=== design 1 ===
`config.mk`:
```
export PLATFORM = sky130hd
export DESIGN_NAME = uart_msg_deframer_flat
export DESIGN_NICKNAME = d
export VERILOG_FILES = /design/src/rtl/uart_msg_deframer_pkg.sv /design/src/rtl/uart_msg_deframer_if.sv /design/src/rtl/uart_msg_deframer_rx_majority.sv /design/src/rtl/uart_msg_deframer.sv /design/src/flat_wrapper.sv
export SDC_FILE = /design/constraint.sdc
export NUM_CORES = 1
export LEC_CHECK = 0
export CAP_MARGIN = 20
export CORE_UTILIZATION = 31
export CTS_CLUSTER_DIAMETER = 40
export DETAILED_ROUTE_END_ITERATION = 8
export GPL_TIMING_DRIVEN = 0
export PLACE_DENSITY_LB_ADDON = 0.12
export SETUP_SLACK_MARGIN = 0.02
export SYNTH_ARGS = -nofsm -noshare
export SYNTH_HDL_FRONTEND = slang
export SYNTH_SLANG_ARGS = --single-unit
```
`constraint.sdc`:
```
create_clock -name clk -period 2.9 [get_ports clk]
set_input_delay 0.435 -clock clk [delete_from_list [all_inputs] [get_ports clk]]
set_output_delay 0.435 -clock clk [all_outputs]
set_load 0.01 [all_outputs]
```
`src/rtl/uart_msg_deframer_pkg.sv`:
```
// Shared types and constants for the UART message deframer.
// Latency: n/a (types, constants and elaboration-time helpers only).
// Backpressure: n/a.
package uart_msg_pkg;

  // Bit receiver states.
  typedef enum logic [1:0] {
    ST_IDLE  = 2'd0,
    ST_START = 2'd1,
    ST_DATA  = 2'd2,
    ST_STOP  = 2'd3
  } rx_state_t;

  localparam int DEF_CLK_RATE = 108_000_000;
  localparam int DEF_BAUD     = 9600;

  // Clocks per bit period.
  function automatic int calc_cpb(input int clk_rate, input int baud);
    return clk_rate / baud;
  endfunction

  // Spacing between the three majority-vote samples of one bit.
  function automatic int calc_q(input int clk_rate, input int baud);
    return calc_cpb(clk_rate, baud) / 8;
  endfunction

endpackage

```
`src/rtl/uart_msg_deframer_if.sv`:
```
// Message output bundle: payload handshake plus the one-cycle error pulses.
// Latency: n/a (wires only).
// Backpressure: msg_valid is held with stable data until msg_valid && msg_ready.
// Ports: master drives msg_valid/msg_header/msg_payload/error pulses, slave drives msg_ready.
interface uart_msg_deframer_if #(
  parameter int HEADER_WIDTH  = 8,
  parameter int PAYLOAD_WIDTH = 56
);
  logic                     msg_valid;
  logic                     msg_ready;
  logic [HEADER_WIDTH-1:0]  msg_header;
  logic [PAYLOAD_WIDTH-1:0] msg_payload;
  logic                     frame_err;
  logic                     timeout_err;
  logic                     overflow;
  logic                     chk_err;

  modport master (
    output msg_valid, msg_header, msg_payload,
    output frame_err, timeout_err, overflow, chk_err,
    input  msg_ready
  );

  modport slave (
    input  msg_valid, msg_header, msg_payload,
    input  frame_err, timeout_err, overflow, chk_err,
    output msg_ready
  );
endinterface

```
`src/rtl/uart_msg_deframer_rx_majority.sv`:
```
// UART word receiver: 2-flop synchroniser, start/data/stop state machine, 3-sample majority vote per bit.
// Latency: word_valid/frame_err are combinational in the cycle of the final stop-bit vote.
// Backpressure: none; the consumer must take word_valid when it is asserted.
// Ports: clk, n_reset (sync, active-low), rx (async line) -> word_valid, word, frame_err.
module uart_rx_majority
  import uart_msg_pkg::*;
#(
  parameter int CLK_RATE   = DEF_CLK_RATE,
  parameter int BAUD       = DEF_BAUD,
  parameter int DATA_WIDTH = 8,
  parameter int STOP_BITS  = 1
) (
  input  logic                  clk,
  input  logic                  n_reset,
  input  logic                  rx,
  output logic                  word_valid,
  output logic [DATA_WIDTH-1:0] word,
  output logic                  frame_err
);

  localparam int CPB   = calc_cpb(CLK_RATE, BAUD);
  localparam int Q     = calc_q(CLK_RATE, BAUD);
  localparam int CNT_W = $clog2(CPB);
  localparam int BIT_W = $clog2(DATA_WIDTH + 1);

  // Sample points within one bit period, counted from the detected falling edge.
  localparam logic [CNT_W-1:0] C_S0   = CNT_W'(CPB / 2 - Q);
  localparam logic [CNT_W-1:0] C_S1   = CNT_W'(CPB / 2);
  localparam logic [CNT_W-1:0] C_S2   = CNT_W'(CPB / 2 + Q);
  localparam logic [CNT_W-1:0] C_LAST = CNT_W'(CPB - 1);
  localparam logic [BIT_W-1:0] B_DATA_LAST = BIT_W'(DATA_WIDTH - 1);
  localparam logic [BIT_W-1:0] B_STOP_LAST = BIT_W'(STOP_BITS - 1);

  logic                  rx_meta, rx_sync, rx_prev;
  rx_state_t             state, state_nx;
  logic [CNT_W-1:0]      cnt, cnt_nx;
  logic [BIT_W-1:0]      bit_idx, bit_idx_nx;
  logic [1:0]            votes, votes_nx;
  logic [DATA_WIDTH-1:0] shreg, shreg_nx;
  logic                  maj;

  // Third vote is taken live, so the bit decision lands on the last sample cycle.
  assign maj  = (votes[1] & votes[0]) | (votes[1] & rx_sync) | (votes[0] & rx_sync);
  assign word = shreg;

  always_ff @(posedge clk) begin
    if (!n_reset) begin
      rx_meta <= 1'b1;
      rx_sync <= 1'b1;
      rx_prev <= 1'b1;
      state   <= ST_IDLE;
      cnt     <= '0;
      bit_idx <= '0;
      votes   <= '0;
      shreg   <= '0;
    end else begin
      rx_meta <= rx;
      rx_sync <= rx_meta;
      rx_prev <= rx_sync;
      state   <= state_nx;
      cnt     <= cnt_nx;
      bit_idx <= bit_idx_nx;
      votes   <= votes_nx;
      shreg   <= shreg_nx;
    end
  end

  always_comb begin
    state_nx   = state;
    cnt_nx     = cnt;
    bit_idx_nx = bit_idx;
    votes_nx   = votes;
    shreg_nx   = shreg;
    word_valid = 1'b0;
    frame_err  = 1'b0;
    if (state == ST_IDLE) begin
      cnt_nx     = '0;
      bit_idx_nx = '0;
      // The detection cycle is offset 0, so the first START cycle is offset 1.
      if (rx_prev && !rx_sync) begin
        state_nx = ST_START;
        cnt_nx   = CNT_W'(1);
      end
    end else begin
      cnt_nx = (cnt == C_LAST) ? '0 : cnt + CNT_W'(1);
      if (cnt == C_S0 || cnt == C_S1) begin
        votes_nx = {votes[0], rx_sync};
      end
      if (cnt == C_S2) begin
        case (state)
          ST_START: if (maj) state_nx = ST_IDLE;  // glitch, not a start bit
          ST_DATA:  shreg_nx = DATA_WIDTH'({maj, shreg} >> 1);
          ST_STOP: begin
            if (!maj) begin
              frame_err = 1'b1;
              state_nx  = ST_IDLE;
            end else if (bit_idx == B_STOP_LAST) begin
              // Remaining stop-bit time is ignored so a back-to-back start is caught.
              word_valid = 1'b1;
              state_nx   = ST_IDLE;
            end
          end
          default: ;
        endcase
      end
      if (cnt == C_LAST) begin
        case (state)
          ST_START: begin
            state_nx   = ST_DATA;
            bit_idx_nx = '0;
          end
          ST_DATA: begin
            if (bit_idx == B_DATA_LAST) begin
              state_nx   = ST_STOP;
              bit_idx_nx = '0;
            end else begin
              bit_idx_nx = bit_idx + BIT_W'(1);
            end
          end
          ST_STOP: bit_idx_nx = bit_idx + BIT_W'(1);
          default: ;
        endcase
      end
    end
  end

endmodule

```
`src/rtl/uart_msg_deframer.sv`:
```
// UART message deframer: assembles LSB-word-first UART words into a message and splits it into header/payload.
// Latency: msg_valid rises the cycle after the final stop-bit vote of the last word (checksum word when enabled).
// Backpressure: output held until msg_valid && msg_ready; a message completing while held and not ready is dropped with overflow.
// Ports: clk, n_reset (sync, active-low), rx (async line), msg_if (master: message handshake and error pulses).
// Optional build macro UART_MSG_RX_CHECKSUM_EN: expect a trailing XOR checksum word and pulse chk_err on mismatch.
module uart_msg_deframer
  import uart_msg_pkg::*;
#(
  parameter int CLK_RATE      = DEF_CLK_RATE,
  parameter int BAUD          = DEF_BAUD,
  parameter int DATA_WIDTH    = 8,
  parameter int STOP_BITS     = 1,
  parameter int MSG_WIDTH     = 64,
  parameter int HEADER_WIDTH  = 8,
  parameter int TIMEOUT_BAUDS = 20
) (
  input  logic                 clk,
  input  logic                 n_reset,
  input  logic                 rx,
  uart_msg_deframer_if.master  msg_if
);

  localparam int CPB        = calc_cpb(CLK_RATE, BAUD);
  localparam int WORDS      = MSG_WIDTH / DATA_WIDTH;
  localparam int WC_W       = $clog2(WORDS + 1);
  localparam int IDLE_LIMIT = TIMEOUT_BAUDS * CPB;
  localparam int IDLE_W     = $clog2(IDLE_LIMIT + 1);
`ifdef UART_MSG_RX_CHECKSUM_EN
  localparam int LAST_WORD  = WORDS;
`else
  localparam int LAST_WORD  = WORDS - 1;
`endif

  logic                  word_valid;
  logic [DATA_WIDTH-1:0] word;
  logic                  rx_frame_err;

  logic [WC_W-1:0]       wc;
  logic [IDLE_W-1:0]     idle_cnt;
  logic [MSG_WIDTH-1:0]  msg_sh, msg_shift, msg_done;
  logic                  last_word, chk_bad, complete, timeout_hit;

  logic                            msg_valid_q;
  logic [HEADER_WIDTH-1:0]         hdr_q;
  logic [MSG_WIDTH-HEADER_WIDTH-1:0] pay_q;
  logic                            frame_err_q, timeout_err_q, overflow_q;

  uart_rx_majority #(
    .CLK_RATE   (CLK_RATE),
    .BAUD       (BAUD),
    .DATA_WIDTH (DATA_WIDTH),
    .STOP_BITS  (STOP_BITS)
  ) u_rx (
    .clk        (clk),
    .n_reset    (n_reset),
    .rx         (rx),
    .word_valid (word_valid),
    .word       (word),
    .frame_err  (rx_frame_err)
  );

  // New words enter at the top, so the first word ends at the bottom.
  assign msg_shift = MSG_WIDTH'({word, msg_sh} >> DATA_WIDTH);
  assign last_word = word_valid && (wc == WC_W'(LAST_WORD));

`ifdef UART_MSG_RX_CHECKSUM_EN
  logic [DATA_WIDTH-1:0] xor_acc;
  logic                  chk_err_q;

  // The message is already whole in msg_sh when the checksum word arrives.
  assign msg_done = msg_sh;
  assign chk_bad  = last_word && (word != xor_acc);

  always_ff @(posedge clk) begin
    if (!n_reset) begin
      xor_acc   <= '0;
      chk_err_q <= 1'b0;
    end else begin
      chk_err_q <= chk_bad;
      if (rx_frame_err || timeout_hit || last_word) xor_acc <= '0;
      else if (word_valid)                          xor_acc <= xor_acc ^ word;
    end
  end

  assign msg_if.chk_err = chk_err_q;
`else
  assign msg_done       = msg_shift;
  assign chk_bad        = 1'b0;
  assign msg_if.chk_err = 1'b0;
`endif

  assign complete = last_word && !chk_bad;
  // A delivered word or a framing error in the same cycle takes precedence over the timeout.
  assign timeout_hit = !rx_frame_err && !word_valid && (wc != '0) &&
                       (idle_cnt == IDLE_W'(IDLE_LIMIT));

  always_ff @(posedge clk) begin
    if (!n_reset) begin
      wc            <= '0;
      idle_cnt      <= '0;
      msg_sh        <= '0;
      msg_valid_q   <= 1'b0;
      hdr_q         <= '0;
      pay_q         <= '0;
      frame_err_q   <= 1'b0;
      timeout_err_q <= 1'b0;
      overflow_q    <= 1'b0;
    end else begin
      frame_err_q   <= rx_frame_err;
      timeout_err_q <= timeout_hit;
      overflow_q    <= complete && msg_valid_q && !msg_if.msg_ready;

      if (rx_frame_err || timeout_hit || last_word) begin
        wc     <= '0;
        msg_sh <= '0;
      end else if (word_valid) begin
        wc     <= wc + WC_W'(1);
        msg_sh <= msg_shift;
      end

      if (word_valid || wc == '0)                  idle_cnt <= '0;
      else if (idle_cnt != IDLE_W'(IDLE_LIMIT))    idle_cnt <= idle_cnt + IDLE_W'(1);

      // A completion coinciding with a handshake replaces the outgoing message.
      if (complete && (!msg_valid_q || msg_if.msg_ready)) begin
        msg_valid_q <= 1'b1;
        hdr_q       <= msg_done[MSG_WIDTH-1 -: HEADER_WIDTH];
        pay_q       <= msg_done[MSG_WIDTH-HEADER_WIDTH-1:0];
      end else if (msg_valid_q && msg_if.msg_ready) begin
        msg_valid_q <= 1'b0;
      end
    end
  end

  assign msg_if.msg_valid   = msg_valid_q;
  assign msg_if.msg_header  = hdr_q;
  assign msg_if.msg_payload = pay_q;
  assign msg_if.frame_err   = frame_err_q;
  assign msg_if.timeout_err = timeout_err_q;
  assign msg_if.overflow    = overflow_q;

endmodule
```
`src/flat_wrapper.sv`:
```
// flat-port wrapper written by rule: the top's interface ports become plain ports
module uart_msg_deframer_flat import uart_msg_pkg::*;
#(
  parameter int CLK_RATE      = DEF_CLK_RATE,
  parameter int BAUD          = DEF_BAUD,
  parameter int DATA_WIDTH    = 8,
  parameter int STOP_BITS     = 1,
  parameter int MSG_WIDTH     = 64,
  parameter int HEADER_WIDTH  = 8,
  parameter int TIMEOUT_BAUDS = 20
)
  (clk, n_reset, rx, msg_if_msg_valid, msg_if_msg_header, msg_if_msg_payload, msg_if_frame_err, msg_if_timeout_err, msg_if_overflow, msg_if_chk_err, msg_if_msg_ready);
  uart_msg_deframer_if #(.HEADER_WIDTH(HEADER_WIDTH)) msg_if_i ();
  input  logic clk;
  input  logic n_reset;
  input  logic rx;
  output wire logic [$bits(msg_if_i.msg_valid)-1:0] msg_if_msg_valid;
  output wire logic [$bits(msg_if_i.msg_header)-1:0] msg_if_msg_header;
  output wire logic [$bits(msg_if_i.msg_payload)-1:0] msg_if_msg_payload;
  output wire logic [$bits(msg_if_i.frame_err)-1:0] msg_if_frame_err;
  output wire logic [$bits(msg_if_i.timeout_err)-1:0] msg_if_timeout_err;
  output wire logic [$bits(msg_if_i.overflow)-1:0] msg_if_overflow;
  output wire logic [$bits(msg_if_i.chk_err)-1:0] msg_if_chk_err;
  input wire logic [$bits(msg_if_i.msg_ready)-1:0] msg_if_msg_ready;
  assign msg_if_msg_valid = msg_if_i.msg_valid;
  assign msg_if_msg_header = msg_if_i.msg_header;
  assign msg_if_msg_payload = msg_if_i.msg_payload;
  assign msg_if_frame_err = msg_if_i.frame_err;
  assign msg_if_timeout_err = msg_if_i.timeout_err;
  assign msg_if_overflow = msg_if_i.overflow;
  assign msg_if_chk_err = msg_if_i.chk_err;
  assign msg_if_i.msg_ready = msg_if_msg_ready;
  uart_msg_deframer #(.CLK_RATE(CLK_RATE), .BAUD(BAUD), .DATA_WIDTH(DATA_WIDTH), .STOP_BITS(STOP_BITS), .MSG_WIDTH(MSG_WIDTH), .HEADER_WIDTH(HEADER_WIDTH), .TIMEOUT_BAUDS(TIMEOUT_BAUDS)) u_core (.clk(clk), .n_reset(n_reset), .rx(rx), .msg_if(msg_if_i));
endmodule
```
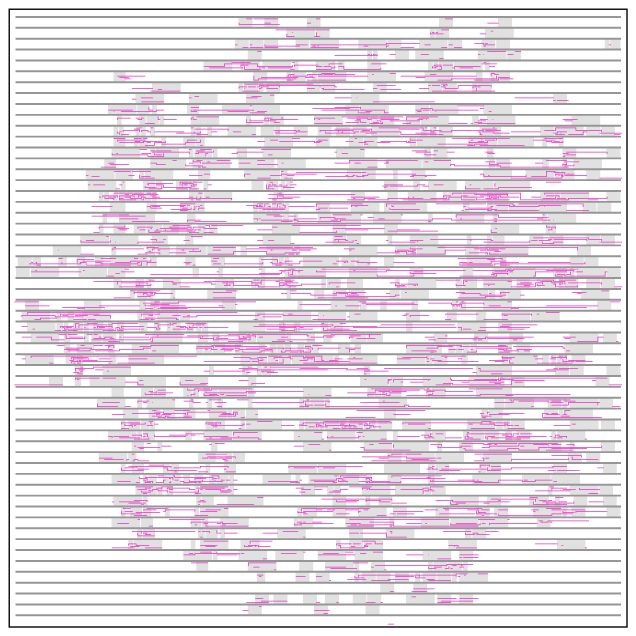
(design_1/layer_met1.png)
(4 px per um) Supply wires on this layer in gray. Cells faint in the background.
The layer carries 7800 um of wire. The wires run mostly horizontal. 769 nets have wire on it. The layer holds 47% of the routed length.

==> CHANGELOG.md <==
### Metrics

- Comb area share: 37.7%
- R2R Path End: u_core.msg_sh[57]$_SDFFE_PP0P_
- Final Hold Fails: 0
- Synth Instances: 725
- Max Slew Vio Count: 0
- Highest metal used: met4
- CTS tree: done
- FP Rows: 55
- Seq power: 2.47 mW
- Register area: 3580 sq um
- WP data required: 3220 ps
- Mux cell area share after synthesis: 17.2%
- Place WS: -228 ps
- Grt met2 use: 25.8%
- Period utilization: 92.2%
- Inserted Diodes: 0
- OpenROAD warning count: 34
- Routing usage on met3: 3.38%
- WL met3: 459 um
- First-pass GRT wire length: 28000 um
- Syn Std Cell Area: 7170 sq um
- Slowest cell on crit path: or4_1
- Hold_sp: u_core.u_rx.rx_meta$_SDFF_PN1_
- Yosys chip area: 7170 sq um
- WL/cell: 15.0 um
- Nonclk buf count: 115
- Logic power comb: 0.0903 mW
- Top cell category: sequential cells
- Crit path cell chain: inv_1, ha_2, or3b_1, or4_1, buf_2, o21ai_2, o21bai_4, buf_6, buf_6, nor3_2
- Comb power frac: 1.9%
- Complex Gates by Area: 2.97%
- # DRC: 0
- Crit-path max FO: 10
- Status: finished, final reports clean
- Setup Total Neg Slack: 0 ps
- Fraction of layout cells with a size suffix above 1: 9.90%
- Least-Margin Pin Slew: 703 ps
- Worst r2r path cells: 10
- Pleak: 3.39 nW

=== design 2 ===
[config.mk]
export PLATFORM = sky130hd
export DESIGN_NAME = instr_mem_loader
export DESIGN_NICKNAME = d
export VERILOG_FILES = /design/src/rtl/instr_mem_loader.sv
export SDC_FILE = /design/constraint.sdc
export NUM_CORES = 1
export LEC_CHECK = 0
export CAP_MARGIN = 5
export CORE_UTILIZATION = 50
export CTS_BUF_LIST = sky130_fd_sc_hd__clkbuf_4 sky130_fd_sc_hd__clkbuf_8
export CTS_CLUSTER_DIAMETER = 30
export DETAILED_ROUTE_END_ITERATION = 6
export PLACE_DENSITY = 0.7
export SYNTH_ARGS = -nofsm -noshare
export SYNTH_HDL_FRONTEND = slang
export SYNTH_SLANG_ARGS = --single-unit
[constraint.sdc]
create_clock -name clk -period 3 [get_ports clk]
set_input_delay 0.6 -clock clk [delete_from_list [all_inputs] [get_ports clk]]
set_output_delay 0.6 -clock clk [all_outputs]
set_load 0.1 [all_outputs]
[src/rtl/instr_mem_loader.sv]
// Instruction store with a byte-stream download port. Every 3 accepted bytes form one
// instruction, written at consecutive addresses from 0. Fetch reads combinationally.
module instr_mem_loader #(
    parameter int ADDR_WIDTH  = 5,
    parameter int INSTR_WIDTH = 19
) (
    input  logic                   clk,
    input  logic                   rst_n,
    input  logic                   load_start,
    input  logic [5:0]             load_count,
    input  logic [7:0]             in_data,
    input  logic                   in_valid,
    output logic                   in_ready,
    output logic                   busy,
    output logic                   done,
    output logic                   error,
    output logic [5:0]             loaded_count,
    input  logic [ADDR_WIDTH-1:0]  address,
    output logic [INSTR_WIDTH-1:0] instruction
);

    localparam int DEPTH   = 1 << ADDR_WIDTH;
    localparam int HI_BITS = INSTR_WIDTH - 16;
    localparam logic [6:0] DEPTH_C = 7'(DEPTH);

    typedef enum logic [1:0] {IDLE, RECV, WRITE, DONE} state_t;

    state_t                  state_reg, state_next;
    logic [5:0]              count_reg;
    logic [5:0]              loaded_count_reg;
    logic [ADDR_WIDTH-1:0]   wr_addr_reg;
    logic [1:0]              byte_idx_reg;
    logic                    error_reg;
    logic [INSTR_WIDTH-1:0]  word_asm;
    logic [INSTR_WIDTH-1:0]  mem [DEPTH];

    logic       byte_accept;
    logic       last_word;
    logic       pad_bad;
    logic [5:0] sat_count;

    assign byte_accept = in_valid & in_ready;
    assign last_word   = (6'(loaded_count_reg + 6'd1) == count_reg);
    // Only the low HI_BITS of the third byte fit in the word; anything above is padding.
    assign pad_bad     = ((in_data >> HI_BITS) != 8'd0);
    assign sat_count   = ({1'b0, load_count} > DEPTH_C) ? DEPTH_C[5:0] : load_count;

    always_ff @(posedge clk) begin
        if (!rst_n) begin
            state_reg <= IDLE;
        end else begin
            state_reg <= state_next;
        end
    end

    always_comb begin
        state_next = state_reg;
        case (state_reg)
            IDLE:    if (load_start) state_next = (sat_count == 6'd0) ? DONE : RECV;
            RECV:    if (byte_accept && byte_idx_reg == 2'd2) state_next = WRITE;
            WRITE:   state_next = last_word ? DONE : RECV;
            DONE:    state_next = IDLE;
            default: state_next = IDLE;
        endcase
    end

    always_comb begin
        in_ready = 1'b0;
        busy     = 1'b0;
        done     = 1'b0;
        case (state_reg)
            RECV:    begin in_ready = 1'b1; busy = 1'b1; end
            WRITE:   busy = 1'b1;
            DONE:    done = 1'b1;
            default: ;
        endcase
    end

    // One lane register per byte position; the top lane is truncated to the word width.
    generate
        for (genvar gi = 0; gi < 3; gi++) begin : g_lane
            localparam int LW = (gi < 2) ? 8 : HI_BITS;
            logic [LW-1:0] lane_reg;
            always_ff @(posedge clk) begin
                if (!rst_n) begin
                    lane_reg <= '0;
                end else if (state_reg == RECV && byte_accept && byte_idx_reg == 2'(gi)) begin
                    lane_reg <= in_data[LW-1:0];
                end
            end
            assign word_asm[gi*8 +: LW] = lane_reg;
        end
    endgenerate

    always_ff @(posedge clk) begin
        if (!rst_n) begin
            count_reg        <= '0;
            loaded_count_reg <= '0;
            wr_addr_reg      <= '0;
            byte_idx_reg     <= '0;
            error_reg        <= 1'b0;
        end else begin
            case (state_reg)
                IDLE: if (load_start) begin
                    count_reg        <= sat_count;
                    loaded_count_reg <= '0;
                    wr_addr_reg      <= '0;
                    byte_idx_reg     <= '0;
                    error_reg        <= 1'b0;
                end
                RECV: if (byte_accept) begin
                    byte_idx_reg <= (byte_idx_reg == 2'd2) ? 2'd0 : byte_idx_reg + 2'd1;
                    if (byte_idx_reg == 2'd2 && pad_bad) error_reg <= 1'b1;
                end
                WRITE: begin
                    wr_addr_reg      <= wr_addr_reg + 1'b1;
                    loaded_count_reg <= loaded_count_reg + 6'd1;
                    byte_idx_reg     <= '0;
                end
                default: ;
            endcase
        end
    end

    // Storage is never cleared by reset; a reset landing on a WRITE edge drops that word.
    always_ff @(posedge clk) begin
        if (rst_n && state_reg == WRITE) begin
            mem[wr_addr_reg] <= word_asm;
        end
    end

    assign instruction  = mem[address];
    assign error        = error_reg;
    assign loaded_count = loaded_count_reg;

endmodule

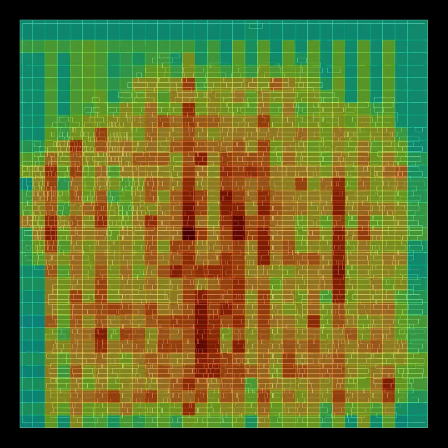
(design_2/congestion.png)
Util after Layout: 62.0%
Global Route met1 Usage: 32.8%
WL/cell: 27.2 um
grt met2 use: 39.1%

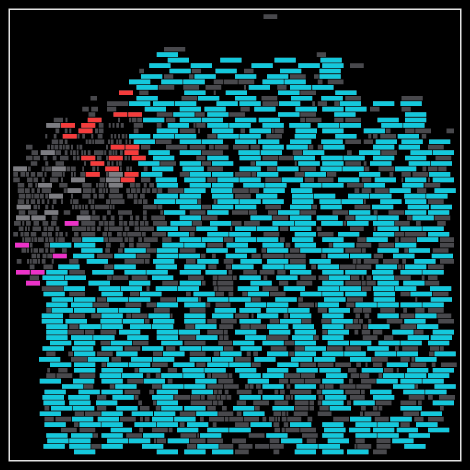
(design_2/flops_by_reg.png)
(2 px per um) Other sequential cells in the stronger gray, the rest of the logic in the fainter gray.
Key: magenta = loaded_count [sequential cells 6, where left middle]; cyan = mem [sequential cells 608, where spread over the die]; red = g_lane.lane_reg [sequential cells 19]

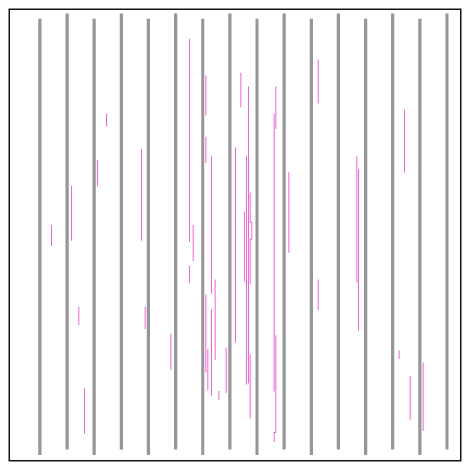
(design_2/layer_met4.png)
(2 px per um) Supply wires on this layer in gray.
The layer carries 1570 um of wire. The layer holds 2.7% of the routed length.

==> CHANGELOG.md <==
### Metrics

- WP depth: 8
- Maximum clock path buffer count: 3
- DP HPWL: 36600 um
- DR WL met2: 29700 um
- Complex Gates by Area: 3.09%
- Crit path cell chain: buf_12, buf_12, buf_4, mux4_2, o22ai_1, buf_4, nor4_4, buf_12
- Max Slew Vio Count: 0
- Comb area share: 19.0%
- Post-DP Area: 27600 sq um
- Drt pass-1 iters: 5
- Total global-route track usage: 24.2%
- Inverters: 5
- Top cell category: sequential cells
- Avg Cell Area, Syn: 20.9 sq um
- Clock buffer cells: 153
- Status: finished, final reports clean
- Max reg flops: 608
- Buffer and inverter count on the worst path: 5
- CTS Buf Count: 120
- Switching Share: 22.1%
- Worst r2r path cells: 5
- Post-route insts no fill: 2183
- RSZ-0062 raised after global routing: false
- Clock network power share: 44.3%
- R2R setup slack: 600 ps
- Vias in the first global route: 13137
- First-pass GRT wire length: 86700 um
- Final Routed Wirelength: 59300 um
- Slowest stage delay, CP: 380 ps
- Period minus WS final: 2930 ps
- Fp util: 50.8%
- Slowest cell on crit path: mux4_2
- Reg power frac: 49.3%
- Hold_sp: g_lane[0].lane_reg[4]$_SDFFE_PN0P_
- Top delay family on crit path: buffers and inverters
- Post-route cell area: 30300 sq um
- Basic Gates by Area: 3.97%
- Crit path from: address[0]
- Well Taps: 664

=== design 3 ===
==> design_3/congestion.png <==
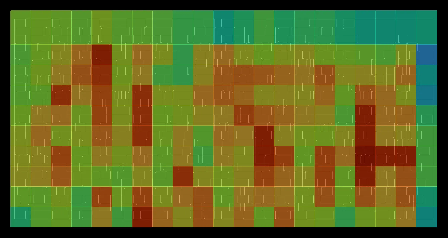
--- src/rtl/branch_pkg.sv ---
// ---------------------------------------------------------------------------
// branch_pkg
// Shared definitions for the EX-stage branch/jump resolution controller:
//   - RISC-V opcode constants for conditional branches, JAL and JALR
//   - funct3 constants selecting the branch comparison
//   - br_state_t, the resolution controller state encoding
// ---------------------------------------------------------------------------
package branch_pkg;

   localparam logic [6:0] OP_BRANCH = 7'b1100011;
   localparam logic [6:0] OP_JAL    = 7'b1101111;
   localparam logic [6:0] OP_JALR   = 7'b1100111;

   localparam logic [2:0] F3_BEQ  = 3'b000;
   localparam logic [2:0] F3_BNE  = 3'b001;
   localparam logic [2:0] F3_BLT  = 3'b100;
   localparam logic [2:0] F3_BGE  = 3'b101;
   localparam logic [2:0] F3_BLTU = 3'b110;
   localparam logic [2:0] F3_BGEU = 3'b111;

   typedef enum logic [1:0] {
      IDLE     = 2'd0,
      WAIT     = 2'd1,
      REDIRECT = 2'd2,
      FLUSH    = 2'd3
   } br_state_t;

endpackage

--- src/rtl/branch_cond_eval.sv ---
// ---------------------------------------------------------------------------
// branch_cond_eval
// Purely combinational decode of a {funct3, opcode} pair plus evaluation of
// the branch condition from the ALU compare flags of rs1-rs2.
// Ports:
//   i_opfunct    {funct3, opcode[6:0]}
//   i_z/n/v/c    zero, negative, overflow, carry (c=1 means no borrow)
//   o_is_branch  conditional branch encoding
//   o_is_jump    JAL or JALR
//   o_illegal    anything else
//   o_taken      condition result (always 1 for jumps)
// ---------------------------------------------------------------------------
module branch_cond_eval
   import branch_pkg::*;
(
   input  logic [9:0] i_opfunct,
   input  logic       i_z,
   input  logic       i_n,
   input  logic       i_v,
   input  logic       i_c,
   output logic       o_is_branch,
   output logic       o_is_jump,
   output logic       o_illegal,
   output logic       o_taken
);

   logic [2:0] w_funct3;
   logic [6:0] w_opcode;

   assign w_funct3 = i_opfunct[9:7];
   assign w_opcode = i_opfunct[6:0];

   // Classify the instruction and evaluate its condition. Signed less-than
   // is n^v; unsigned less-than is a borrow, i.e. !c.
   always_comb begin
      o_is_branch = 1'b0;
      o_is_jump   = 1'b0;
      o_illegal   = 1'b0;
      o_taken     = 1'b0;
      case (w_opcode)
         OP_BRANCH: begin
            o_is_branch = 1'b1;
            case (w_funct3)
               F3_BEQ:  o_taken = i_z;
               F3_BNE:  o_taken = ~i_z;
               F3_BLT:  o_taken = i_n ^ i_v;
               F3_BGE:  o_taken = ~(i_n ^ i_v);
               F3_BLTU: o_taken = ~i_c;
               F3_BGEU: o_taken = i_c;
               default: begin
                  o_is_branch = 1'b0;
                  o_illegal   = 1'b1;
               end
            endcase
         end
         OP_JAL: begin
            o_is_jump = 1'b1;
            o_taken   = 1'b1;
         end
         OP_JALR: begin
            if (w_funct3 == 3'b000) begin
               o_is_jump = 1'b1;
               o_taken   = 1'b1;
            end else begin
               o_illegal = 1'b1;
            end
         end
         default: o_illegal = 1'b1;
      endcase
   end

endmodule

--- src/rtl/branch_resolve_ctrl.sv ---
// ---------------------------------------------------------------------------
// branch_resolve_ctrl
// EX-stage sequencing controller for branch/jump resolution. Accepts one
// branch or jump at a time, waits for ALU flags on conditional branches,
// drives a one-cycle PC redirect and flushes IF/ID for FLUSH_CYCLES more
// cycles. Keeps saturating resolved/taken performance counters.
// Ports:
//   i_clk, i_rst_n          clock, async active-low reset
//   i_br_valid/o_br_ready   instruction handshake (ready only in IDLE)
//   i_br_opfunct, i_br_target  {funct3, opcode}, computed target PC
//   i_flags_valid, i_flag_* ALU compare flags of rs1-rs2
//   i_kill                  abort in-flight resolution
//   o_stall_if, o_flush_ifid  front-end hold / squash
//   o_redirect_valid/pc     PC load strobe and target
//   o_illegal_br            pulse after an unsupported opfunct is accepted
//   o_cnt_resolved/taken    saturating perf counters
// ---------------------------------------------------------------------------
module branch_resolve_ctrl
   import branch_pkg::*;
#(
   parameter int FLUSH_CYCLES = 2,
   parameter int CNT_W        = 16
)(
   input  logic             i_clk,
   input  logic             i_rst_n,
   input  logic             i_br_valid,
   output logic             o_br_ready,
   input  logic [9:0]       i_br_opfunct,
   input  logic [31:0]      i_br_target,
   input  logic             i_flags_valid,
   input  logic             i_flag_z,
   input  logic             i_flag_n,
   input  logic             i_flag_v,
   input  logic             i_flag_c,
   input  logic             i_kill,
   output logic             o_stall_if,
   output logic             o_flush_ifid,
   output logic             o_redirect_valid,
   output logic [31:0]      o_redirect_pc,
   output logic             o_illegal_br,
   output logic [CNT_W-1:0] o_cnt_resolved,
   output logic [CNT_W-1:0] o_cnt_taken
);

   localparam int FC_W = (FLUSH_CYCLES > 1) ? $clog2(FLUSH_CYCLES) : 1;
   localparam logic [FC_W-1:0] FC_LOAD = FC_W'((FLUSH_CYCLES > 0) ? FLUSH_CYCLES - 1 : 0);

   br_state_t        r_state;
   br_state_t        w_next_state;
   logic [9:0]       r_opfunct;
   logic [31:0]      r_target;
   logic [FC_W-1:0]  r_flush_cnt;
   logic             r_illegal;
   logic [CNT_W-1:0] r_cnt_resolved;
   logic [CNT_W-1:0] r_cnt_taken;

   logic [9:0]       w_eval_opfunct;
   logic             w_is_branch;
   logic             w_is_jump;
   logic             w_illegal;
   logic             w_taken;
   logic             w_accept;
   logic             w_inc_resolved;
   logic             w_inc_taken;
   logic             w_illegal_next;

   // One evaluator serves both phases: in IDLE it classifies the incoming
   // instruction, afterwards it evaluates the latched one against the flags.
   assign w_eval_opfunct = (r_state == IDLE) ? i_br_opfunct : r_opfunct;

   branch_cond_eval u_cond_eval (
      .i_opfunct   (w_eval_opfunct),
      .i_z         (i_flag_z),
      .i_n         (i_flag_n),
      .i_v         (i_flag_v),
      .i_c         (i_flag_c),
      .o_is_branch (w_is_branch),
      .o_is_jump   (w_is_jump),
      .o_illegal   (w_illegal),
      .o_taken     (w_taken)
   );

   // Next-state and counting decisions. Kill forces IDLE and suppresses
   // acceptance, evaluation and counting in the same cycle.
   always_comb begin
      w_next_state   = r_state;
      w_accept       = 1'b0;
      w_inc_resolved = 1'b0;
      w_inc_taken    = 1'b0;
      w_illegal_next = 1'b0;
      case (r_state)
         IDLE: begin
            if (i_br_valid && !i_kill) begin
               w_accept = 1'b1;
               if (w_is_jump) begin
                  w_next_state   = REDIRECT;
                  w_inc_resolved = 1'b1;
                  w_inc_taken    = 1'b1;
               end else if (w_is_branch) begin
                  w_next_state = WAIT;
               end else begin
                  w_illegal_next = w_illegal;
               end
            end
         end
         WAIT: begin
            if (i_flags_valid && !i_kill) begin
               w_inc_resolved = 1'b1;
               if (w_taken) begin
                  w_next_state = REDIRECT;
                  w_inc_taken  = 1'b1;
               end else begin
                  w_next_state = IDLE;
               end
            end
         end
         REDIRECT: w_next_state = (FLUSH_CYCLES > 0) ? FLUSH : IDLE;
         FLUSH: begin
            if (r_flush_cnt == '0) begin
               w_next_state = IDLE;
            end
         end
         default: w_next_state = IDLE;
      endcase
      if (i_kill) begin
         w_next_state = IDLE;
      end
   end

   // State, latched instruction, flush down-counter and illegal pulse.
   always_ff @(posedge i_clk or negedge i_rst_n) begin
      if (!i_rst_n) begin
         r_state     <= IDLE;
         r_opfunct   <= '0;
         r_target    <= '0;
         r_flush_cnt <= '0;
         r_illegal   <= 1'b0;
      end else begin
         r_state   <= w_next_state;
         r_illegal <= w_illegal_next;
         if (w_accept) begin
            r_opfunct <= i_br_opfunct;
            r_target  <= i_br_target;
         end
         if (r_state == REDIRECT) begin
            r_flush_cnt <= FC_LOAD;
         end else if (r_state == FLUSH && r_flush_cnt != '0) begin
            r_flush_cnt <= r_flush_cnt - FC_W'(1);
         end
      end
   end

   // Performance counters stick at all-ones instead of wrapping.
   always_ff @(posedge i_clk or negedge i_rst_n) begin
      if (!i_rst_n) begin
         r_cnt_resolved <= '0;
         r_cnt_taken    <= '0;
      end else begin
         if (w_inc_resolved && r_cnt_resolved != '1) begin
            r_cnt_resolved <= r_cnt_resolved + CNT_W'(1);
         end
         if (w_inc_taken && r_cnt_taken != '1) begin
            r_cnt_taken <= r_cnt_taken + CNT_W'(1);
         end
      end
   end

   assign o_br_ready       = (r_state == IDLE);
   assign o_stall_if       = (r_state == WAIT);
   assign o_redirect_valid = (r_state == REDIRECT);
   assign o_flush_ifid     = (r_state == REDIRECT) || (r_state == FLUSH);
   assign o_redirect_pc    = r_target;
   assign o_illegal_br     = r_illegal;
   assign o_cnt_resolved   = r_cnt_resolved;
   assign o_cnt_taken      = r_cnt_taken;

endmodule

--- config.mk ---
export PLATFORM = sky130hd
export DESIGN_NAME = branch_resolve_ctrl
export DESIGN_NICKNAME = d
export VERILOG_FILES = /design/src/rtl/branch_pkg.sv /design/src/rtl/branch_cond_eval.sv /design/src/rtl/branch_resolve_ctrl.sv
export SDC_FILE = /design/constraint.sdc
export NUM_CORES = 1
export LEC_CHECK = 0
export CAP_MARGIN = 20
export CELL_PAD_IN_SITES_DETAIL_PLACEMENT = 1
export CELL_PAD_IN_SITES_GLOBAL_PLACEMENT = 1
export CORE_ASPECT_RATIO = 0.5
export CORE_UTILIZATION = 36
export CTS_CLUSTER_SIZE = 30
export DETAILED_ROUTE_END_ITERATION = 16
export GPL_TIMING_DRIVEN = 0
export PLACE_DENSITY_LB_ADDON = 0.1
export SETUP_SLACK_MARGIN = 0.4
export SLEW_MARGIN = 20
export SYNTH_ARGS = -nofsm -noshare
export SYNTH_HDL_FRONTEND = slang
export SYNTH_SLANG_ARGS = --single-unit
--- constraint.sdc ---
create_clock -name i_clk -period 2.25 [get_ports i_clk]
set_input_delay 0.45 -clock i_clk [delete_from_list [all_inputs] [get_ports i_clk]]
set_output_delay 0.45 -clock i_clk [all_outputs]
set_load 0.005 [all_outputs]
==> CHANGELOG.md <==
### Metrics

- Most frequent cells in the layout: clkdlybuf4s50_1 (110), dfrtp_1 (74), mux2_2 (41)
- Post-synth cell types: 53
- Dominant Register Cell: dfrtp_1
- Maximum clock path buffer count: 2
- Clock network area share: 4.94%
- Clock Sinks: 78
- Avg Vias per Cell: 5.06
- Final Skew: 8.68 ps
- Seq/total area: 32.2%
- CP Launch Type: register
- Basic Gates by Area: 16.9%
- Sw Pwr: 0.926 mW
- Slowest cell on crit path: dfrtp_1
- Max Slew Vio Count: 0
- Final setup fails: 2
- Setup bufs post-CTS: 14
- WP depth: 9
- Final Worst Setup Slack: -28.3 ps
- Commonest Layout Cell: clkdlybuf4s50_1
- Area Overhead vs Synth: 64.9%
- Inserted Diodes: 0
- Failing checks: setup timing
- Nonclk buf count: 163
- Seq power: 1.62 mW
- Status: complete, but fails checks
- Period minus WS final: 2280 ps
- Util after Layout: 62.7%
- Iter 0 DRT Violations: 57
## Picture notes: design_3/congestion.png
Global Route met1 Usage: 25.2%
grt peak-use layer: met2
grt met2 use: 40.4%
total global-route track usage: 22.0%


=== design 4 ===
--- src/rtl/lsu_mem_ctrl.sv ---
// Load/store controller for a word-addressed data RAM.
// The RAM has a registered read port with one cycle of latency and a byte-enabled write port.
// The controller handles one RV32I load or store at a time: the request is checked,
// then the RAM is read or written, then a response is returned.
module lsu_mem_ctrl #(
  parameter int RAM_WORDS = 501
) (
  input  logic        clk,
  input  logic        rst,
  input  logic        req_valid,
  output logic        req_ready,
  input  logic        req_we,
  input  logic [2:0]  req_funct3,
  input  logic [31:0] req_addr,
  input  logic [31:0] req_wdata,
  output logic        resp_valid,
  input  logic        resp_ready,
  output logic [31:0] resp_rdata,
  output logic        resp_err,
  output logic [29:0] ram_addr,
  input  logic [31:0] ram_rdata,
  output logic        ram_we,
  output logic [31:0] ram_wdata,
  output logic [3:0]  ram_byte_en
);

  localparam logic [2:0] S_IDLE  = 3'd0;
  localparam logic [2:0] S_ISSUE = 3'd1;
  localparam logic [2:0] S_CAPT  = 3'd2;
  localparam logic [2:0] S_WRITE = 3'd3;
  localparam logic [2:0] S_RESP  = 3'd4;

  localparam logic [31:0] RAM_WORDS_U = 32'(RAM_WORDS);

  logic [2:0]  state_q,      state_d;
  logic [31:0] addr_q,       addr_d;
  logic [2:0]  funct3_q,     funct3_d;
  logic [29:0] ram_addr_q,   ram_addr_d;
  logic [31:0] ram_wdata_q,  ram_wdata_d;
  logic        resp_valid_q, resp_valid_d;
  logic [31:0] resp_rdata_q, resp_rdata_d;
  logic        resp_err_q,   resp_err_d;
  logic        accept;

  // An access is rejected when funct3 is illegal, the access is misaligned, or the word is out of range.
  function automatic logic access_err(input logic we, input logic [2:0] f3, input logic [31:0] addr);
    logic f3_bad;
    logic misal;
    logic oor;
    f3_bad = (f3 == 3'b011) || (f3[2:1] == 2'b11) || (we && f3[2]);
    misal  = ((f3[1:0] == 2'b01) && addr[0]) ||
             ((f3[1:0] == 2'b10) && (addr[1:0] != 2'b00));
    oor    = {2'b00, addr[31:2]} >= RAM_WORDS_U;
    return f3_bad | misal | oor;
  endfunction

  // Select the addressed byte or halfword from the RAM word and extend it to 32 bits.
  function automatic logic [31:0] load_fmt(input logic [2:0] f3, input logic [1:0] off,
                                           input logic [31:0] word);
    logic [7:0]  b;
    logic [15:0] h;
    b = word[{off, 3'b000} +: 8];
    h = word[{off[1], 4'b0000} +: 16];
    case (f3)
      3'b000:  return {{24{b[7]}}, b};
      3'b100:  return {24'h0, b};
      3'b001:  return {{16{h[15]}}, h};
      3'b101:  return {16'h0, h};
      default: return word;
    endcase
  endfunction

  // Copy the store data into every lane, so the byte enables alone choose which lanes the RAM writes.
  function automatic logic [31:0] store_rep(input logic [2:0] f3, input logic [31:0] wdata);
    case (f3[1:0])
      2'b00:   return {4{wdata[7:0]}};
      2'b01:   return {2{wdata[15:0]}};
      default: return wdata;
    endcase
  endfunction

  // Compute the byte lanes to write from the store width and the address offset.
  function automatic logic [3:0] store_be(input logic [2:0] f3, input logic [1:0] off);
    case (f3[1:0])
      2'b00:   return 4'b0001 << off;
      2'b01:   return off[1] ? 4'b1100 : 4'b0011;
      default: return 4'b1111;
    endcase
  endfunction

  assign accept = req_valid && (state_q == S_IDLE);

  // Next-state and datapath update for the request/response sequencing.
  always_comb begin
    state_d      = state_q;
    addr_d       = addr_q;
    funct3_d     = funct3_q;
    ram_addr_d   = ram_addr_q;
    ram_wdata_d  = ram_wdata_q;
    resp_valid_d = resp_valid_q;
    resp_rdata_d = resp_rdata_q;
    resp_err_d   = resp_err_q;
    case (state_q)
      S_IDLE: begin
        if (accept) begin
          addr_d   = req_addr;
          funct3_d = req_funct3;
          if (access_err(req_we, req_funct3, req_addr)) begin
            resp_valid_d = 1'b1;
            resp_err_d   = 1'b1;
            resp_rdata_d = 32'h0;
            state_d      = S_RESP;
          end else begin
            // The RAM address is set up here so that it is already stable in ISSUE and WRITE.
            ram_addr_d = req_addr[31:2];
            if (req_we) begin
              ram_wdata_d = store_rep(req_funct3, req_wdata);
              state_d     = S_WRITE;
            end else begin
              state_d = S_ISSUE;
            end
          end
        end
      end
      S_ISSUE: state_d = S_CAPT;
      S_CAPT: begin
        resp_rdata_d = load_fmt(funct3_q, addr_q[1:0], ram_rdata);
        resp_err_d   = 1'b0;
        resp_valid_d = 1'b1;
        state_d      = S_RESP;
      end
      S_WRITE: begin
        resp_rdata_d = 32'h0;
        resp_err_d   = 1'b0;
        resp_valid_d = 1'b1;
        state_d      = S_RESP;
      end
      S_RESP: begin
        if (resp_ready) begin
          resp_valid_d = 1'b0;
          state_d      = S_IDLE;
        end
      end
      default: state_d = S_IDLE;
    endcase
  end

  // State, response and RAM-side registers, cleared by the synchronous reset.
  always_ff @(posedge clk) begin
    if (rst) begin
      state_q      <= S_IDLE;
      ram_addr_q   <= 30'h0;
      ram_wdata_q  <= 32'h0;
      resp_valid_q <= 1'b0;
      resp_rdata_q <= 32'h0;
      resp_err_q   <= 1'b0;
    end else begin
      state_q      <= state_d;
      ram_addr_q   <= ram_addr_d;
      ram_wdata_q  <= ram_wdata_d;
      resp_valid_q <= resp_valid_d;
      resp_rdata_q <= resp_rdata_d;
      resp_err_q   <= resp_err_d;
    end
  end

  // Latched request fields; they are only read in states that an accept has already filled in.
  always_ff @(posedge clk) begin
    addr_q   <= addr_d;
    funct3_q <= funct3_d;
  end

  assign req_ready   = (state_q == S_IDLE);
  assign resp_valid  = resp_valid_q;
  assign resp_rdata  = resp_rdata_q;
  assign resp_err    = resp_err_q;
  assign ram_addr    = ram_addr_q;
  assign ram_wdata   = ram_wdata_q;
  // The write strobes are gated by rst directly, so that no write lands on an edge where reset is sampled.
  assign ram_we      = (state_q == S_WRITE) && !rst;
  assign ram_byte_en = ram_we ? store_be(funct3_q, addr_q[1:0]) : 4'b0000;

endmodule

--- config.mk ---
export PLATFORM = sky130hd
export DESIGN_NAME = lsu_mem_ctrl
export DESIGN_NICKNAME = d
export VERILOG_FILES = /design/src/rtl/lsu_mem_ctrl.sv
export SDC_FILE = /design/constraint.sdc
export NUM_CORES = 1
export LEC_CHECK = 0
export ABC_AREA = 1
export CAP_MARGIN = 10
export CORE_MARGIN = 4
export CORE_UTILIZATION = 47
export DETAILED_ROUTE_END_ITERATION = 10
export PLACE_DENSITY_LB_ADDON = 0.15
export SLEW_MARGIN = 20
export SYNTH_ARGS = -nofsm -noshare
export SYNTH_HDL_FRONTEND = slang
export SYNTH_SLANG_ARGS = --single-unit
--- constraint.sdc ---
create_clock -name clk -period 2.7 [get_ports clk]
set_input_delay 0.405 -clock clk [delete_from_list [all_inputs] [get_ports clk]]
set_output_delay 0.405 -clock clk [all_outputs]
set_load 0.005 [all_outputs]
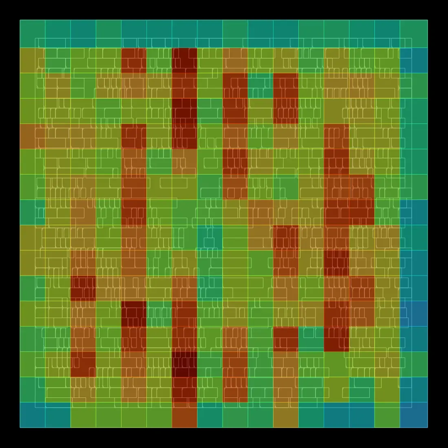
(design_4/congestion.png)
Util after Layout: 70.9%
Global Route met1 Usage: 28.0%
WL/cell: 14.2 um
grt met2 use: 41.8%
total global-route track usage: 24.5%

==> CHANGELOG.md <==
### Metrics

- Status: finished, final reports clean
- Crit path cell chain: inv_4, nand2_1, o21ai_0, nor2_1, clkdlybuf4s50_1
- CP Capture Type: primary output
- Setup bufs post-CTS: 0
- Slew headroom: 38.0%
- Comb power frac: 17.1%
- Pint: 2.19 mW
- Post-synth cell types: 30
- Top cells by count: nand2_1 (200), nor2_1 (177), inv_1 (100)
- Period minus WS final: 2570 ps
- EDFF count, synth: 5
- Nonclk buf count: 220
- Commonest Layout Cell: clkdlybuf4s50_1
- Final Skew: 14.0 ps
- Top delay family on crit path: buffers and inverters
- Fraction of layout cells with a size suffix above 1: 5.21%
- Fp util: 48.3%
- Maximum clock path buffer count: 2
- Port bufs: 205
- Worst Hold Path Cells: 2
- Slowest cell on crit path: edfxtp_1
- CP Launch Type: register
- Synth async-reset ratio: 0%
- Mux cell area share after synthesis: 0%
- Clk slew on worst S/H paths: 100 ps
- P_clk: 0.944 mW
- Clock Sinks: 104
- Total chip power: 3.07 mW
- Leading power group: sequential cells
- DR WL met2: 7430 um
- Final setup fails: 0
- Critical path class: register to primary output
- RSZ-0062 raised after global routing: false
- Seq power: 1.60 mW
- Yosys Instances: 760
- Clock latency on the worst-skew pair: 380 ps
- Synthesized Nets: 864
- Crit path from: funct3_q[1]$_DFFE_PP_
- FP Rows: 37
- Reg power frac: 52.1%
- Highest metal used: met4
- Post-DP Area: 7090 sq um
- Complex Gates by Area: 11.5%
- XOR Share, Synth: 0%
- Non-clk buf share: 29.8%
- Core area: 10300 sq um
- Maxcap violations: 0
- Fa+ha+maj area frac: 0%
- Top area cell types: dfxtp_1 (40%), nand2_1 (15%), nor2_1 (13%)
- # fillers: 871
- Max-area cell share: 39.7%
- Ys flops: 104
- Ys Warns: 0
- Inverters: 106
- CTS tree: done
- Comb area share: 30.8%
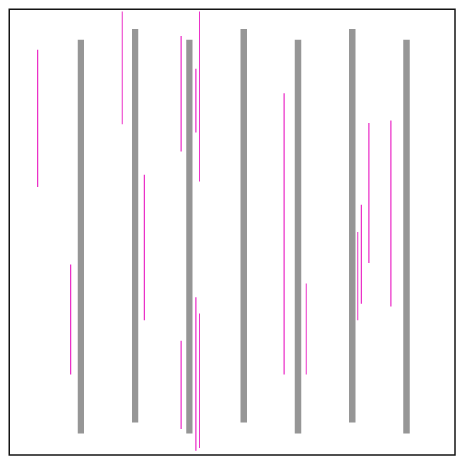
(design_4/layer_met4.png)
(4 px per um) Supply wires on this layer in gray.
The layer carries 524 um of wire. The layer holds 3.4% of the routed length. 15 nets have wire on it.
vias: 5410
Final Routed Wirelength: 15600 um


=== design 5 ===
**config.mk**
```make
export PLATFORM = sky130hd
export DESIGN_NAME = if_fetch_arbiter
export DESIGN_NICKNAME = d
export VERILOG_FILES = /design/src/rtl/if_fetch_arbiter.sv
export SDC_FILE = /design/constraint.sdc
export NUM_CORES = 1
export LEC_CHECK = 0
export CORE_MARGIN = 4
export CORE_UTILIZATION = 43
export CTS_CLUSTER_DIAMETER = 150
export CTS_CLUSTER_SIZE = 28
export DETAILED_ROUTE_END_ITERATION = 7
export PLACE_DENSITY = 0.76
export SLEW_MARGIN = 20
export SYNTH_ARGS = -nofsm -noshare
export SYNTH_HDL_FRONTEND = slang
export SYNTH_SLANG_ARGS = --single-unit
export TNS_END_PERCENT = 1
```
**constraint.sdc**
```tcl
create_clock -name clk -period 3 [get_ports clk]
set_input_delay 0.6 -clock clk [delete_from_list [all_inputs] [get_ports clk]]
set_output_delay 0.6 -clock clk [all_outputs]
set_load 0.02 [all_outputs]
```
**src/rtl/if_fetch_arbiter.sv**
```systemverilog
// Round-robin share of one instruction-memory port among SLOT_CNT fetch slots; issue is registered (request -> mem_req_valid next cycle).
// In-order tag FIFO routes each response to its slot or drops it when the fetch was killed/superseded; issue stalls on a full FIFO or !mem_req_ready.
module if_fetch_arbiter #(
   parameter int SLOT_CNT = 4,
   parameter int MAX_OUT  = 2,
   parameter int ADDR_W   = 32,
   parameter int INST_W   = 32
) (
   input  logic                            clk,
   input  logic                            rst,
   input  logic [SLOT_CNT-1:0]             slot_req_valid,
   input  logic [SLOT_CNT-1:0][ADDR_W-1:0] slot_req_pc,
   input  logic [SLOT_CNT-1:0]             slot_kill,
   output logic [SLOT_CNT-1:0]             slot_rsp_valid,
   output logic [SLOT_CNT-1:0][INST_W-1:0] slot_rsp_inst,
   output logic [SLOT_CNT-1:0]             slot_busy,
   output logic                            mem_req_valid,
   output logic [ADDR_W-1:0]               mem_req_addr,
   input  logic                            mem_req_ready,
   input  logic                            mem_rsp_valid,
   input  logic [INST_W-1:0]               mem_rsp_data,
   output logic                            rsp_err
);
   localparam int SW = (SLOT_CNT > 1) ? $clog2(SLOT_CNT) : 1;
   localparam int FW = (MAX_OUT > 1) ? $clog2(MAX_OUT) : 1;
   localparam int CW = $clog2(MAX_OUT + 1);
   localparam logic [SW-1:0] LAST_SLOT = SW'(SLOT_CNT - 1);
   localparam logic [FW-1:0] LAST_ENT  = FW'(MAX_OUT - 1);
   localparam logic [CW-1:0] FULL_CNT  = CW'(MAX_OUT);

   typedef enum logic {ST_IDLE, ST_REQ} state_t;

   state_t                          r_state, w_state_nxt;
   logic [SLOT_CNT-1:0]             r_pend, w_pend_eff, w_pend_nxt, w_drop;
   logic [SLOT_CNT-1:0][ADDR_W-1:0] r_pc, w_pc_eff;
   logic                            r_req_vld, r_req_live;
   logic [ADDR_W-1:0]               r_req_addr;
   logic [SW-1:0]                   r_req_slot, r_rr, w_rr_base, w_slot_inc, w_sel, w_head_slot;
   logic [SW:0]                     w_sum;
   logic                            w_found, w_issue, w_accept, w_pop, w_push_live, w_head_live;
   logic [SW-1:0]                   r_fslot [MAX_OUT];
   logic [MAX_OUT-1:0]              r_flive;
   logic [FW-1:0]                   r_rd, r_wr;
   logic [CW-1:0]                   r_cnt, w_cnt_nxt;
   logic [SLOT_CNT-1:0]             r_rsp_vld, w_busy;
   logic [SLOT_CNT-1:0][INST_W-1:0] r_rsp_inst;
   logic                            r_err;

   // A kill or a new request both end any outstanding fetch of that slot.
   assign w_drop      = slot_kill | slot_req_valid;
   assign w_pend_eff  = (r_pend & ~slot_kill) | slot_req_valid;
   assign w_accept    = r_req_vld & mem_req_ready;
   assign w_pop       = mem_rsp_valid & (r_cnt != '0);
   assign w_cnt_nxt   = r_cnt + CW'(w_accept) - CW'(w_pop);
   assign w_push_live = r_req_live & ~w_drop[r_req_slot];
   assign w_head_slot = r_fslot[r_rd];
   assign w_head_live = r_flive[r_rd] & ~w_drop[w_head_slot];
   assign w_slot_inc  = (r_req_slot == LAST_SLOT) ? '0 : r_req_slot + 1'b1;
   assign w_rr_base   = w_accept ? w_slot_inc : r_rr;

   always_comb begin
      w_pc_eff = r_pc;
      for (int s = 0; s < SLOT_CNT; s++)
         if (slot_req_valid[s]) w_pc_eff[s] = slot_req_pc[s];
   end

   always_comb begin
      w_found = 1'b0;
      w_sel   = '0;
      w_sum   = '0;
      for (int i = 0; i < SLOT_CNT; i++) begin
         w_sum = {1'b0, w_rr_base} + (SW+1)'(i);
         if (w_sum >= (SW+1)'(SLOT_CNT)) w_sum = w_sum - (SW+1)'(SLOT_CNT);
         if (!w_found && w_pend_eff[w_sum[SW-1:0]]) begin
            w_found = 1'b1;
            w_sel   = w_sum[SW-1:0];
         end
      end
   end

   always_comb begin
      w_state_nxt = r_state;
      w_issue     = 1'b0;
      case (r_state)
         ST_IDLE: if (w_found && r_cnt < FULL_CNT) begin
            w_issue     = 1'b1;
            w_state_nxt = ST_REQ;
         end
         ST_REQ: if (w_accept) begin
            if (w_found && w_cnt_nxt < FULL_CNT) w_issue = 1'b1;
            else                                 w_state_nxt = ST_IDLE;
         end
         default: w_state_nxt = ST_IDLE;
      endcase
   end

   assign w_pend_nxt = w_pend_eff & ~(w_issue ? (SLOT_CNT'(1) << w_sel) : '0);

   always_ff @(posedge clk) begin
      if (rst) r_state <= ST_IDLE;
      else     r_state <= w_state_nxt;
   end

   always_ff @(posedge clk) begin
      if (rst) begin
         r_pend     <= '0;
         r_pc       <= '0;
         r_req_vld  <= 1'b0;
         r_req_addr <= '0;
         r_req_slot <= '0;
         r_req_live <= 1'b0;
         r_rr       <= '0;
      end else begin
         r_pend <= w_pend_nxt;
         r_pc   <= w_pc_eff;
         if (w_accept) r_rr <= w_slot_inc;
         if (w_issue) begin
            r_req_vld  <= 1'b1;
            r_req_addr <= w_pc_eff[w_sel];
            r_req_slot <= w_sel;
            r_req_live <= 1'b1;
         end else if (w_accept) begin
            r_req_vld  <= 1'b0;
         end else if (r_req_vld) begin
            r_req_live <= r_req_live & ~w_drop[r_req_slot];
         end
      end
   end

   // Popped entries are cleared so a set live bit always marks an occupied entry.
   always_ff @(posedge clk) begin
      if (rst) begin
         for (int e = 0; e < MAX_OUT; e++) r_fslot[e] <= '0;
         r_flive <= '0;
         r_rd    <= '0;
         r_wr    <= '0;
         r_cnt   <= '0;
      end else begin
         for (int e = 0; e < MAX_OUT; e++)
            if (w_drop[r_fslot[e]]) r_flive[e] <= 1'b0;
         if (w_pop) begin
            r_flive[r_rd] <= 1'b0;
            r_rd <= (r_rd == LAST_ENT) ? '0 : r_rd + 1'b1;
         end
         if (w_accept) begin
            r_fslot[r_wr] <= r_req_slot;
            r_flive[r_wr] <= w_push_live;
            r_wr <= (r_wr == LAST_ENT) ? '0 : r_wr + 1'b1;
         end
         r_cnt <= w_cnt_nxt;
      end
   end

   always_ff @(posedge clk) begin
      if (rst) begin
         r_rsp_vld  <= '0;
         r_rsp_inst <= '0;
         r_err      <= 1'b0;
      end else begin
         r_rsp_vld <= '0;
         if (w_pop && w_head_live) begin
            r_rsp_vld[w_head_slot]  <= 1'b1;
            r_rsp_inst[w_head_slot] <= mem_rsp_data;
         end
         if (mem_rsp_valid && r_cnt == '0) r_err <= 1'b1;
      end
   end

   always_comb begin
      w_busy = r_pend;
      for (int s = 0; s < SLOT_CNT; s++) begin
         if (r_req_vld && r_req_live && r_req_slot == SW'(s)) w_busy[s] = 1'b1;
         for (int e = 0; e < MAX_OUT; e++)
            if (r_flive[e] && r_fslot[e] == SW'(s)) w_busy[s] = 1'b1;
      end
   end

   assign slot_busy      = w_busy;
   assign slot_rsp_valid = r_rsp_vld;
   assign slot_rsp_inst  = r_rsp_inst;
   assign mem_req_valid  = r_req_vld;
   assign mem_req_addr   = r_req_addr;
   assign rsp_err        = r_err;
endmodule

```
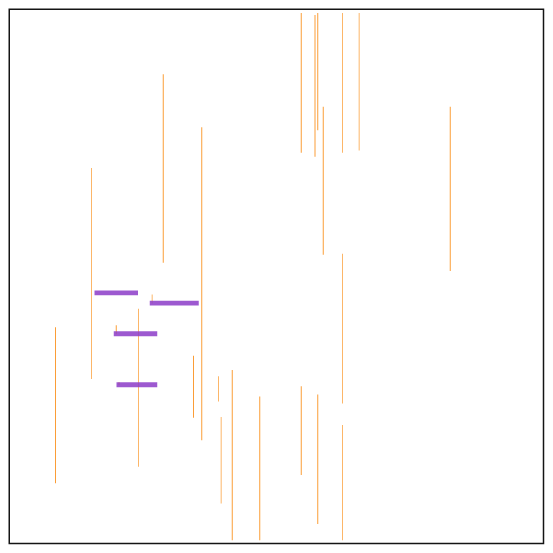
(design_5/wires.png)
(3 px per um) Two of the layers only.
Key: purple = metal 5 [wire length 52.4 um]; orange = metal 4 [wire length 995 um]

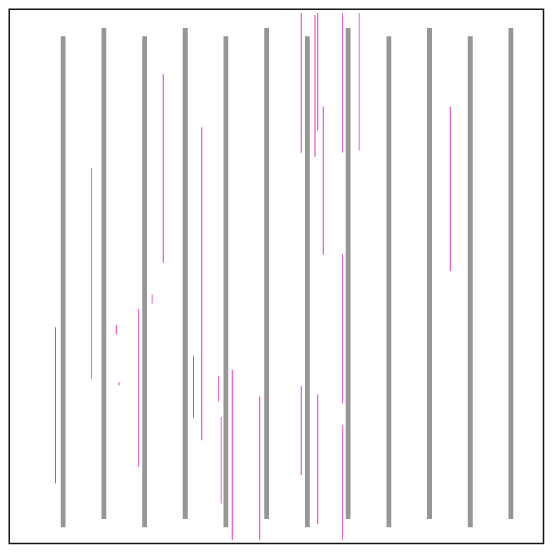
(design_5/layer_met4.png)
(3 px per um) Supply wires on this layer in gray.
The longest straight run is 104 um. The layer holds 2.6% of the routed length. The layer carries 995 um of wire.
vias: 10819
Final Routed Wirelength: 38100 um

==> CHANGELOG.md <==
### Metrics

- Critical path data arrival time: 3350 ps
- Top cell category: sequential cells
- Seq/total area: 38.0%
- Die Wd: 178 um
- Non-clk buf share: 23.0%
- Most frequent cells in the layout: clkdlybuf4s50_1 (336), dfxtp_1 (311), nand2_1 (267)
- Worst R2R Start: r_cnt[1]$_SDFF_PP0_
- Status: finished, final reports clean
- CTS Buf Count: 15
- # fillers: 2434
- Iter 0 DRT Violations: 805
- Routing usage on met3: 5.71%
- Period minus WS final: 2910 ps
- Sw Pwr: 2.80 mW
- Comb power frac: 25.5%

=== design 6 ===
==> design_6/congestion.png <==
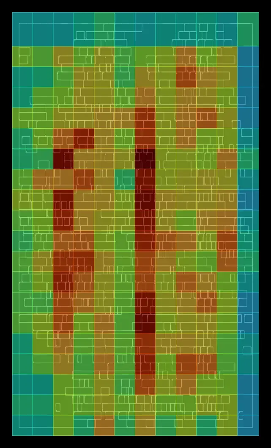
## config.mk

```make
export PLATFORM = sky130hd
export DESIGN_NAME = pixel_word_packer
export DESIGN_NICKNAME = d
export VERILOG_FILES = /design/src/rtl/pixel_word_packer.sv
export SDC_FILE = /design/constraint.sdc
export NUM_CORES = 1
export LEC_CHECK = 0
export ABC_AREA = 0
export CORE_ASPECT_RATIO = 1.75
export CORE_MARGIN = 2
export CORE_UTILIZATION = 45
export DETAILED_ROUTE_END_ITERATION = 7
export PLACE_DENSITY = 0.72
export SKIP_CTS_REPAIR_TIMING = 1
export SLEW_MARGIN = 20
export SYNTH_ARGS = -nofsm -noshare
export SYNTH_HDL_FRONTEND = slang
export SYNTH_SLANG_ARGS = --single-unit
```

## constraint.sdc

```tcl
create_clock -name clk -period 2.1 [get_ports clk]
set_clock_uncertainty 0.2 [all_clocks]
set_input_delay 0.315 -clock clk [delete_from_list [all_inputs] [get_ports clk]]
set_output_delay 0.315 -clock clk [all_outputs]
set_load 0.1 [all_outputs]
```

## src/rtl/pixel_word_packer.sv

```systemverilog
// Packs 8-bit pixels four per 32-bit word, little-endian, onto a memory write port; strobe 1 cycle after the completing pixel.
// Ready is high throughout PACK (sustained 1 pixel/cycle, no bubbles); define PACKER_STATS_EN to add the o_words_written counter.
module pixel_word_packer #(
   parameter int ADDR_W    = 16,
   parameter int ADDR_STEP = 4
) (
   input  logic              clk,
   input  logic              rst_n,
   input  logic              i_start,
   input  logic [ADDR_W-1:0] i_base_addr,
   input  logic              i_pix_valid,
   output logic              o_pix_ready,
   input  logic [7:0]        i_pix_data,
   input  logic              i_pix_last,
   output logic              o_mem_we,
   output logic [3:0]        o_mem_byte_en,
   output logic [ADDR_W-1:0] o_mem_addr,
   output logic [31:0]       o_mem_wdata,
   output logic              o_done
`ifdef PACKER_STATS_EN
   ,
   output logic [15:0]       o_words_written
`endif
);

   localparam logic [1:0] S_IDLE  = 2'd0;
   localparam logic [1:0] S_PACK  = 2'd1;
   localparam logic [1:0] S_FLUSH = 2'd2;
   localparam logic [1:0] S_DONE  = 2'd3;

   logic [1:0]        state_q, state_d;
   logic [1:0]        lane_q, lane_d;
   logic [31:0]       acc_q, acc_d;
   logic [3:0]        be_q, be_d;
   logic [ADDR_W-1:0] addr_q, addr_d;
   logic              we_q, we_d;
   logic [3:0]        mem_be_q, mem_be_d;
   logic [ADDR_W-1:0] mem_addr_q, mem_addr_d;
   logic [31:0]       mem_wdata_q, mem_wdata_d;
   logic              done_q, done_d;

   logic              hs;
   logic              start_acc;
   logic [31:0]       word;
   logic [3:0]        word_be;
   logic [1:0]        unused_base_lsbs;

   assign unused_base_lsbs = i_base_addr[1:0];
   assign hs        = i_pix_valid && (state_q == S_PACK);
   assign start_acc = i_start && ((state_q == S_IDLE) || (state_q == S_DONE));

   always_comb begin
      state_d     = state_q;
      lane_d      = lane_q;
      acc_d       = acc_q;
      be_d        = be_q;
      addr_d      = addr_q;
      we_d        = 1'b0;
      mem_be_d    = mem_be_q;
      mem_addr_d  = mem_addr_q;
      mem_wdata_d = mem_wdata_q;
      done_d      = done_q;
      word        = acc_q;
      word[{lane_q, 3'b000} +: 8] = i_pix_data;
      word_be     = be_q | (4'b0001 << lane_q);

      case (state_q)
         S_IDLE, S_DONE: begin
            if (i_start) begin
               addr_d  = {i_base_addr[ADDR_W-1:2], 2'b00};
               lane_d  = 2'd0;
               acc_d   = 32'd0;
               be_d    = 4'd0;
               done_d  = 1'b0;
               state_d = S_PACK;
            end
         end
         S_PACK: begin
            if (hs) begin
               if ((lane_q == 2'd3) || i_pix_last) begin
                  // Completing pixel goes straight to the output regs so the accumulator is free next cycle.
                  we_d        = 1'b1;
                  mem_wdata_d = word;
                  mem_be_d    = word_be;
                  mem_addr_d  = addr_q;
                  addr_d      = addr_q + ADDR_W'(ADDR_STEP);
                  acc_d       = 32'd0;
                  be_d        = 4'd0;
                  lane_d      = 2'd0;
               end else begin
                  acc_d  = word;
                  be_d   = word_be;
                  lane_d = lane_q + 2'd1;
               end
               if (i_pix_last) begin
                  state_d = S_FLUSH;
               end
            end
         end
         S_FLUSH: begin
            state_d = S_DONE;
            done_d  = 1'b1;
         end
         default: state_d = S_IDLE;
      endcase
   end

   always_ff @(posedge clk or negedge rst_n) begin
      if (!rst_n) begin
         state_q     <= S_IDLE;
         lane_q      <= 2'd0;
         acc_q       <= 32'd0;
         be_q        <= 4'd0;
         addr_q      <= '0;
         we_q        <= 1'b0;
         mem_be_q    <= 4'd0;
         mem_addr_q  <= '0;
         mem_wdata_q <= 32'd0;
         done_q      <= 1'b0;
      end else begin
         state_q     <= state_d;
         lane_q      <= lane_d;
         acc_q       <= acc_d;
         be_q        <= be_d;
         addr_q      <= addr_d;
         we_q        <= we_d;
         mem_be_q    <= mem_be_d;
         mem_addr_q  <= mem_addr_d;
         mem_wdata_q <= mem_wdata_d;
         done_q      <= done_d;
      end
   end

   assign o_pix_ready   = (state_q == S_PACK);
   assign o_mem_we      = we_q;
   assign o_mem_byte_en = mem_be_q;
   assign o_mem_addr    = mem_addr_q;
   assign o_mem_wdata   = mem_wdata_q;
   assign o_done        = done_q;

`ifdef PACKER_STATS_EN
   logic [15:0] cnt_q, cnt_d;

   // Counts alongside the strobe so the value is current in the same cycle as o_mem_we.
   always_comb begin
      cnt_d = cnt_q;
      if (start_acc) begin
         cnt_d = 16'd0;
      end else if (we_d && (cnt_q != 16'hFFFF)) begin
         cnt_d = cnt_q + 16'd1;
      end
   end

   always_ff @(posedge clk or negedge rst_n) begin
      if (!rst_n) begin
         cnt_q <= 16'd0;
      end else begin
         cnt_q <= cnt_d;
      end
   end

   assign o_words_written = cnt_q;
`else
   logic unused_start_acc;
   assign unused_start_acc = start_acc;
`endif

endmodule

```

==> CHANGELOG.md <==
### Metrics

- Final Worst Setup Slack: -55.6 ps
- DP HPWL: 9020 um
- P_clk: 1.82 mW
- Place WS: -417 ps
- Failing checks: setup timing
- Well Taps: 130
- Least-Margin Pin Slew: 496 ps
- Crit path cell chain: buf_6, inv_4, ha_4, nand2_4, buf_6, or4_4, o21ai_4, a22o_1
- Number of nets still failing antenna checks after routing: 0
- CTS Buf Count: 9
- Final setup fails: 29
- RSZ-0062 raised after global routing: true
- Crit-path max FO: 8
- WL/cell: 16.9 um
- Status: complete, but fails checks
- Worst setup endpoint: acc_q[18]$_DFFE_PN0P_
- Critical path class: register to register
- H-Tree Depth: 3
- Multi-input gates: 322
- Maxcap violations: 0
- Final Routed Wirelength: 12000 um
- Max frequency: 464 MHz
- Grt peak-use layer: met2
- Antenna violations before repair: 0
- Avg Vias per Cell: 5.48
- First-pass GRT wire length: 19600 um
- MI comb area: 2180 sq um
- Util after Layout: 60.7%
- Top cells by count: dfrtp_1 (106), nand2_1 (51), o21ai_1 (40)
- WP data required: 2190 ps
- Post-route insts no fill: 712
- Maximum vdd drop: 1.30 mV
- Pleak: 2.98 nW
- GRT overflow: 0
- Worst min-delay path class: primary input to async pin
- Comb power frac: 54.6%
- Most frequent cells in the layout: dfrtp_1 (105), buf_4 (92), nand2_1 (51)
- Die Wd: 83.1 um
- Syn Std Cell Area: 4930 sq um
- Synth logic family: AND-OR/OR-AND gates
- Period minus WS final: 2160 ps
- Die Y: 142 um
- Ys Warns: 0
- Final hold slack: 246 ps
- FP Rows: 50
- Non-clk buf share: 17.5%
- Setup Total Neg Slack: -658 ps
- Post-route cell area: 6490 sq um
- Fp util: 46.1%
- Synth async-reset ratio: 100%
- R2R setup slack: -60 ps
- CTS tree: done
- DR WL met2: 6770 um
- Inserted Diodes: 0
About design_6/congestion.png:
routing usage on met3: 4.18%
total global-route track usage: 21.0%
Global Route met1 Usage: 22.5%
grt met2 use: 40.0%


=== design 7 ===
==> design_7/flops_by_reg.png <==
(3 px per um) Other sequential cells in the stronger gray, the rest of the logic in the fainter gray.
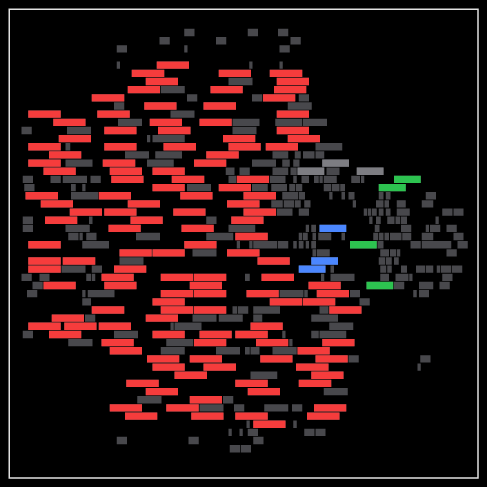
File: src/rtl/tomas_pkg.sv
// Shared definitions for the Tomasulo front-end instruction queue.
//   QUEUE_WIDTH / QUEUE_DEPTH : default entry width and entry count
//   queue_entry_t             : generic entry type; a typed instruction format
//                               may take its place later
//   ptr_inc()                 : circular pointer increment that wraps at depth-1,
//                               so the depth does not have to be a power of two
package tomas_pkg;

  localparam int QUEUE_WIDTH = 16;
  localparam int QUEUE_DEPTH = 8;

  typedef logic [QUEUE_WIDTH-1:0] queue_entry_t;

  function automatic int unsigned ptr_inc(input int unsigned ptr, input int unsigned depth);
    return (ptr == depth - 1) ? 0 : ptr + 1;
  endfunction

endpackage

File: src/rtl/queue_ram.sv
// DEPTH x WIDTH storage for inst_queue.
//   clock         : rising-edge write clock
//   we/waddr/wdata: single synchronous write port
//   raddr/rdata   : asynchronous read port (head entry for first-word-fall-through)
// The contents are not reset. Keeping the storage in its own module lets it be
// swapped for a block RAM later without touching the pointer logic.
module queue_ram #(
  parameter int WIDTH = 16,
  parameter int DEPTH = 8,
  parameter int AW    = $clog2(DEPTH)
) (
  input  logic             clock,
  input  logic             we,
  input  logic [AW-1:0]    waddr,
  input  logic [WIDTH-1:0] wdata,
  input  logic [AW-1:0]    raddr,
  output logic [WIDTH-1:0] rdata
);

  logic [WIDTH-1:0] mem [DEPTH];

  always_ff @(posedge clock) begin
    if (we) mem[waddr] <= wdata;
  end

  assign rdata = mem[raddr];

endmodule

File: src/rtl/inst_queue.sv
// Instruction/operand queue between fetch/decode (producer) and issue (consumer).
// Circular first-word-fall-through FIFO with valid/ready on both sides.
//   clock, reset_n        : clock, asynchronous active-low reset
//   flush                 : synchronous discard of all entries, overrides push/pop
//   in_valid/in_ready/in_data    : producer handshake (in_ready = !full)
//   out_valid/out_ready/out_data : consumer handshake (head visible, 0 when empty)
//   count, full, empty, almost_full : occupancy status, derived from count only
module inst_queue
  import tomas_pkg::*;
#(
  parameter int WIDTH    = QUEUE_WIDTH,
  parameter int DEPTH    = QUEUE_DEPTH,
  parameter int AF_LEVEL = DEPTH - 2,
  parameter int CW       = $clog2(DEPTH + 1)
) (
  input  logic             clock,
  input  logic             reset_n,
  input  logic             flush,
  input  logic             in_valid,
  output logic             in_ready,
  input  logic [WIDTH-1:0] in_data,
  output logic             out_valid,
  input  logic             out_ready,
  output logic [WIDTH-1:0] out_data,
  output logic [CW-1:0]    count,
  output logic             full,
  output logic             empty,
  output logic             almost_full
);

  localparam int AW = $clog2(DEPTH);
  localparam logic [CW-1:0] DEPTH_C = CW'(DEPTH);
  localparam logic [CW-1:0] AF_C    = CW'(AF_LEVEL);

  logic [AW-1:0]    wr_ptr, rd_ptr;
  logic [WIDTH-1:0] head;
  logic             push, pop;

  // Status comes from the count register alone, so in_ready never depends on
  // out_ready in the same cycle: a full queue refuses a push even while popping.
  assign full        = (count == DEPTH_C);
  assign empty       = (count == '0);
  assign almost_full = (count >= AF_C);
  assign in_ready    = ~full;
  assign out_valid   = ~empty;
  assign out_data    = empty ? '0 : head;

  // Flush swallows any handshake in the same cycle, including the RAM write.
  assign push = in_valid & in_ready & ~flush;
  assign pop  = out_valid & out_ready & ~flush;

  always_ff @(posedge clock or negedge reset_n) begin
    if (!reset_n) begin
      wr_ptr <= '0;
      rd_ptr <= '0;
      count  <= '0;
    end else if (flush) begin
      wr_ptr <= '0;
      rd_ptr <= '0;
      count  <= '0;
    end else begin
      if (push) wr_ptr <= AW'(ptr_inc(32'(wr_ptr), DEPTH));
      if (pop)  rd_ptr <= AW'(ptr_inc(32'(rd_ptr), DEPTH));
      case ({push, pop})
        2'b10:   count <= count + CW'(1);
        2'b01:   count <= count - CW'(1);
        default: count <= count;
      endcase
    end
  end

  queue_ram #(
    .WIDTH (WIDTH),
    .DEPTH (DEPTH),
    .AW    (AW)
  ) u_ram (
    .clock (clock),
    .we    (push),
    .waddr (wr_ptr),
    .wdata (in_data),
    .raddr (rd_ptr),
    .rdata (head)
  );

endmodule

File: config.mk
export PLATFORM = sky130hd
export DESIGN_NAME = inst_queue
export DESIGN_NICKNAME = d
export VERILOG_FILES = /design/src/rtl/tomas_pkg.sv /design/src/rtl/queue_ram.sv /design/src/rtl/inst_queue.sv
export SDC_FILE = /design/constraint.sdc
export NUM_CORES = 1
export LEC_CHECK = 0
export ABC_AREA = 0
export CORE_MARGIN = 3
export CORE_UTILIZATION = 25
export CTS_BUF_LIST = sky130_fd_sc_hd__clkbuf_8 sky130_fd_sc_hd__clkbuf_16
export CTS_CLUSTER_SIZE = 8
export DETAILED_ROUTE_END_ITERATION = 7
export GPL_TIMING_DRIVEN = 0
export PLACE_DENSITY_LB_ADDON = 0.2
export SYNTH_ARGS = -nofsm -noshare
export SYNTH_HDL_FRONTEND = slang
export SYNTH_SLANG_ARGS = --single-unit
File: constraint.sdc
create_clock -name clock -period 3.85 [get_ports clock]
set_input_delay 0.385 -clock clock [delete_from_list [all_inputs] [get_ports clock]]
set_output_delay 0.385 -clock clock [all_outputs]
set_load 0.03 [all_outputs]
==> CHANGELOG.md <==
### Metrics

- Period utilization: 93.6%
- Most flop-heavy register: u_ram.mem
- Clock latency on the worst-skew pair: 420 ps
- EDFF count, synth: 128
- Status: finished, final reports clean
- Nonclk buf count: 69
- Inverters: 5
- Grt met2 use: 17.4%
- CTS tree: done
- Registers: 138
- FP Rows: 54
- Synthesized Nets: 321
- DR WL met2: 6060 um
- Maximum vdd drop: 0.374 mV
- CP Launch Type: register
- Register area: 4090 sq um
- Post-CTS Resized: 0
- Post-synth cell types: 35
- Top cell category: sequential cells
- Highest metal used: met4
- Synth logic family: multiplexers
- Grt peak-use layer: met2
- Worst R2R Start: count[1]$_DFFE_PN0P_
- Max-area cell share: 68.6%
- Routing usage on met3: 2.83%
- Synth Seq Share: 73.0%
- Post-Place Cells: 629
- Maxcap violations: 0
- NumNets Final: 395
- Total global-route track usage: 11.0%
- Place WS: 642 ps
- Final Routed Wirelength: 12500 um
- GP Congestion: 0.767
- Inserted Diodes: 0
- Crit-path max FO: 10
- Vias in the first global route: 3091
- Sw Pwr: 1.62 mW
- DP HPWL: 8250 um
- Clock network area share: 7.77%
- Clock network power share: 30.8%
- Post-route insts no fill: 661
- Slowest cell on crit path: buf_1
- Vias: 2952
- Setup bufs post-CTS: 0
- Global Route met1 Usage: 14.7%
- Worst r2r path cells: 8
About design_7/flops_by_reg.png:
Key: blue = rd_ptr [sequential cells 3]; green = count [sequential cells 4, where right middle]; red = u_ram.mem [sequential cells 128]
Another 3 sequential cells are not colored.


=== design 8 ===
==> design_8/congestion.png <==
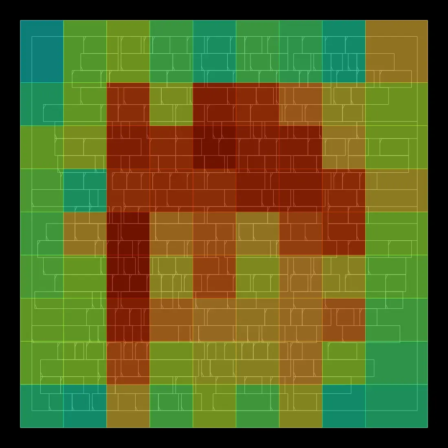
==> design_8/layer_met4.png <==
(8 px per um) Supply wires on this layer in gray.
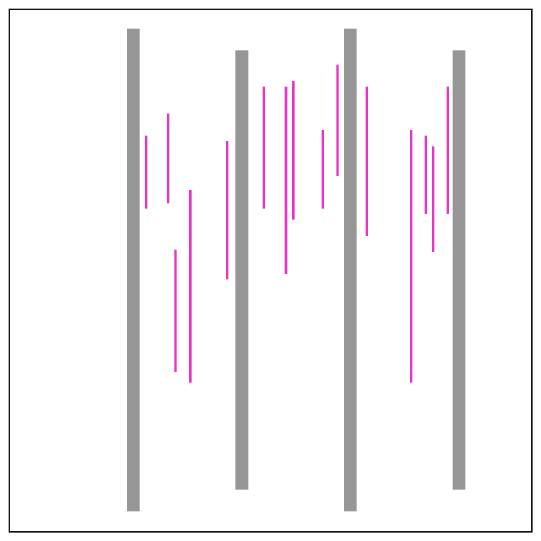
File: src/rtl/uart_pkg.sv
// Shared UART definitions: FSM encoding, word-length codes and controlReg field layout.
// Used by both the transmitter and the receiver so their frame formats stay identical.
package uart_pkg;

    typedef enum logic [1:0] {
        IDLE = 2'b00,
        LOAD = 2'b01,
        SEND = 2'b10,
        DONE = 2'b11
    } uartState_e;

    typedef enum logic [1:0] {
        WLEN5 = 2'd0,
        WLEN6 = 2'd1,
        WLEN7 = 2'd2,
        WLEN8 = 2'd3
    } wordLen_e;

    localparam int unsigned CR_WIDTH       = 6;
    localparam int unsigned CR_WLEN        = 0;  // two-bit field [1:0]
    localparam int unsigned CR_STOP        = 2;
    localparam int unsigned CR_PEN         = 3;
    localparam int unsigned CR_EPS         = 4;
    localparam int unsigned CR_SPAR        = 5;
    localparam int unsigned MAX_FRAME_BITS = 12;

    function automatic logic [7:0] dataMask(input logic [1:0] wlen);
        logic [7:0] mask;
        case (wordLen_e'(wlen))
            WLEN5:   mask = 8'h1F;
            WLEN6:   mask = 8'h3F;
            WLEN7:   mask = 8'h7F;
            default: mask = 8'hFF;
        endcase
        return mask;
    endfunction

endpackage

File: src/rtl/uart_tx_frame_builder.sv
// Combinational frame assembly: start bit, data LSB first, optional parity, stop bits.
// Produces the shift-register image and the number of bit times in the frame.
module uart_tx_frame_builder
    import uart_pkg::*;
(
    input  logic [7:0]                data,
    input  logic [CR_WIDTH-1:0]       control,
    output logic [MAX_FRAME_BITS-1:0] frameImage,
    output logic [3:0]                bitCount
);

    logic [7:0] mask;
    logic [3:0] nBits;
    logic       parity;
    logic       pen;

    always_comb begin
        mask   = dataMask(control[CR_WLEN +: 2]);
        nBits  = 4'd5 + {2'b00, control[CR_WLEN +: 2]};
        pen    = control[CR_PEN];
        // Computed parity is even when EPS=1; stick mode drives the inverse of EPS.
        parity = control[CR_SPAR] ? ((^(data & mask)) ^ ~control[CR_EPS]) : ~control[CR_EPS];

        // Start from all ones so the stop bits and unused slots are already marking.
        frameImage    = '1;
        frameImage[0] = 1'b0;
        for (int i = 0; i < 8; i++) begin
            if (mask[i]) begin
                frameImage[i + 1] = data[i];
            end
        end
        if (pen) begin
            frameImage[nBits + 4'd1] = parity;
        end

        bitCount = 4'd2 + nBits + {3'b000, pen} + {3'b000, control[CR_STOP]};
    end

endmodule

File: src/rtl/uart_tx.sv
// UART transmitter draining a first-word-fall-through FIFO onto uartTxLine.
// Define UART_TX_CTS_EN to add the active-low ctsN flow-control input.
module uart_tx
    import uart_pkg::*;
(
    input  logic                clock,
    input  logic                reset,
    input  logic                baudRateX16Tick,
    input  logic [CR_WIDTH-1:0] controlReg,
    input  logic                sendBreak,
    input  logic                fifoEmpty,
    input  logic [7:0]          fifoData,
`ifdef UART_TX_CTS_EN
    input  logic                ctsN,
`endif
    output logic                fifoRe,
    output logic                uartTxLine,
    output logic                busy,
    output logic                txEmpty
);

    uartState_e                stateQ, stateD;
    logic [MAX_FRAME_BITS-1:0] shiftQ, shiftD;
    logic [3:0]                bitCntQ, bitCntD;
    logic [3:0]                baudCntQ, baudCntD;
    logic                      fifoReD, lineD, busyD;
    logic [MAX_FRAME_BITS-1:0] frameImage;
    logic [3:0]                loadCount;
    logic                      ctsOk;
    logic                      bitTick;

`ifdef UART_TX_CTS_EN
    logic [1:0] ctsSync;

    always_ff @(posedge clock or negedge reset) begin
        if (!reset) begin
            ctsSync <= 2'b11;
        end else begin
            ctsSync <= {ctsSync[0], ctsN};
        end
    end

    assign ctsOk = ~ctsSync[1];
`else
    assign ctsOk = 1'b1;
`endif

    uart_tx_frame_builder u_frameBuilder (
        .data       (fifoData),
        .control    (controlReg),
        .frameImage (frameImage),
        .bitCount   (loadCount)
    );

    assign bitTick = baudRateX16Tick && (baudCntQ == 4'hF);
    assign txEmpty = (stateQ == IDLE) && fifoEmpty;

    always_ff @(posedge clock or negedge reset) begin
        if (!reset) begin
            stateQ <= IDLE;
        end else begin
            stateQ <= stateD;
        end
    end

    always_comb begin
        stateD = stateQ;
        unique case (stateQ)
            IDLE: if (!fifoEmpty && ctsOk) stateD = LOAD;
            LOAD: stateD = SEND;
            SEND: if (bitTick && (bitCntQ == 4'd1)) stateD = DONE;
            DONE: stateD = IDLE;
            default: stateD = IDLE;
        endcase
    end

    always_comb begin
        shiftD   = shiftQ;
        bitCntD  = bitCntQ;
        baudCntD = baudCntQ;
        unique case (stateQ)
            LOAD: begin
                shiftD   = frameImage;
                bitCntD  = loadCount;
                baudCntD = 4'd0;
            end
            SEND: begin
                if (baudRateX16Tick) begin
                    baudCntD = baudCntQ + 4'd1;
                    if (baudCntQ == 4'hF) begin
                        shiftD  = {1'b1, shiftQ[MAX_FRAME_BITS-1:1]};
                        bitCntD = bitCntQ - 4'd1;
                    end
                end
            end
            default: ;
        endcase
        // Outputs are computed from next state so the registered copies line up with it.
        fifoReD = (stateQ == IDLE) && (stateD == LOAD);
        busyD   = (stateD != IDLE);
        lineD   = ~sendBreak && ((stateD == SEND) ? shiftD[0] : 1'b1);
    end

    always_ff @(posedge clock or negedge reset) begin
        if (!reset) begin
            shiftQ     <= '1;
            bitCntQ    <= 4'd0;
            baudCntQ   <= 4'd0;
            fifoRe     <= 1'b0;
            busy       <= 1'b0;
            uartTxLine <= 1'b1;
        end else begin
            shiftQ     <= shiftD;
            bitCntQ    <= bitCntD;
            baudCntQ   <= baudCntD;
            fifoRe     <= fifoReD;
            busy       <= busyD;
            uartTxLine <= lineD;
        end
    end

endmodule

File: config.mk
export PLATFORM = sky130hd
export DESIGN_NAME = uart_tx
export DESIGN_NICKNAME = d
export VERILOG_FILES = /design/src/rtl/uart_pkg.sv /design/src/rtl/uart_tx_frame_builder.sv /design/src/rtl/uart_tx.sv
export SDC_FILE = /design/constraint.sdc
export NUM_CORES = 1
export LEC_CHECK = 0
export CAP_MARGIN = 25
export CORE_MARGIN = 1.5
export CORE_UTILIZATION = 50
export CTS_CLUSTER_DIAMETER = 150
export DETAILED_ROUTE_END_ITERATION = 12
export PLACE_DENSITY = 0.83
export SLEW_MARGIN = 30
export SYNTH_ARGS = -nofsm -noshare
export SYNTH_HDL_FRONTEND = slang
export SYNTH_HIERARCHICAL = 1
export SYNTH_SLANG_ARGS = --single-unit
File: constraint.sdc
create_clock -name clock -period 1.55 [get_ports clock]
set_input_delay 0.3875 -clock clock [delete_from_list [all_inputs] [get_ports clock]]
set_output_delay 0.3875 -clock clock [all_outputs]
set_load 0.02 [all_outputs]
==> CHANGELOG.md <==
### Metrics

- Status: complete, but fails checks
- Failing checks: setup timing
- Yosys chip area: 1930 sq um
- Pint: 2.26 mW
- Post-synth cell types: 50
- Inserted Diodes: 0
- Leading area contributor after synthesis: dfstp_2
- NumNets Final: 289
- Syn Std Cell Area: 1930 sq um
- Synth Instances: 193
- Post-Place Cells: 290
- Seq power: 1.17 mW
- Well Taps: 48
- Post-CTS Resized: 61
- Routed met1 length: 2420 um
- Max Slew Vio Count: 0
- Mux cell area share after synthesis: 3.37%
- OpenROAD warning count: 39
- Comb area share: 48.1%
- Post-route insts no fill: 301
- Avg Cell Area, Syn: 10.0 sq um
- Final Worst Setup Slack: -694 ps
- Clk slew on worst S/H paths: 90 ps
- Setup Total Neg Slack: -5790 ps
- Commonest Layout Cell: buf_4
- Synth async-reset ratio: 100%
- EDFF count, synth: 0
- Fa+ha+maj area frac: 10.8%
- Switching Share: 43.7%
- Largest net degree at the start of global routing: 26
- WP data required: 1740 ps
- CP Capture Type: register
- Util after Layout: 77.8%
- First-pass GRT wire length: 8760 um
- Worst r2r path cells: 7
- Crit path cell chain: buf_8, buf_6, inv_12, buf_6, ha_4, nand2b_4, a21bo_1, a21bo_1, mux2i_2, xor2_2, nand4_1, a32oi_2, o31ai_2
- Post-DP Area: 2510 sq um
- CTS tree: done
- Final hold slack: 468 ps
- Final setup fails: 12
- Maximum vdd drop: 1.54 mV
- Number of nets still failing antenna checks after routing: 0
- Ys flops: 25
- Buffer and inverter count on the worst path: 4
- DR WL met2: 2890 um
- WL/cell: 19.3 um
- Pwr Density: 1400 nW/um^2
- Drt pass-1 iters: 4
- Global Route met1 Usage: 32.5%
- Io pins: 23
- Top cell category: multi-input combinational cells
- XOR Share, Synth: 4.93%
- Iter 0 DRT Violations: 150
- Clock latency on the worst-skew pair: 280 ps
- Yosys top cell by instances: inv_1
- WL met3: 244 um
- Crit path from: controlReg[0]
- Critical path class: primary input to register
- P_clk: 0.394 mW
- Max reg flops: 12
- Non-clk buf share: 22.7%
- Final Skew: 11.7 ps
- Max frequency: 446 MHz
- Grt peak-use layer: met2
- Logic power comb: 2.45 mW
- Hold_buf cts: 0
- Sw Pwr: 1.75 mW
- Maximum clock path buffer count: 2
- Leading power group: combinational cells
- Vias in the first global route: 1861
## Picture notes: design_8/congestion.png
grt met2 use: 46.1%
total global-route track usage: 27.4%

## Picture notes: design_8/layer_met4.png
The layer carries 241 um of wire. The wires run mostly vertical.


=== design 9 ===
`src/rtl/mm_pkg.sv`:
```
// Shared types and defaults for the main-memory responder.
package mm_pkg;

    localparam int MM_DATA_W = 8;
    localparam int MM_ADDR_W = 8;
    localparam int CNT_W     = 4;

    typedef enum logic [1:0] {
        IDLE,
        WAIT,
        ACK
    } mm_state_t;

    typedef enum logic {
        OP_RD,
        OP_WR
    } mm_op_t;

endpackage

```
`src/rtl/mm_delay_counter.sv`:
```
// Loadable down-counter; zero_next flags that the count after this edge is zero.
module mm_delay_counter #(
    parameter int W = 4
) (
    input  logic         clk,
    input  logic         rst_n,
    input  logic         load,
    input  logic [W-1:0] load_val,
    input  logic         dec,
    output logic         zero_next
);

    logic [W-1:0] count_reg;
    logic [W-1:0] count_next;

    // Saturates at zero so a stray decrement never wraps.
    always_comb begin
        count_next = count_reg;
        if (load) begin
            count_next = load_val;
        end else if (dec && (count_reg != '0)) begin
            count_next = count_reg - 1'b1;
        end
    end

    assign zero_next = (count_next == '0);

    always_ff @(posedge clk or negedge rst_n) begin
        if (!rst_n) begin
            count_reg <= '0;
        end else begin
            count_reg <= count_next;
        end
    end

endmodule

```
`src/rtl/main_mem_responder.sv`:
```
// Fixed-latency main-memory responder for the data cache miss/write-back port.
module main_mem_responder
    import mm_pkg::*;
#(
    parameter int DATA_W  = MM_DATA_W,
    parameter int ADDR_W  = MM_ADDR_W,
    parameter int LATENCY = 4
) (
    input  logic              clk,
    input  logic              rst_n,
    input  logic              mm_read,
    input  logic              mm_write,
    input  logic [ADDR_W-1:0] mm_addr,
    input  logic [DATA_W-1:0] cache_to_mem,
    output logic [DATA_W-1:0] mem_to_cache,
    output logic              mm_ack,
    output logic              mm_busy
);

    localparam int              DEPTH    = 1 << ADDR_W;
    localparam logic [CNT_W-1:0] LOAD_VAL = CNT_W'(LATENCY - 1);

    if (LATENCY < 1 || LATENCY > (1 << CNT_W) - 1) begin : g_latency_check
        $error("main_mem_responder: LATENCY must be within 1..15");
    end

    mm_state_t         state_reg;
    mm_op_t            op_reg;
    logic [ADDR_W-1:0] addr_reg;
    logic [DATA_W-1:0] wdata_reg;
    logic [DATA_W-1:0] rdata_reg;
    logic              ack_reg;
    logic              busy_reg;

    logic [DATA_W-1:0] mem_array [DEPTH];

    mm_op_t            acc_op;
    logic [ADDR_W-1:0] acc_addr;
    logic [DATA_W-1:0] acc_data;
    logic              accept;
    logic              enter_ack;
    logic              cnt_zero_next;

    // In IDLE the live request is used so LATENCY=1 can complete without a latch stage.
    always_comb begin
        acc_op   = op_reg;
        acc_addr = addr_reg;
        acc_data = wdata_reg;
        if (state_reg == IDLE) begin
            acc_op   = mm_write ? OP_WR : OP_RD;
            acc_addr = mm_addr;
            acc_data = cache_to_mem;
        end
    end

    assign accept    = (state_reg == IDLE) && (mm_read || mm_write);
    assign enter_ack = (accept && (LATENCY == 1)) ||
                       ((state_reg == WAIT) && cnt_zero_next);

    mm_delay_counter #(
        .W (CNT_W)
    ) u_delay (
        .clk       (clk),
        .rst_n     (rst_n),
        .load      (accept),
        .load_val  (LOAD_VAL),
        .dec       (state_reg == WAIT),
        .zero_next (cnt_zero_next)
    );

    always_ff @(posedge clk or negedge rst_n) begin
        if (!rst_n) begin
            state_reg <= IDLE;
            op_reg    <= OP_RD;
            addr_reg  <= '0;
            wdata_reg <= '0;
            rdata_reg <= '0;
            ack_reg   <= 1'b0;
            busy_reg  <= 1'b0;
        end else begin
            ack_reg <= 1'b0;
            case (state_reg)
                IDLE: begin
                    if (accept) begin
                        op_reg    <= acc_op;
                        addr_reg  <= mm_addr;
                        wdata_reg <= cache_to_mem;
                        busy_reg  <= 1'b1;
                        if (LATENCY == 1) begin
                            state_reg <= ACK;
                            ack_reg   <= 1'b1;
                        end else begin
                            state_reg <= WAIT;
                        end
                    end
                end
                WAIT: begin
                    if (cnt_zero_next) begin
                        state_reg <= ACK;
                        ack_reg   <= 1'b1;
                    end
                end
                ACK: begin
                    state_reg <= IDLE;
                    busy_reg  <= 1'b0;
                end
                default: state_reg <= IDLE;
            endcase
            if (enter_ack && (acc_op == OP_RD)) begin
                rdata_reg <= mem_array[acc_addr];
            end
        end
    end

    // Storage is deliberately not reset; commit happens only outside reset.
    always_ff @(posedge clk) begin
        if (rst_n && enter_ack && (acc_op == OP_WR)) begin
            mem_array[acc_addr] <= acc_data;
        end
    end

    assign mem_to_cache = rdata_reg;
    assign mm_ack       = ack_reg;
    assign mm_busy      = busy_reg;

endmodule
```
`config.mk`:
```
export PLATFORM = sky130hd
export DESIGN_NAME = main_mem_responder
export DESIGN_NICKNAME = d
export VERILOG_FILES = /design/src/rtl/mm_pkg.sv /design/src/rtl/mm_delay_counter.sv /design/src/rtl/main_mem_responder.sv
export SDC_FILE = /design/constraint.sdc
export NUM_CORES = 2
export LEC_CHECK = 0
export ABC_AREA = 0
export CAP_MARGIN = 20
export CORE_UTILIZATION = 45
export DETAILED_ROUTE_END_ITERATION = 10
export PLACE_DENSITY = 0.65
export SLEW_MARGIN = 10
export SYNTH_ARGS = -nofsm -noshare
export SYNTH_HDL_FRONTEND = slang
export SYNTH_SLANG_ARGS = --single-unit
```
`constraint.sdc`:
```
create_clock -name clk -period 5.66 [get_ports clk]
set_input_delay 0.566 -clock clk [delete_from_list [all_inputs] [get_ports clk]]
set_output_delay 0.566 -clock clk [all_outputs]
set_load 0.05 [all_outputs]
```
==> CHANGELOG.md <==
### Metrics

- Most flop-heavy register: mem_array
- Least-Margin Pin Slew: 1280 ps
- Setup bufs post-CTS: 0
- EDFF count, synth: 2048
- NumNets Final: 4689
- Slew headroom: 13.6%
- CTS tree: done
- Non-clk buf share: 2.56%
- Switching Share: 36.6%
- Final Hold Fails: 0
- Fa+ha+maj area frac: 0.0161%
- Final setup fails: 0
- WP data required: 6320 ps
- Ys Warns: 0
- Final Worst Setup Slack: 184 ps
- WP depth: 11
- Hold_buf cts: 0
- Well Taps: 2295
- Leading area contributor after synthesis: edfxtp_1
- Synth logic family: AND-OR/OR-AND gates
- # fillers: 13528
- Buffer and inverter count on the worst path: 3
- Complex Gates by Area: 15.4%
- Die Y: 417 um
- Register area: 62300 sq um
- Clock network power share: 26.2%
- Synth Seq Share: 80.4%
- Grt met2 use: 36.3%
- Top delay family on crit path: AND-OR/OR-AND gates
- Area Overhead vs Synth: 13.2%
- Inserted Diodes: 2
- Clock Sinks: 2081
- Status: finished, final reports clean
- Nonclk buf count: 235
- WL met3: 19300 um
- Multi-input gates: 2140
- Largest net degree at the start of global routing: 149
- Clock network area share: 7.13%
- Synth async-reset ratio: 1.59%
- Critical path class: register to register
- Clk slew on worst S/H paths: 60 ps
- Max reg flops: 2048
- Most frequent cells in the layout: edfxtp_1 (2048), a22oi_1 (1024), a21oi_1 (522)
- MI comb area: 14000 sq um
- Fraction of layout cells with a size suffix above 1: 10.8%
- Clock latency on the worst-skew pair: 840 ps
- Antenna violations before repair: 7
- # DRC: 0
- Crit path from: state_reg[1]$_DFFE_PN0P_
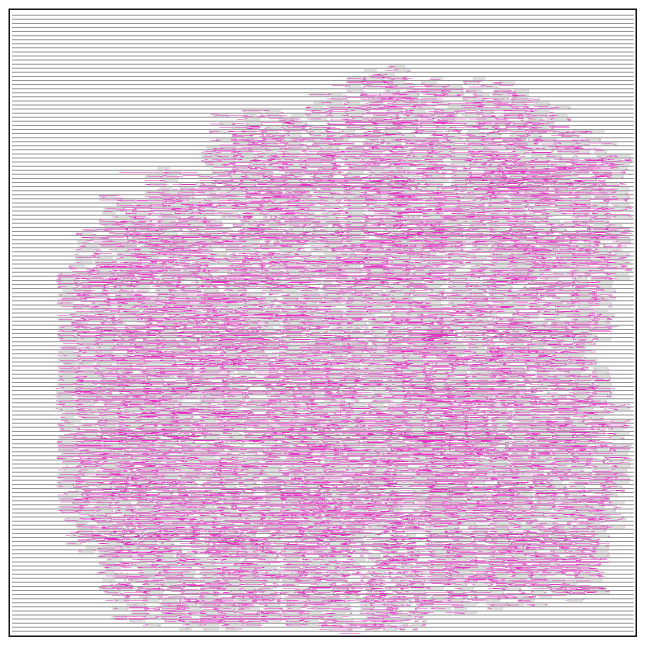
(design_9/layer_met1.png)
(1.5 px per um) Supply wires on this layer in gray. Cells faint in the background.
The layer carries 82.5 mm of wire. The layer holds 40% of the routed length. The wires run mostly horizontal.
Final Routed Wirelength: 205000 um
Global Route met1 Usage: 32.7%
vias: 44647

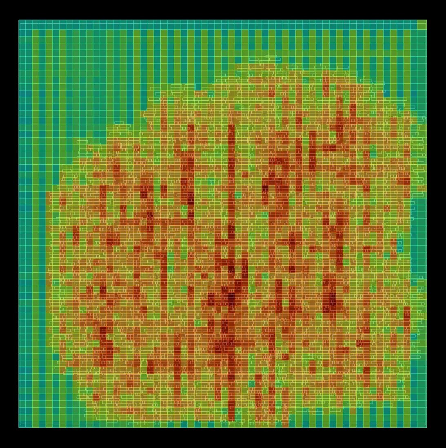
(design_9/congestion.png)
WL/cell: 28.8 um
Util after Layout: 51.5%
grt peak-use layer: met2
routing usage on met3: 4.53%


=== design 10 ===
--- src/rtl/display_arbiter_if.sv ---
// rtl/display_arbiter_if.sv - request/grant and display-word bundle between producers and display_arbiter
interface display_arbiter_if #(
    parameter int N     = 4,
    parameter int WIDTH = 16
);
    localparam int OW = $clog2(N);

    logic [N-1:0]       req;
    logic [N*WIDTH-1:0] req_data;
    logic [N-1:0]       grant;
    logic [OW-1:0]      owner;
    logic [WIDTH-1:0]   disp_data;
    logic               disp_valid;

    // Producer side: raises requests and supplies words, observes who owns the display
    modport master (
        output req, req_data,
        input  grant, owner, disp_data, disp_valid
    );

    // Arbiter side
    modport slave (
        input  req, req_data,
        output grant, owner, disp_data, disp_valid
    );
endinterface

--- src/rtl/display_arbiter.sv ---
// rtl/display_arbiter.sv - round-robin display arbiter with minimum hold; DISPLAY_ARB_PRIORITY_EN selects fixed priority
module display_arbiter #(
    parameter int N           = 4,
    parameter int WIDTH       = 16,
    parameter int HOLD_CYCLES = 100_000_000
) (
    input  logic         clk,
    input  logic         rst_n,
    display_arbiter_if.slave bus
);
    localparam int OW = $clog2(N);
    localparam int HW = $clog2(HOLD_CYCLES + 1);

    localparam logic [0:0] S_IDLE = 1'b0;
    localparam logic [0:0] S_HELD = 1'b1;

    localparam logic [HW-1:0] HOLD_MAX  = HW'(HOLD_CYCLES);
    localparam logic [OW-1:0] OWNER_RST = OW'(N - 1);
    localparam logic [N-1:0]  ONE_HOT0  = {{(N-1){1'b0}}, 1'b1};

    logic [0:0]    state;
    logic [HW-1:0] hold_cnt;
    logic          hold_expired;
    logic [N-1:0]  cand;
    logic          win_found;
    logic [OW-1:0] win_idx;

    assign hold_expired = (hold_cnt == HOLD_MAX);

    // Requesters eligible to win: all of them when idle, only challengers while held
    always_comb begin
        cand = bus.req;
        if (state == S_HELD) begin
`ifdef DISPLAY_ARB_PRIORITY_EN
            // only a strictly lower index may take the display away
            for (int i = 0; i < N; i++) begin
                if (i >= int'(bus.owner)) cand[i] = 1'b0;
            end
`else
            cand[bus.owner] = 1'b0;
`endif
        end
    end

    // Winner among the eligible requesters
    always_comb begin
        win_found = 1'b0;
        win_idx   = '0;
`ifdef DISPLAY_ARB_PRIORITY_EN
        // descending scan so the lowest active index is the last one written
        for (int i = N - 1; i >= 0; i--) begin
            if (cand[i]) begin
                win_found = 1'b1;
                win_idx   = OW'(i);
            end
        end
`else
        // descending distance from owner so the nearest one after owner is kept
        for (int d = N; d >= 1; d--) begin
            if (cand[(int'(bus.owner) + d) % N]) begin
                win_found = 1'b1;
                win_idx   = OW'((int'(bus.owner) + d) % N);
            end
        end
`endif
    end

    // Grant state, hold timer and registered display word
    always_ff @(posedge clk or negedge rst_n) begin
        if (!rst_n) begin
            state          <= S_IDLE;
            hold_cnt       <= '0;
            bus.grant      <= '0;
            bus.owner      <= OWNER_RST;
            bus.disp_data  <= '0;
            bus.disp_valid <= 1'b0;
        end else begin
            case (state)
                S_IDLE: begin
                    if (win_found) begin
                        state          <= S_HELD;
                        hold_cnt       <= '0;
                        bus.grant      <= ONE_HOT0 << win_idx;
                        bus.owner      <= win_idx;
                        bus.disp_data  <= bus.req_data[win_idx*WIDTH +: WIDTH];
                        bus.disp_valid <= 1'b1;
                    end
                end
                default: begin
                    if (!bus.req[bus.owner]) begin
                        // owner let go; disp_data keeps its last word
                        state          <= S_IDLE;
                        hold_cnt       <= '0;
                        bus.grant      <= '0;
                        bus.disp_valid <= 1'b0;
                    end else if (hold_expired && win_found) begin
                        // hand over directly, no idle gap
                        hold_cnt       <= '0;
                        bus.grant      <= ONE_HOT0 << win_idx;
                        bus.owner      <= win_idx;
                        bus.disp_data  <= bus.req_data[win_idx*WIDTH +: WIDTH];
                    end else begin
                        if (!hold_expired) hold_cnt <= hold_cnt + 1'b1;
                        bus.disp_data <= bus.req_data[bus.owner*WIDTH +: WIDTH];
                    end
                end
            endcase
        end
    end
endmodule

--- src/flat_wrapper.sv ---
// flat-port wrapper written by rule: the top's interface ports become plain ports
module display_arbiter_flat 
#(
    parameter int N           = 4,
    parameter int WIDTH       = 16,
    parameter int HOLD_CYCLES = 100_000_000
)
  (clk, rst_n, bus_req, bus_req_data, bus_grant, bus_owner, bus_disp_data, bus_disp_valid);
  display_arbiter_if #(.N(N), .WIDTH(WIDTH)) bus_i ();
  input  logic clk;
  input  logic rst_n;
  input wire logic [$bits(bus_i.req)-1:0] bus_req;
  input wire logic [$bits(bus_i.req_data)-1:0] bus_req_data;
  output wire logic [$bits(bus_i.grant)-1:0] bus_grant;
  output wire logic [$bits(bus_i.owner)-1:0] bus_owner;
  output wire logic [$bits(bus_i.disp_data)-1:0] bus_disp_data;
  output wire logic [$bits(bus_i.disp_valid)-1:0] bus_disp_valid;
  assign bus_i.req = bus_req;
  assign bus_i.req_data = bus_req_data;
  assign bus_grant = bus_i.grant;
  assign bus_owner = bus_i.owner;
  assign bus_disp_data = bus_i.disp_data;
  assign bus_disp_valid = bus_i.disp_valid;
  display_arbiter #(.N(N), .WIDTH(WIDTH), .HOLD_CYCLES(HOLD_CYCLES)) u_core (.clk(clk), .rst_n(rst_n), .bus(bus_i));
endmodule
--- config.mk ---
export PLATFORM = sky130hd
export DESIGN_NAME = display_arbiter_flat
export DESIGN_NICKNAME = d
export VERILOG_FILES = /design/src/rtl/display_arbiter_if.sv /design/src/rtl/display_arbiter.sv /design/src/flat_wrapper.sv
export SDC_FILE = /design/constraint.sdc
export NUM_CORES = 1
export LEC_CHECK = 0
export CORE_MARGIN = 1
export CORE_UTILIZATION = 30
export DETAILED_ROUTE_END_ITERATION = 7
export PLACE_DENSITY_LB_ADDON = 0.08
export REMOVE_ABC_BUFFERS = 1
export SETUP_SLACK_MARGIN = 0.2
export SLEW_MARGIN = 10
export SYNTH_ARGS = -nofsm -noshare
export SYNTH_HDL_FRONTEND = slang
export SYNTH_SLANG_ARGS = --single-unit
--- constraint.sdc ---
create_clock -name clk -period 4.18 [get_ports clk]
set_input_delay 0.836 -clock clk [delete_from_list [all_inputs] [get_ports clk]]
set_output_delay 0.836 -clock clk [all_outputs]
set_load 0.005 [all_outputs]
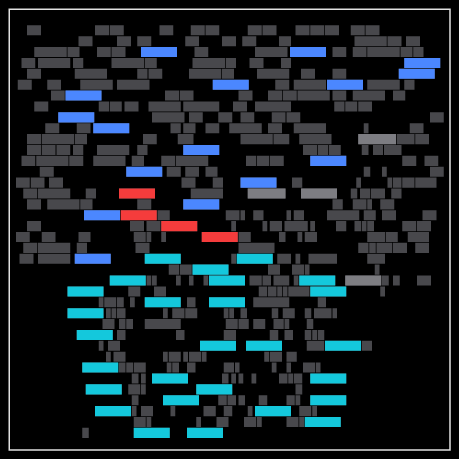
(design_10/flops_by_reg.png)
(4 px per um) Other sequential cells in the stronger gray, the rest of the logic in the fainter gray.
Key: cyan = u_core.hold_cnt [sequential cells 27]; red = u_core.bus.grant [sequential cells 4]; blue = u_core.bus.disp_data [sequential cells 16]
Another 4 sequential cells are not colored.
Seq/total area: 27.1%
Seq power: 0.727 mW
Util after Layout: 42.6%
register area: 1280 sq um

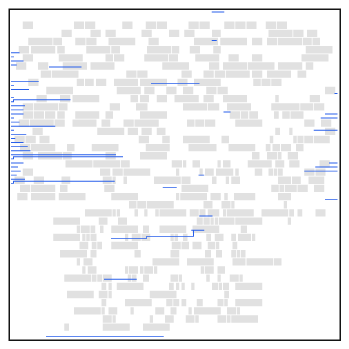
(design_10/layer_met3.png)
(3 px per um) Cells faint in the background.
The layer carries 388 um of wire. The layer holds 4.1% of the routed length. The longest straight run is 38.9 um.
vias: 2838
routing usage on met3: 3.73%
Final Routed Wirelength: 9560 um

==> CHANGELOG.md <==
### Metrics

- Inserted Diodes: 0
- Post-Place Cells: 530
- Multi-input gates: 227
- Io pins: 93
- MI comb area: 2070 sq um
- Pleak: 1.97 nW
- Comb power frac: 62.7%
- Crit path from: u_core.bus.owner[0]$_DFFE_PN1P_
- Fraction of layout cells with a size suffix above 1: 15.8%
- Avg Cell Area, Syn: 11.3 sq um
- Clock Sinks: 51
- Slowest cell on crit path: dfstp_2
- EDFF count, synth: 0
- Highest metal used: met4
- Status: finished, final reports clean
- NumNets Final: 473
- Maximum vdd drop: 0.424 mV
- CTS tree: done
- Leading area contributor after synthesis: dfrtp_1
- Period utilization: 79.3%
- Place WS: 545 ps

=== design 11 ===
==> design_11/layer_met1.png <==
(2 px per um) Supply wires on this layer in gray. Cells faint in the background.
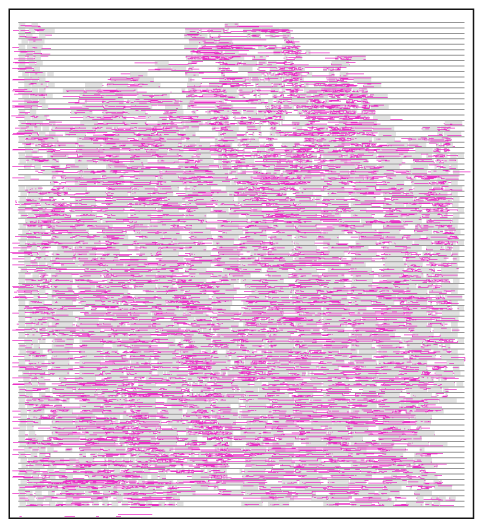
==> design_11/layer_met4.png <==
(2 px per um) Supply wires on this layer in gray.
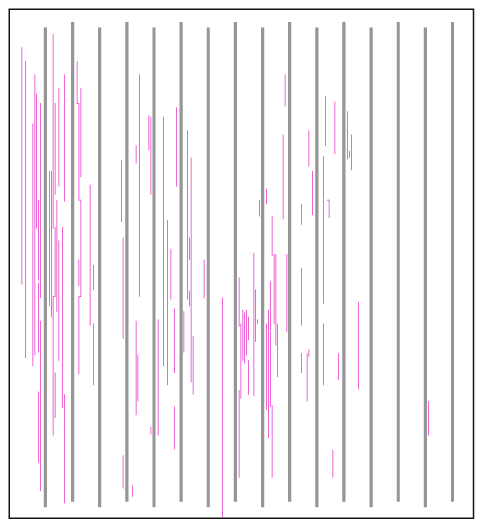
==> design_11/wires.png <==
(2 px per um) Two of the layers only.
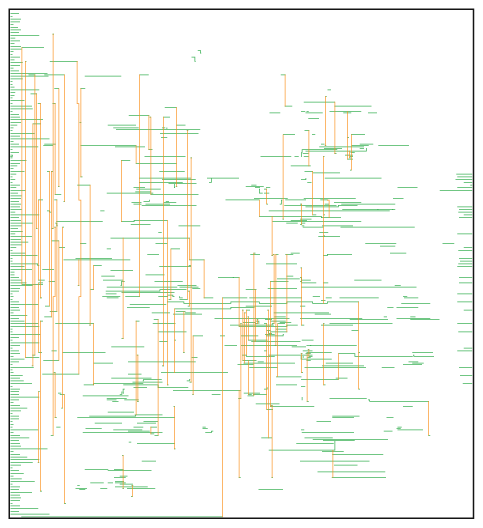
<file path="src/rtl/matmul_pkg.sv">
`default_nettype none
// ============================================================================
// Module      : matmul_pkg
// Description : Shared FSM state encoding and width helpers for the
//               matrix_mult_n block (matrix_mult_n.sv, matrix_mult_n_mac.sv).
// Revision    : 1.0 - initial release
// ============================================================================
package matmul_pkg;

   // Controller states. The encoding width is stated explicitly.
   typedef enum logic [2:0] {
      ST_IDLE = 3'd0,
      ST_LOAD = 3'd1,
      ST_MAC  = 3'd2,
      ST_XOR  = 3'd3,
      ST_DONE = 3'd4
   } state_e;

   // Ceiling log2, never below 1 so that counters always have at least one bit.
   function automatic int unsigned f_clog2(input int unsigned value);
      int unsigned r;
      r = 0;
      for (int unsigned w = 0; w < 32; w++) begin
         if ((64'd1 << w) < 64'(value)) r = w + 1;
      end
      return (r == 0) ? 1 : r;
   endfunction

   // Address width of an N*N element RAM.
   function automatic int unsigned f_addr_w(input int unsigned n);
      return f_clog2(n * n);
   endfunction

   // Width of a row/column/inner-product index counter.
   function automatic int unsigned f_idx_w(input int unsigned n);
      return f_clog2(n);
   endfunction

endpackage : matmul_pkg
`default_nettype wire

</file>
<file path="src/rtl/matrix_mult_n_mac.sv">
`default_nettype none
// ============================================================================
// Module      : mac_unit
// Description : Unsigned DW x DW multiply-accumulate into a CW-bit register.
//               clr restarts the accumulation with the current product;
//               the sum wraps modulo 2^CW.
// Revision    : 1.0 - initial release
// ============================================================================
module mac_unit #(
   parameter int DW = 8,
   parameter int CW = 20
) (
   input  logic          clock,
   input  logic          reset,
   input  logic          clr,
   input  logic          en,
   input  logic [DW-1:0] a,
   input  logic [DW-1:0] b,
   output logic [CW-1:0] acc
);

   // The accumulator must be strictly wider than a single product.
   if (CW <= 2 * DW) begin : g_bad_cw
      $error("mac_unit: CW must exceed 2*DW");
   end

   logic [2*DW-1:0] w_prod;
   logic [CW-1:0]   w_prod_ext;
   logic [CW-1:0]   acc_q;

   assign w_prod     = {{DW{1'b0}}, a} * {{DW{1'b0}}, b};
   assign w_prod_ext = {{(CW - 2 * DW){1'b0}}, w_prod};
   assign acc        = acc_q;

   // Accumulate one product per enabled cycle, restarting on clr.
   always_ff @(posedge clock or posedge reset) begin
      if (reset) begin
         acc_q <= '0;
      end else if (en) begin
         acc_q <= clr ? w_prod_ext : (acc_q + w_prod_ext);
      end
   end

endmodule : mac_unit
`default_nettype wire

</file>
<file path="src/rtl/matrix_mult_n.sv">
`default_nettype none
// ============================================================================
// Module      : matrix_mult_n
// Description : Sequential N x N unsigned matrix multiplier. Loads A and B
//               into internal RAMs, computes C = A*B with one MAC per cycle,
//               then XOR-folds all C elements into final_xor.
//               Optional macro MATMUL_C_OUT_EN adds the matrix_c output.
// Revision    : 1.0 - initial release
// ============================================================================
module matrix_mult_n
   import matmul_pkg::*;
#(
   parameter int N  = 4,
   parameter int DW = 8,
   parameter int CW = 20
) (
   input  logic              clock,
   input  logic              reset,
   input  logic              start,
   input  logic [N*N*DW-1:0] A,
   input  logic [N*N*DW-1:0] B,
   output logic              busy,
   output logic              done,
   output logic [CW-1:0]     final_xor,
   output logic [15:0]       mult_count
`ifdef MATMUL_C_OUT_EN
   ,
   output logic [N*N*CW-1:0] matrix_c
`endif
);

   localparam int c_EL = N * N;
   localparam int c_AW = f_addr_w(N);
   localparam int c_IW = f_idx_w(N);
   localparam int c_MW = f_clog2(N * N * N + 2);
   localparam int c_XW = f_clog2(c_EL + 1);

   typedef logic [c_AW-1:0] addr_t;

   localparam logic [c_IW-1:0] c_IDX_MAX   = c_IW'(N - 1);
   localparam addr_t           c_EL_LAST   = addr_t'(c_EL - 1);
   localparam logic [c_MW-1:0] c_MAC_ISSUE = c_MW'(N * N * N);
   localparam logic [c_MW-1:0] c_MAC_LAST  = c_MW'(N * N * N + 1);
   localparam logic [c_XW-1:0] c_X_LAST    = c_XW'(c_EL);

   // Elaboration-time parameter sanity.
   if (N < 2 || N > 16) begin : g_bad_n
      $error("matrix_mult_n: N must be in 2..16");
   end
   if (CW < 2 * DW + f_clog2(N)) begin : g_bad_cw
      $error("matrix_mult_n: CW too narrow for N accumulated products");
   end

   state_e          state_q, state_d;
   addr_t           load_cnt_q;
   logic [c_IW-1:0] i_q, j_q, k_q;
   logic [c_MW-1:0] mac_cnt_q;
   logic [c_XW-1:0] x_cnt_q;

   logic            s1_vld_q, s1_first_q, s1_last_q;
   addr_t           s1_caddr_q;
   logic            s2_wr_q;
   addr_t           s2_caddr_q;
   logic            x_vld_q;

   logic [DW-1:0]   a_ram [c_EL];
   logic [DW-1:0]   b_ram [c_EL];
   logic [CW-1:0]   c_ram [c_EL];
   logic [DW-1:0]   a_rd_q, b_rd_q;
   logic [CW-1:0]   c_rd_q;

   logic [CW-1:0]   final_xor_q;
   logic [15:0]     mult_count_q;
   logic [CW-1:0]   w_acc;

   logic            w_accept, w_issue, w_xrd;
   logic            w_load_last, w_mac_last, w_x_last;
   addr_t           w_a_addr, w_b_addr, w_c_addr;

   assign w_accept    = (state_q == ST_IDLE) && start;
   assign w_issue     = (state_q == ST_MAC) && (mac_cnt_q < c_MAC_ISSUE);
   assign w_xrd       = (state_q == ST_XOR) && (x_cnt_q < c_X_LAST);
   assign w_load_last = (load_cnt_q == c_EL_LAST);
   assign w_mac_last  = (mac_cnt_q == c_MAC_LAST);
   assign w_x_last    = (x_cnt_q == c_X_LAST);

   // Row-major addresses: A(i,k), B(k,j) and the destination C(i,j).
   assign w_a_addr = addr_t'(i_q) * addr_t'(N) + addr_t'(k_q);
   assign w_b_addr = addr_t'(k_q) * addr_t'(N) + addr_t'(j_q);
   assign w_c_addr = addr_t'(i_q) * addr_t'(N) + addr_t'(j_q);

   // State register.
   always_ff @(posedge clock or posedge reset) begin
      if (reset) state_q <= ST_IDLE;
      else       state_q <= state_d;
   end

   // Next-state logic; the drain cycles are folded into the MAC count.
   always_comb begin
      state_d = state_q;
      case (state_q)
         ST_IDLE: if (start)       state_d = ST_LOAD;
         ST_LOAD: if (w_load_last) state_d = ST_MAC;
         ST_MAC:  if (w_mac_last)  state_d = ST_XOR;
         ST_XOR:  if (w_x_last)    state_d = ST_DONE;
         ST_DONE:                  state_d = ST_IDLE;
         default:                  state_d = ST_IDLE;
      endcase
   end

   // Status outputs decoded from the state.
   always_comb begin
      busy = 1'b0;
      done = 1'b0;
      case (state_q)
         ST_LOAD, ST_MAC, ST_XOR: busy = 1'b1;
         ST_DONE:                 done = 1'b1;
         default: ;
      endcase
   end

   // Phase counters: load index, i/j/k loop nest with drain count, XOR index.
   always_ff @(posedge clock or posedge reset) begin
      if (reset) begin
         load_cnt_q <= '0;
         i_q        <= '0;
         j_q        <= '0;
         k_q        <= '0;
         mac_cnt_q  <= '0;
         x_cnt_q    <= '0;
      end else begin
         case (state_q)
            ST_IDLE: begin
               load_cnt_q <= '0;
               i_q        <= '0;
               j_q        <= '0;
               k_q        <= '0;
               mac_cnt_q  <= '0;
               x_cnt_q    <= '0;
            end
            ST_LOAD: load_cnt_q <= w_load_last ? '0 : (load_cnt_q + 1'b1);
            ST_MAC: begin
               mac_cnt_q <= w_mac_last ? '0 : (mac_cnt_q + 1'b1);
               if (w_issue) begin
                  if (k_q == c_IDX_MAX) begin
                     k_q <= '0;
                     if (j_q == c_IDX_MAX) begin
                        j_q <= '0;
                        i_q <= (i_q == c_IDX_MAX) ? '0 : (i_q + 1'b1);
                     end else begin
                        j_q <= j_q + 1'b1;
                     end
                  end else begin
                     k_q <= k_q + 1'b1;
                  end
               end
            end
            ST_XOR: x_cnt_q <= w_x_last ? '0 : (x_cnt_q + 1'b1);
            default: ;
         endcase
      end
   end

   // Pipeline tags that follow each read pair through RAM latency and the MAC.
   always_ff @(posedge clock or posedge reset) begin
      if (reset) begin
         s1_vld_q   <= 1'b0;
         s1_first_q <= 1'b0;
         s1_last_q  <= 1'b0;
         s1_caddr_q <= '0;
         s2_wr_q    <= 1'b0;
         s2_caddr_q <= '0;
         x_vld_q    <= 1'b0;
      end else begin
         s1_vld_q   <= w_issue;
         s1_first_q <= (k_q == '0);
         s1_last_q  <= (k_q == c_IDX_MAX);
         s1_caddr_q <= w_c_addr;
         s2_wr_q    <= s1_vld_q && s1_last_q;
         s2_caddr_q <= s1_caddr_q;
         x_vld_q    <= w_xrd;
      end
   end

   // Inferred RAMs with registered reads; contents are never reset.
   always_ff @(posedge clock) begin
      if (state_q == ST_LOAD) begin
         a_ram[load_cnt_q] <= A[load_cnt_q * DW +: DW];
         b_ram[load_cnt_q] <= B[load_cnt_q * DW +: DW];
      end
      if (s2_wr_q) c_ram[s2_caddr_q] <= w_acc;
      a_rd_q <= a_ram[w_a_addr];
      b_rd_q <= b_ram[w_b_addr];
      c_rd_q <= c_ram[x_cnt_q[c_AW-1:0]];
   end

   mac_unit #(
      .DW (DW),
      .CW (CW)
   ) u_mac (
      .clock (clock),
      .reset (reset),
      .clr   (s1_first_q),
      .en    (s1_vld_q),
      .a     (a_rd_q),
      .b     (b_rd_q),
      .acc   (w_acc)
   );

   // Run results: cleared on accepted start, held in IDLE afterwards.
   always_ff @(posedge clock or posedge reset) begin
      if (reset) begin
         final_xor_q  <= '0;
         mult_count_q <= '0;
      end else if (w_accept) begin
         final_xor_q  <= '0;
         mult_count_q <= '0;
      end else begin
         if (s1_vld_q) mult_count_q <= mult_count_q + 16'd1;
         if (x_vld_q)  final_xor_q  <= final_xor_q ^ c_rd_q;
      end
   end

   assign final_xor  = final_xor_q;
   assign mult_count = mult_count_q;

`ifdef MATMUL_C_OUT_EN
   logic [N*N*CW-1:0] matrix_c_q;

   // Mirror of each C element as it is written to the C RAM.
   always_ff @(posedge clock or posedge reset) begin
      if (reset) begin
         matrix_c_q <= '0;
      end else if (w_accept) begin
         matrix_c_q <= '0;
      end else if (s2_wr_q) begin
         matrix_c_q[s2_caddr_q * CW +: CW] <= w_acc;
      end
   end

   assign matrix_c = matrix_c_q;
`endif

endmodule : matrix_mult_n
`default_nettype wire

</file>
<file path="config.mk">
export PLATFORM = sky130hd
export DESIGN_NAME = matrix_mult_n
export DESIGN_NICKNAME = d
export VERILOG_FILES = /design/src/rtl/matmul_pkg.sv /design/src/rtl/matrix_mult_n_mac.sv /design/src/rtl/matrix_mult_n.sv
export SDC_FILE = /design/constraint.sdc
export NUM_CORES = 1
export LEC_CHECK = 0
export CAP_MARGIN = 20
export CORE_ASPECT_RATIO = 1.1
export CORE_MARGIN = 4
export CORE_UTILIZATION = 58
export DETAILED_ROUTE_END_ITERATION = 8
export PLACE_DENSITY = 0.81
export SYNTH_ARGS = -nofsm -noshare
export SYNTH_HDL_FRONTEND = slang
export SYNTH_HIERARCHICAL = 1
export SYNTH_SLANG_ARGS = --single-unit
</file>
<file path="constraint.sdc">
create_clock -name clock -period 6.5 [get_ports clock]
set_input_delay 1.3 -clock clock [delete_from_list [all_inputs] [get_ports clock]]
set_output_delay 1.3 -clock clock [all_outputs]
set_load 0.01 [all_outputs]
</file>
==> CHANGELOG.md <==
### Metrics

- Status: finished, final reports clean
- Ys Warns: 6
- Avg Cell Area, Syn: 16.7 sq um
- XOR Share, Synth: 1.29%
- Largest net degree at the start of global routing: 76
- Top cells by count: edfxtp_1 (576), mux4_2 (208), nand2_1 (128)
- Grt peak-use layer: met2
- Routed met1 length: 27900 um
- Non-clk buf share: 8.52%
- DR WL met2: 43800 um
- Syn Std Cell Area: 31800 sq um
- Seq/total area: 53.8%
- Highest metal used: met4
- Clock Tree Root: clkbuf_16
- Worst R2R Start: b_rd_q[4]$_DFF_P_
- Register area: 20400 sq um
- Place WS: 412 ps
- Drt pass-1 iters: 5
- Area Overhead vs Synth: 19.1%
- Die Y: 254 um
- Slowest stage delay, CP: 540 ps
- Period utilization: 95.4%
- Post-DP Area: 35600 sq um
- WP depth: 19
- Clock latency on the worst-skew pair: 590 ps
- NumNets Final: 2580
- Avg Vias per Cell: 6.35
- Vias in the first global route: 20459
- FP Rows: 89
- CTS Buf Count: 69
- WP data required: 6940 ps
- GRT overflow: 0
- Complex Gates by Area: 5.79%
- CP Capture Type: register
- Crit-path max FO: 8
- Setup Total Neg Slack: 0 ps
- Slew headroom: 19.8%
- Synth logic family: multiplexers
- Final hold slack: 354 ps
- Util after Layout: 70.2%
- Max reg flops: 320
- Iter 0 DRT Violations: 2134
- Commonest Layout Cell: edfxtp_1
- RSZ-0062 raised after global routing: false
- EDFF count, synth: 576
- Post-synth cell types: 80
- Yosys top cell by instances: edfxtp_1
- Clock buffer cells: 91
- Post-Place Cells: 2873
- Routing usage on met3: 4.19%
- Top delay family on crit path: adder cells
- Die Wd: 231 um
- Final Worst Setup Slack: 301 ps
- Worst min-delay path class: register to register
- Period minus WS final: 6200 ps
- Post-route cell area: 37900 sq um
- Post-CTS Resized: 0
- CTS tree: done
- Maximum clock path buffer count: 3
- Ys flops: 706
About design_11/layer_met1.png:
The layer carries 27.9 mm of wire. The layer holds 34% of the routed length. The wires run mostly horizontal. The longest straight run is 68.1 um.

About design_11/layer_met4.png:
The longest straight run is 148 um. 79 nets have wire on it. The layer carries 4290 um of wire. The wires run mostly vertical.
Final Routed Wirelength: 81600 um
vias: 19097

About design_11/wires.png:
Key: green = metal 3 [wire length 5690 um]; orange = metal 4 [wire length 4290 um]
WL/cell: 27.1 um
total global-route track usage: 28.0%



==> notes/layouts.md <==
Pictures saved along the way, in no particular order.

Routed metal, one color a layer.
picture 1
(1 px per um) Two of the layers only.
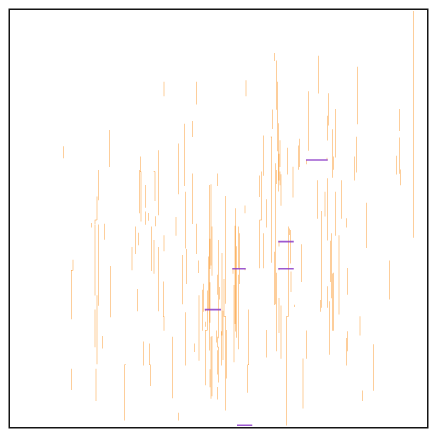
picture 2
(8 px per um) Two of the layers only.
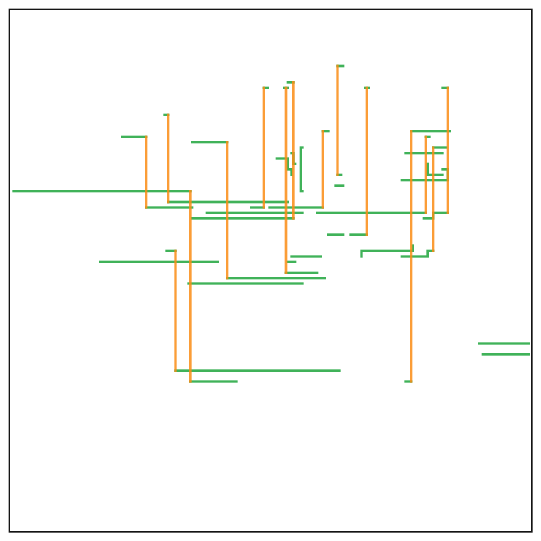
picture 3
(4 px per um) Two of the layers only.
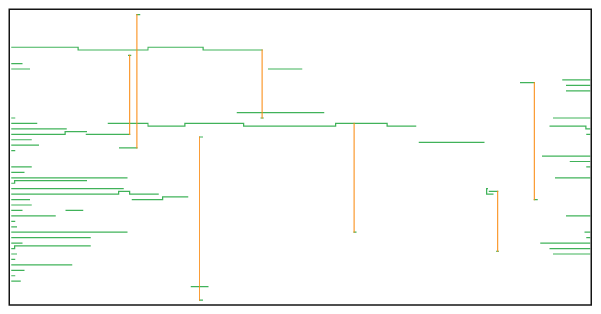
picture 4
(4 px per um) Two of the layers only.
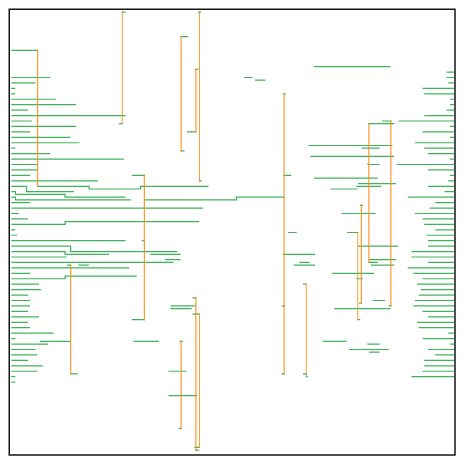
picture 5
(2 px per um) Two of the layers only.
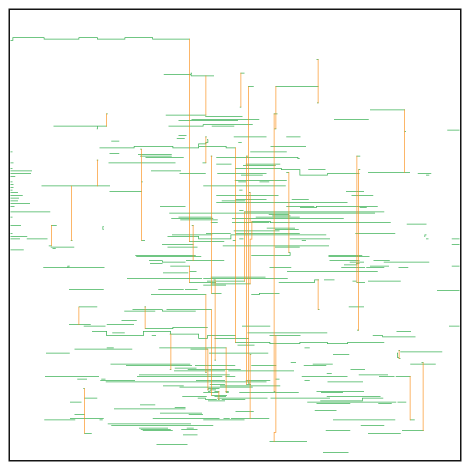
picture 6
(4 px per um) Two of the layers only.
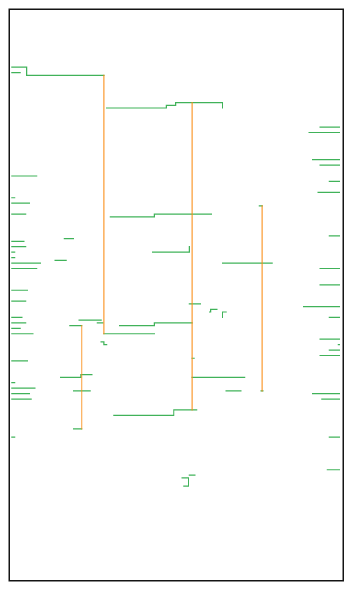
The one with the smallest die is picture 2.
- design 8 = picture 2
- design 3 = picture 3
- design 2 = picture 5
- design 6 = picture 6
- design 4 = picture 4
- design 9 = picture 1

Key to picture 4:
Key: green = metal 3 [wire length 1440 um]; orange = metal 4 [wire length 524 um]


## Gallery

Sequential cells colored by netlist name.
image #1
(8 px per um) Other sequential cells in the stronger gray, the rest of the logic in the fainter gray.
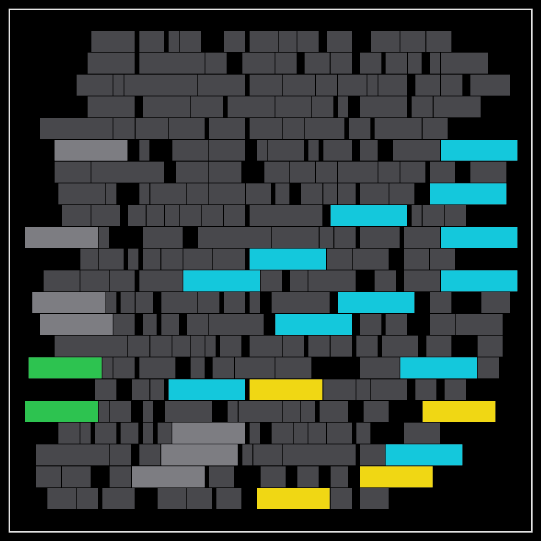
image #2
(4 px per um) Other sequential cells in the stronger gray, the rest of the logic in the fainter gray.
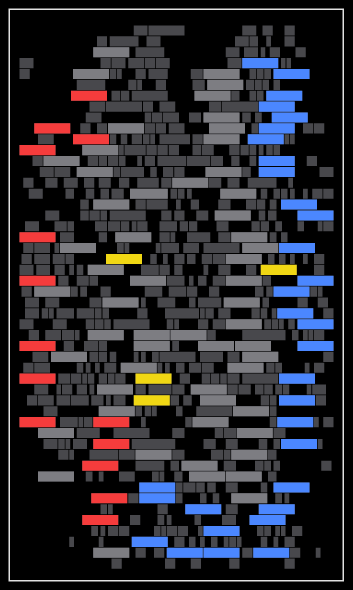
image #3
(2 px per um) Other sequential cells in the stronger gray, the rest of the logic in the fainter gray.
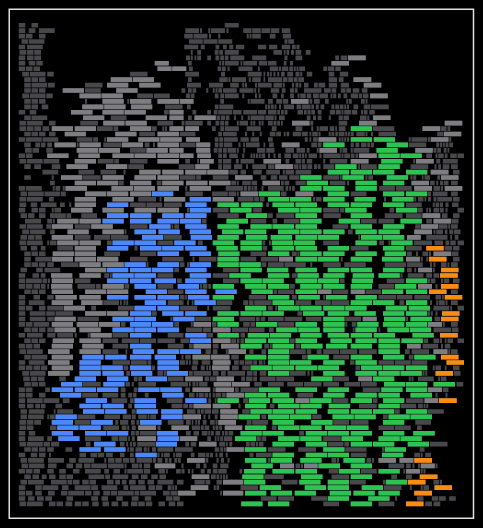
image #4
(3 px per um) Other sequential cells in the stronger gray, the rest of the logic in the fainter gray.
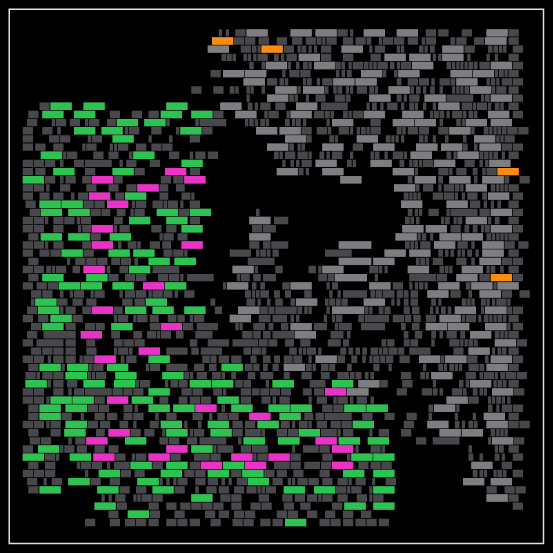
image #5
(4 px per um) Other sequential cells in the stronger gray, the rest of the logic in the fainter gray.
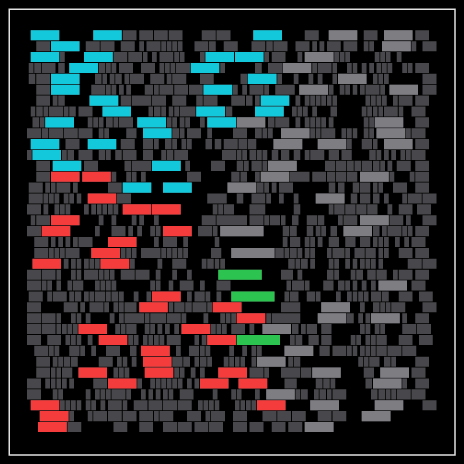
image #6
(3 px per um) Other sequential cells in the stronger gray, the rest of the logic in the fainter gray.
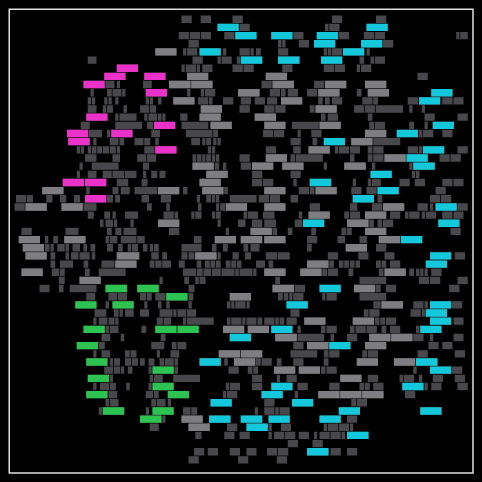
Image #2 comes from design 6.
Image #4 comes from design 5.
Image #1 comes from design 8.
Image #6 comes from design 1.
Image #5 comes from design 4.
Image #3 comes from design 11.
- smallest die: image #1

No activity file was given, so power comes from the tool's default toggle rates.
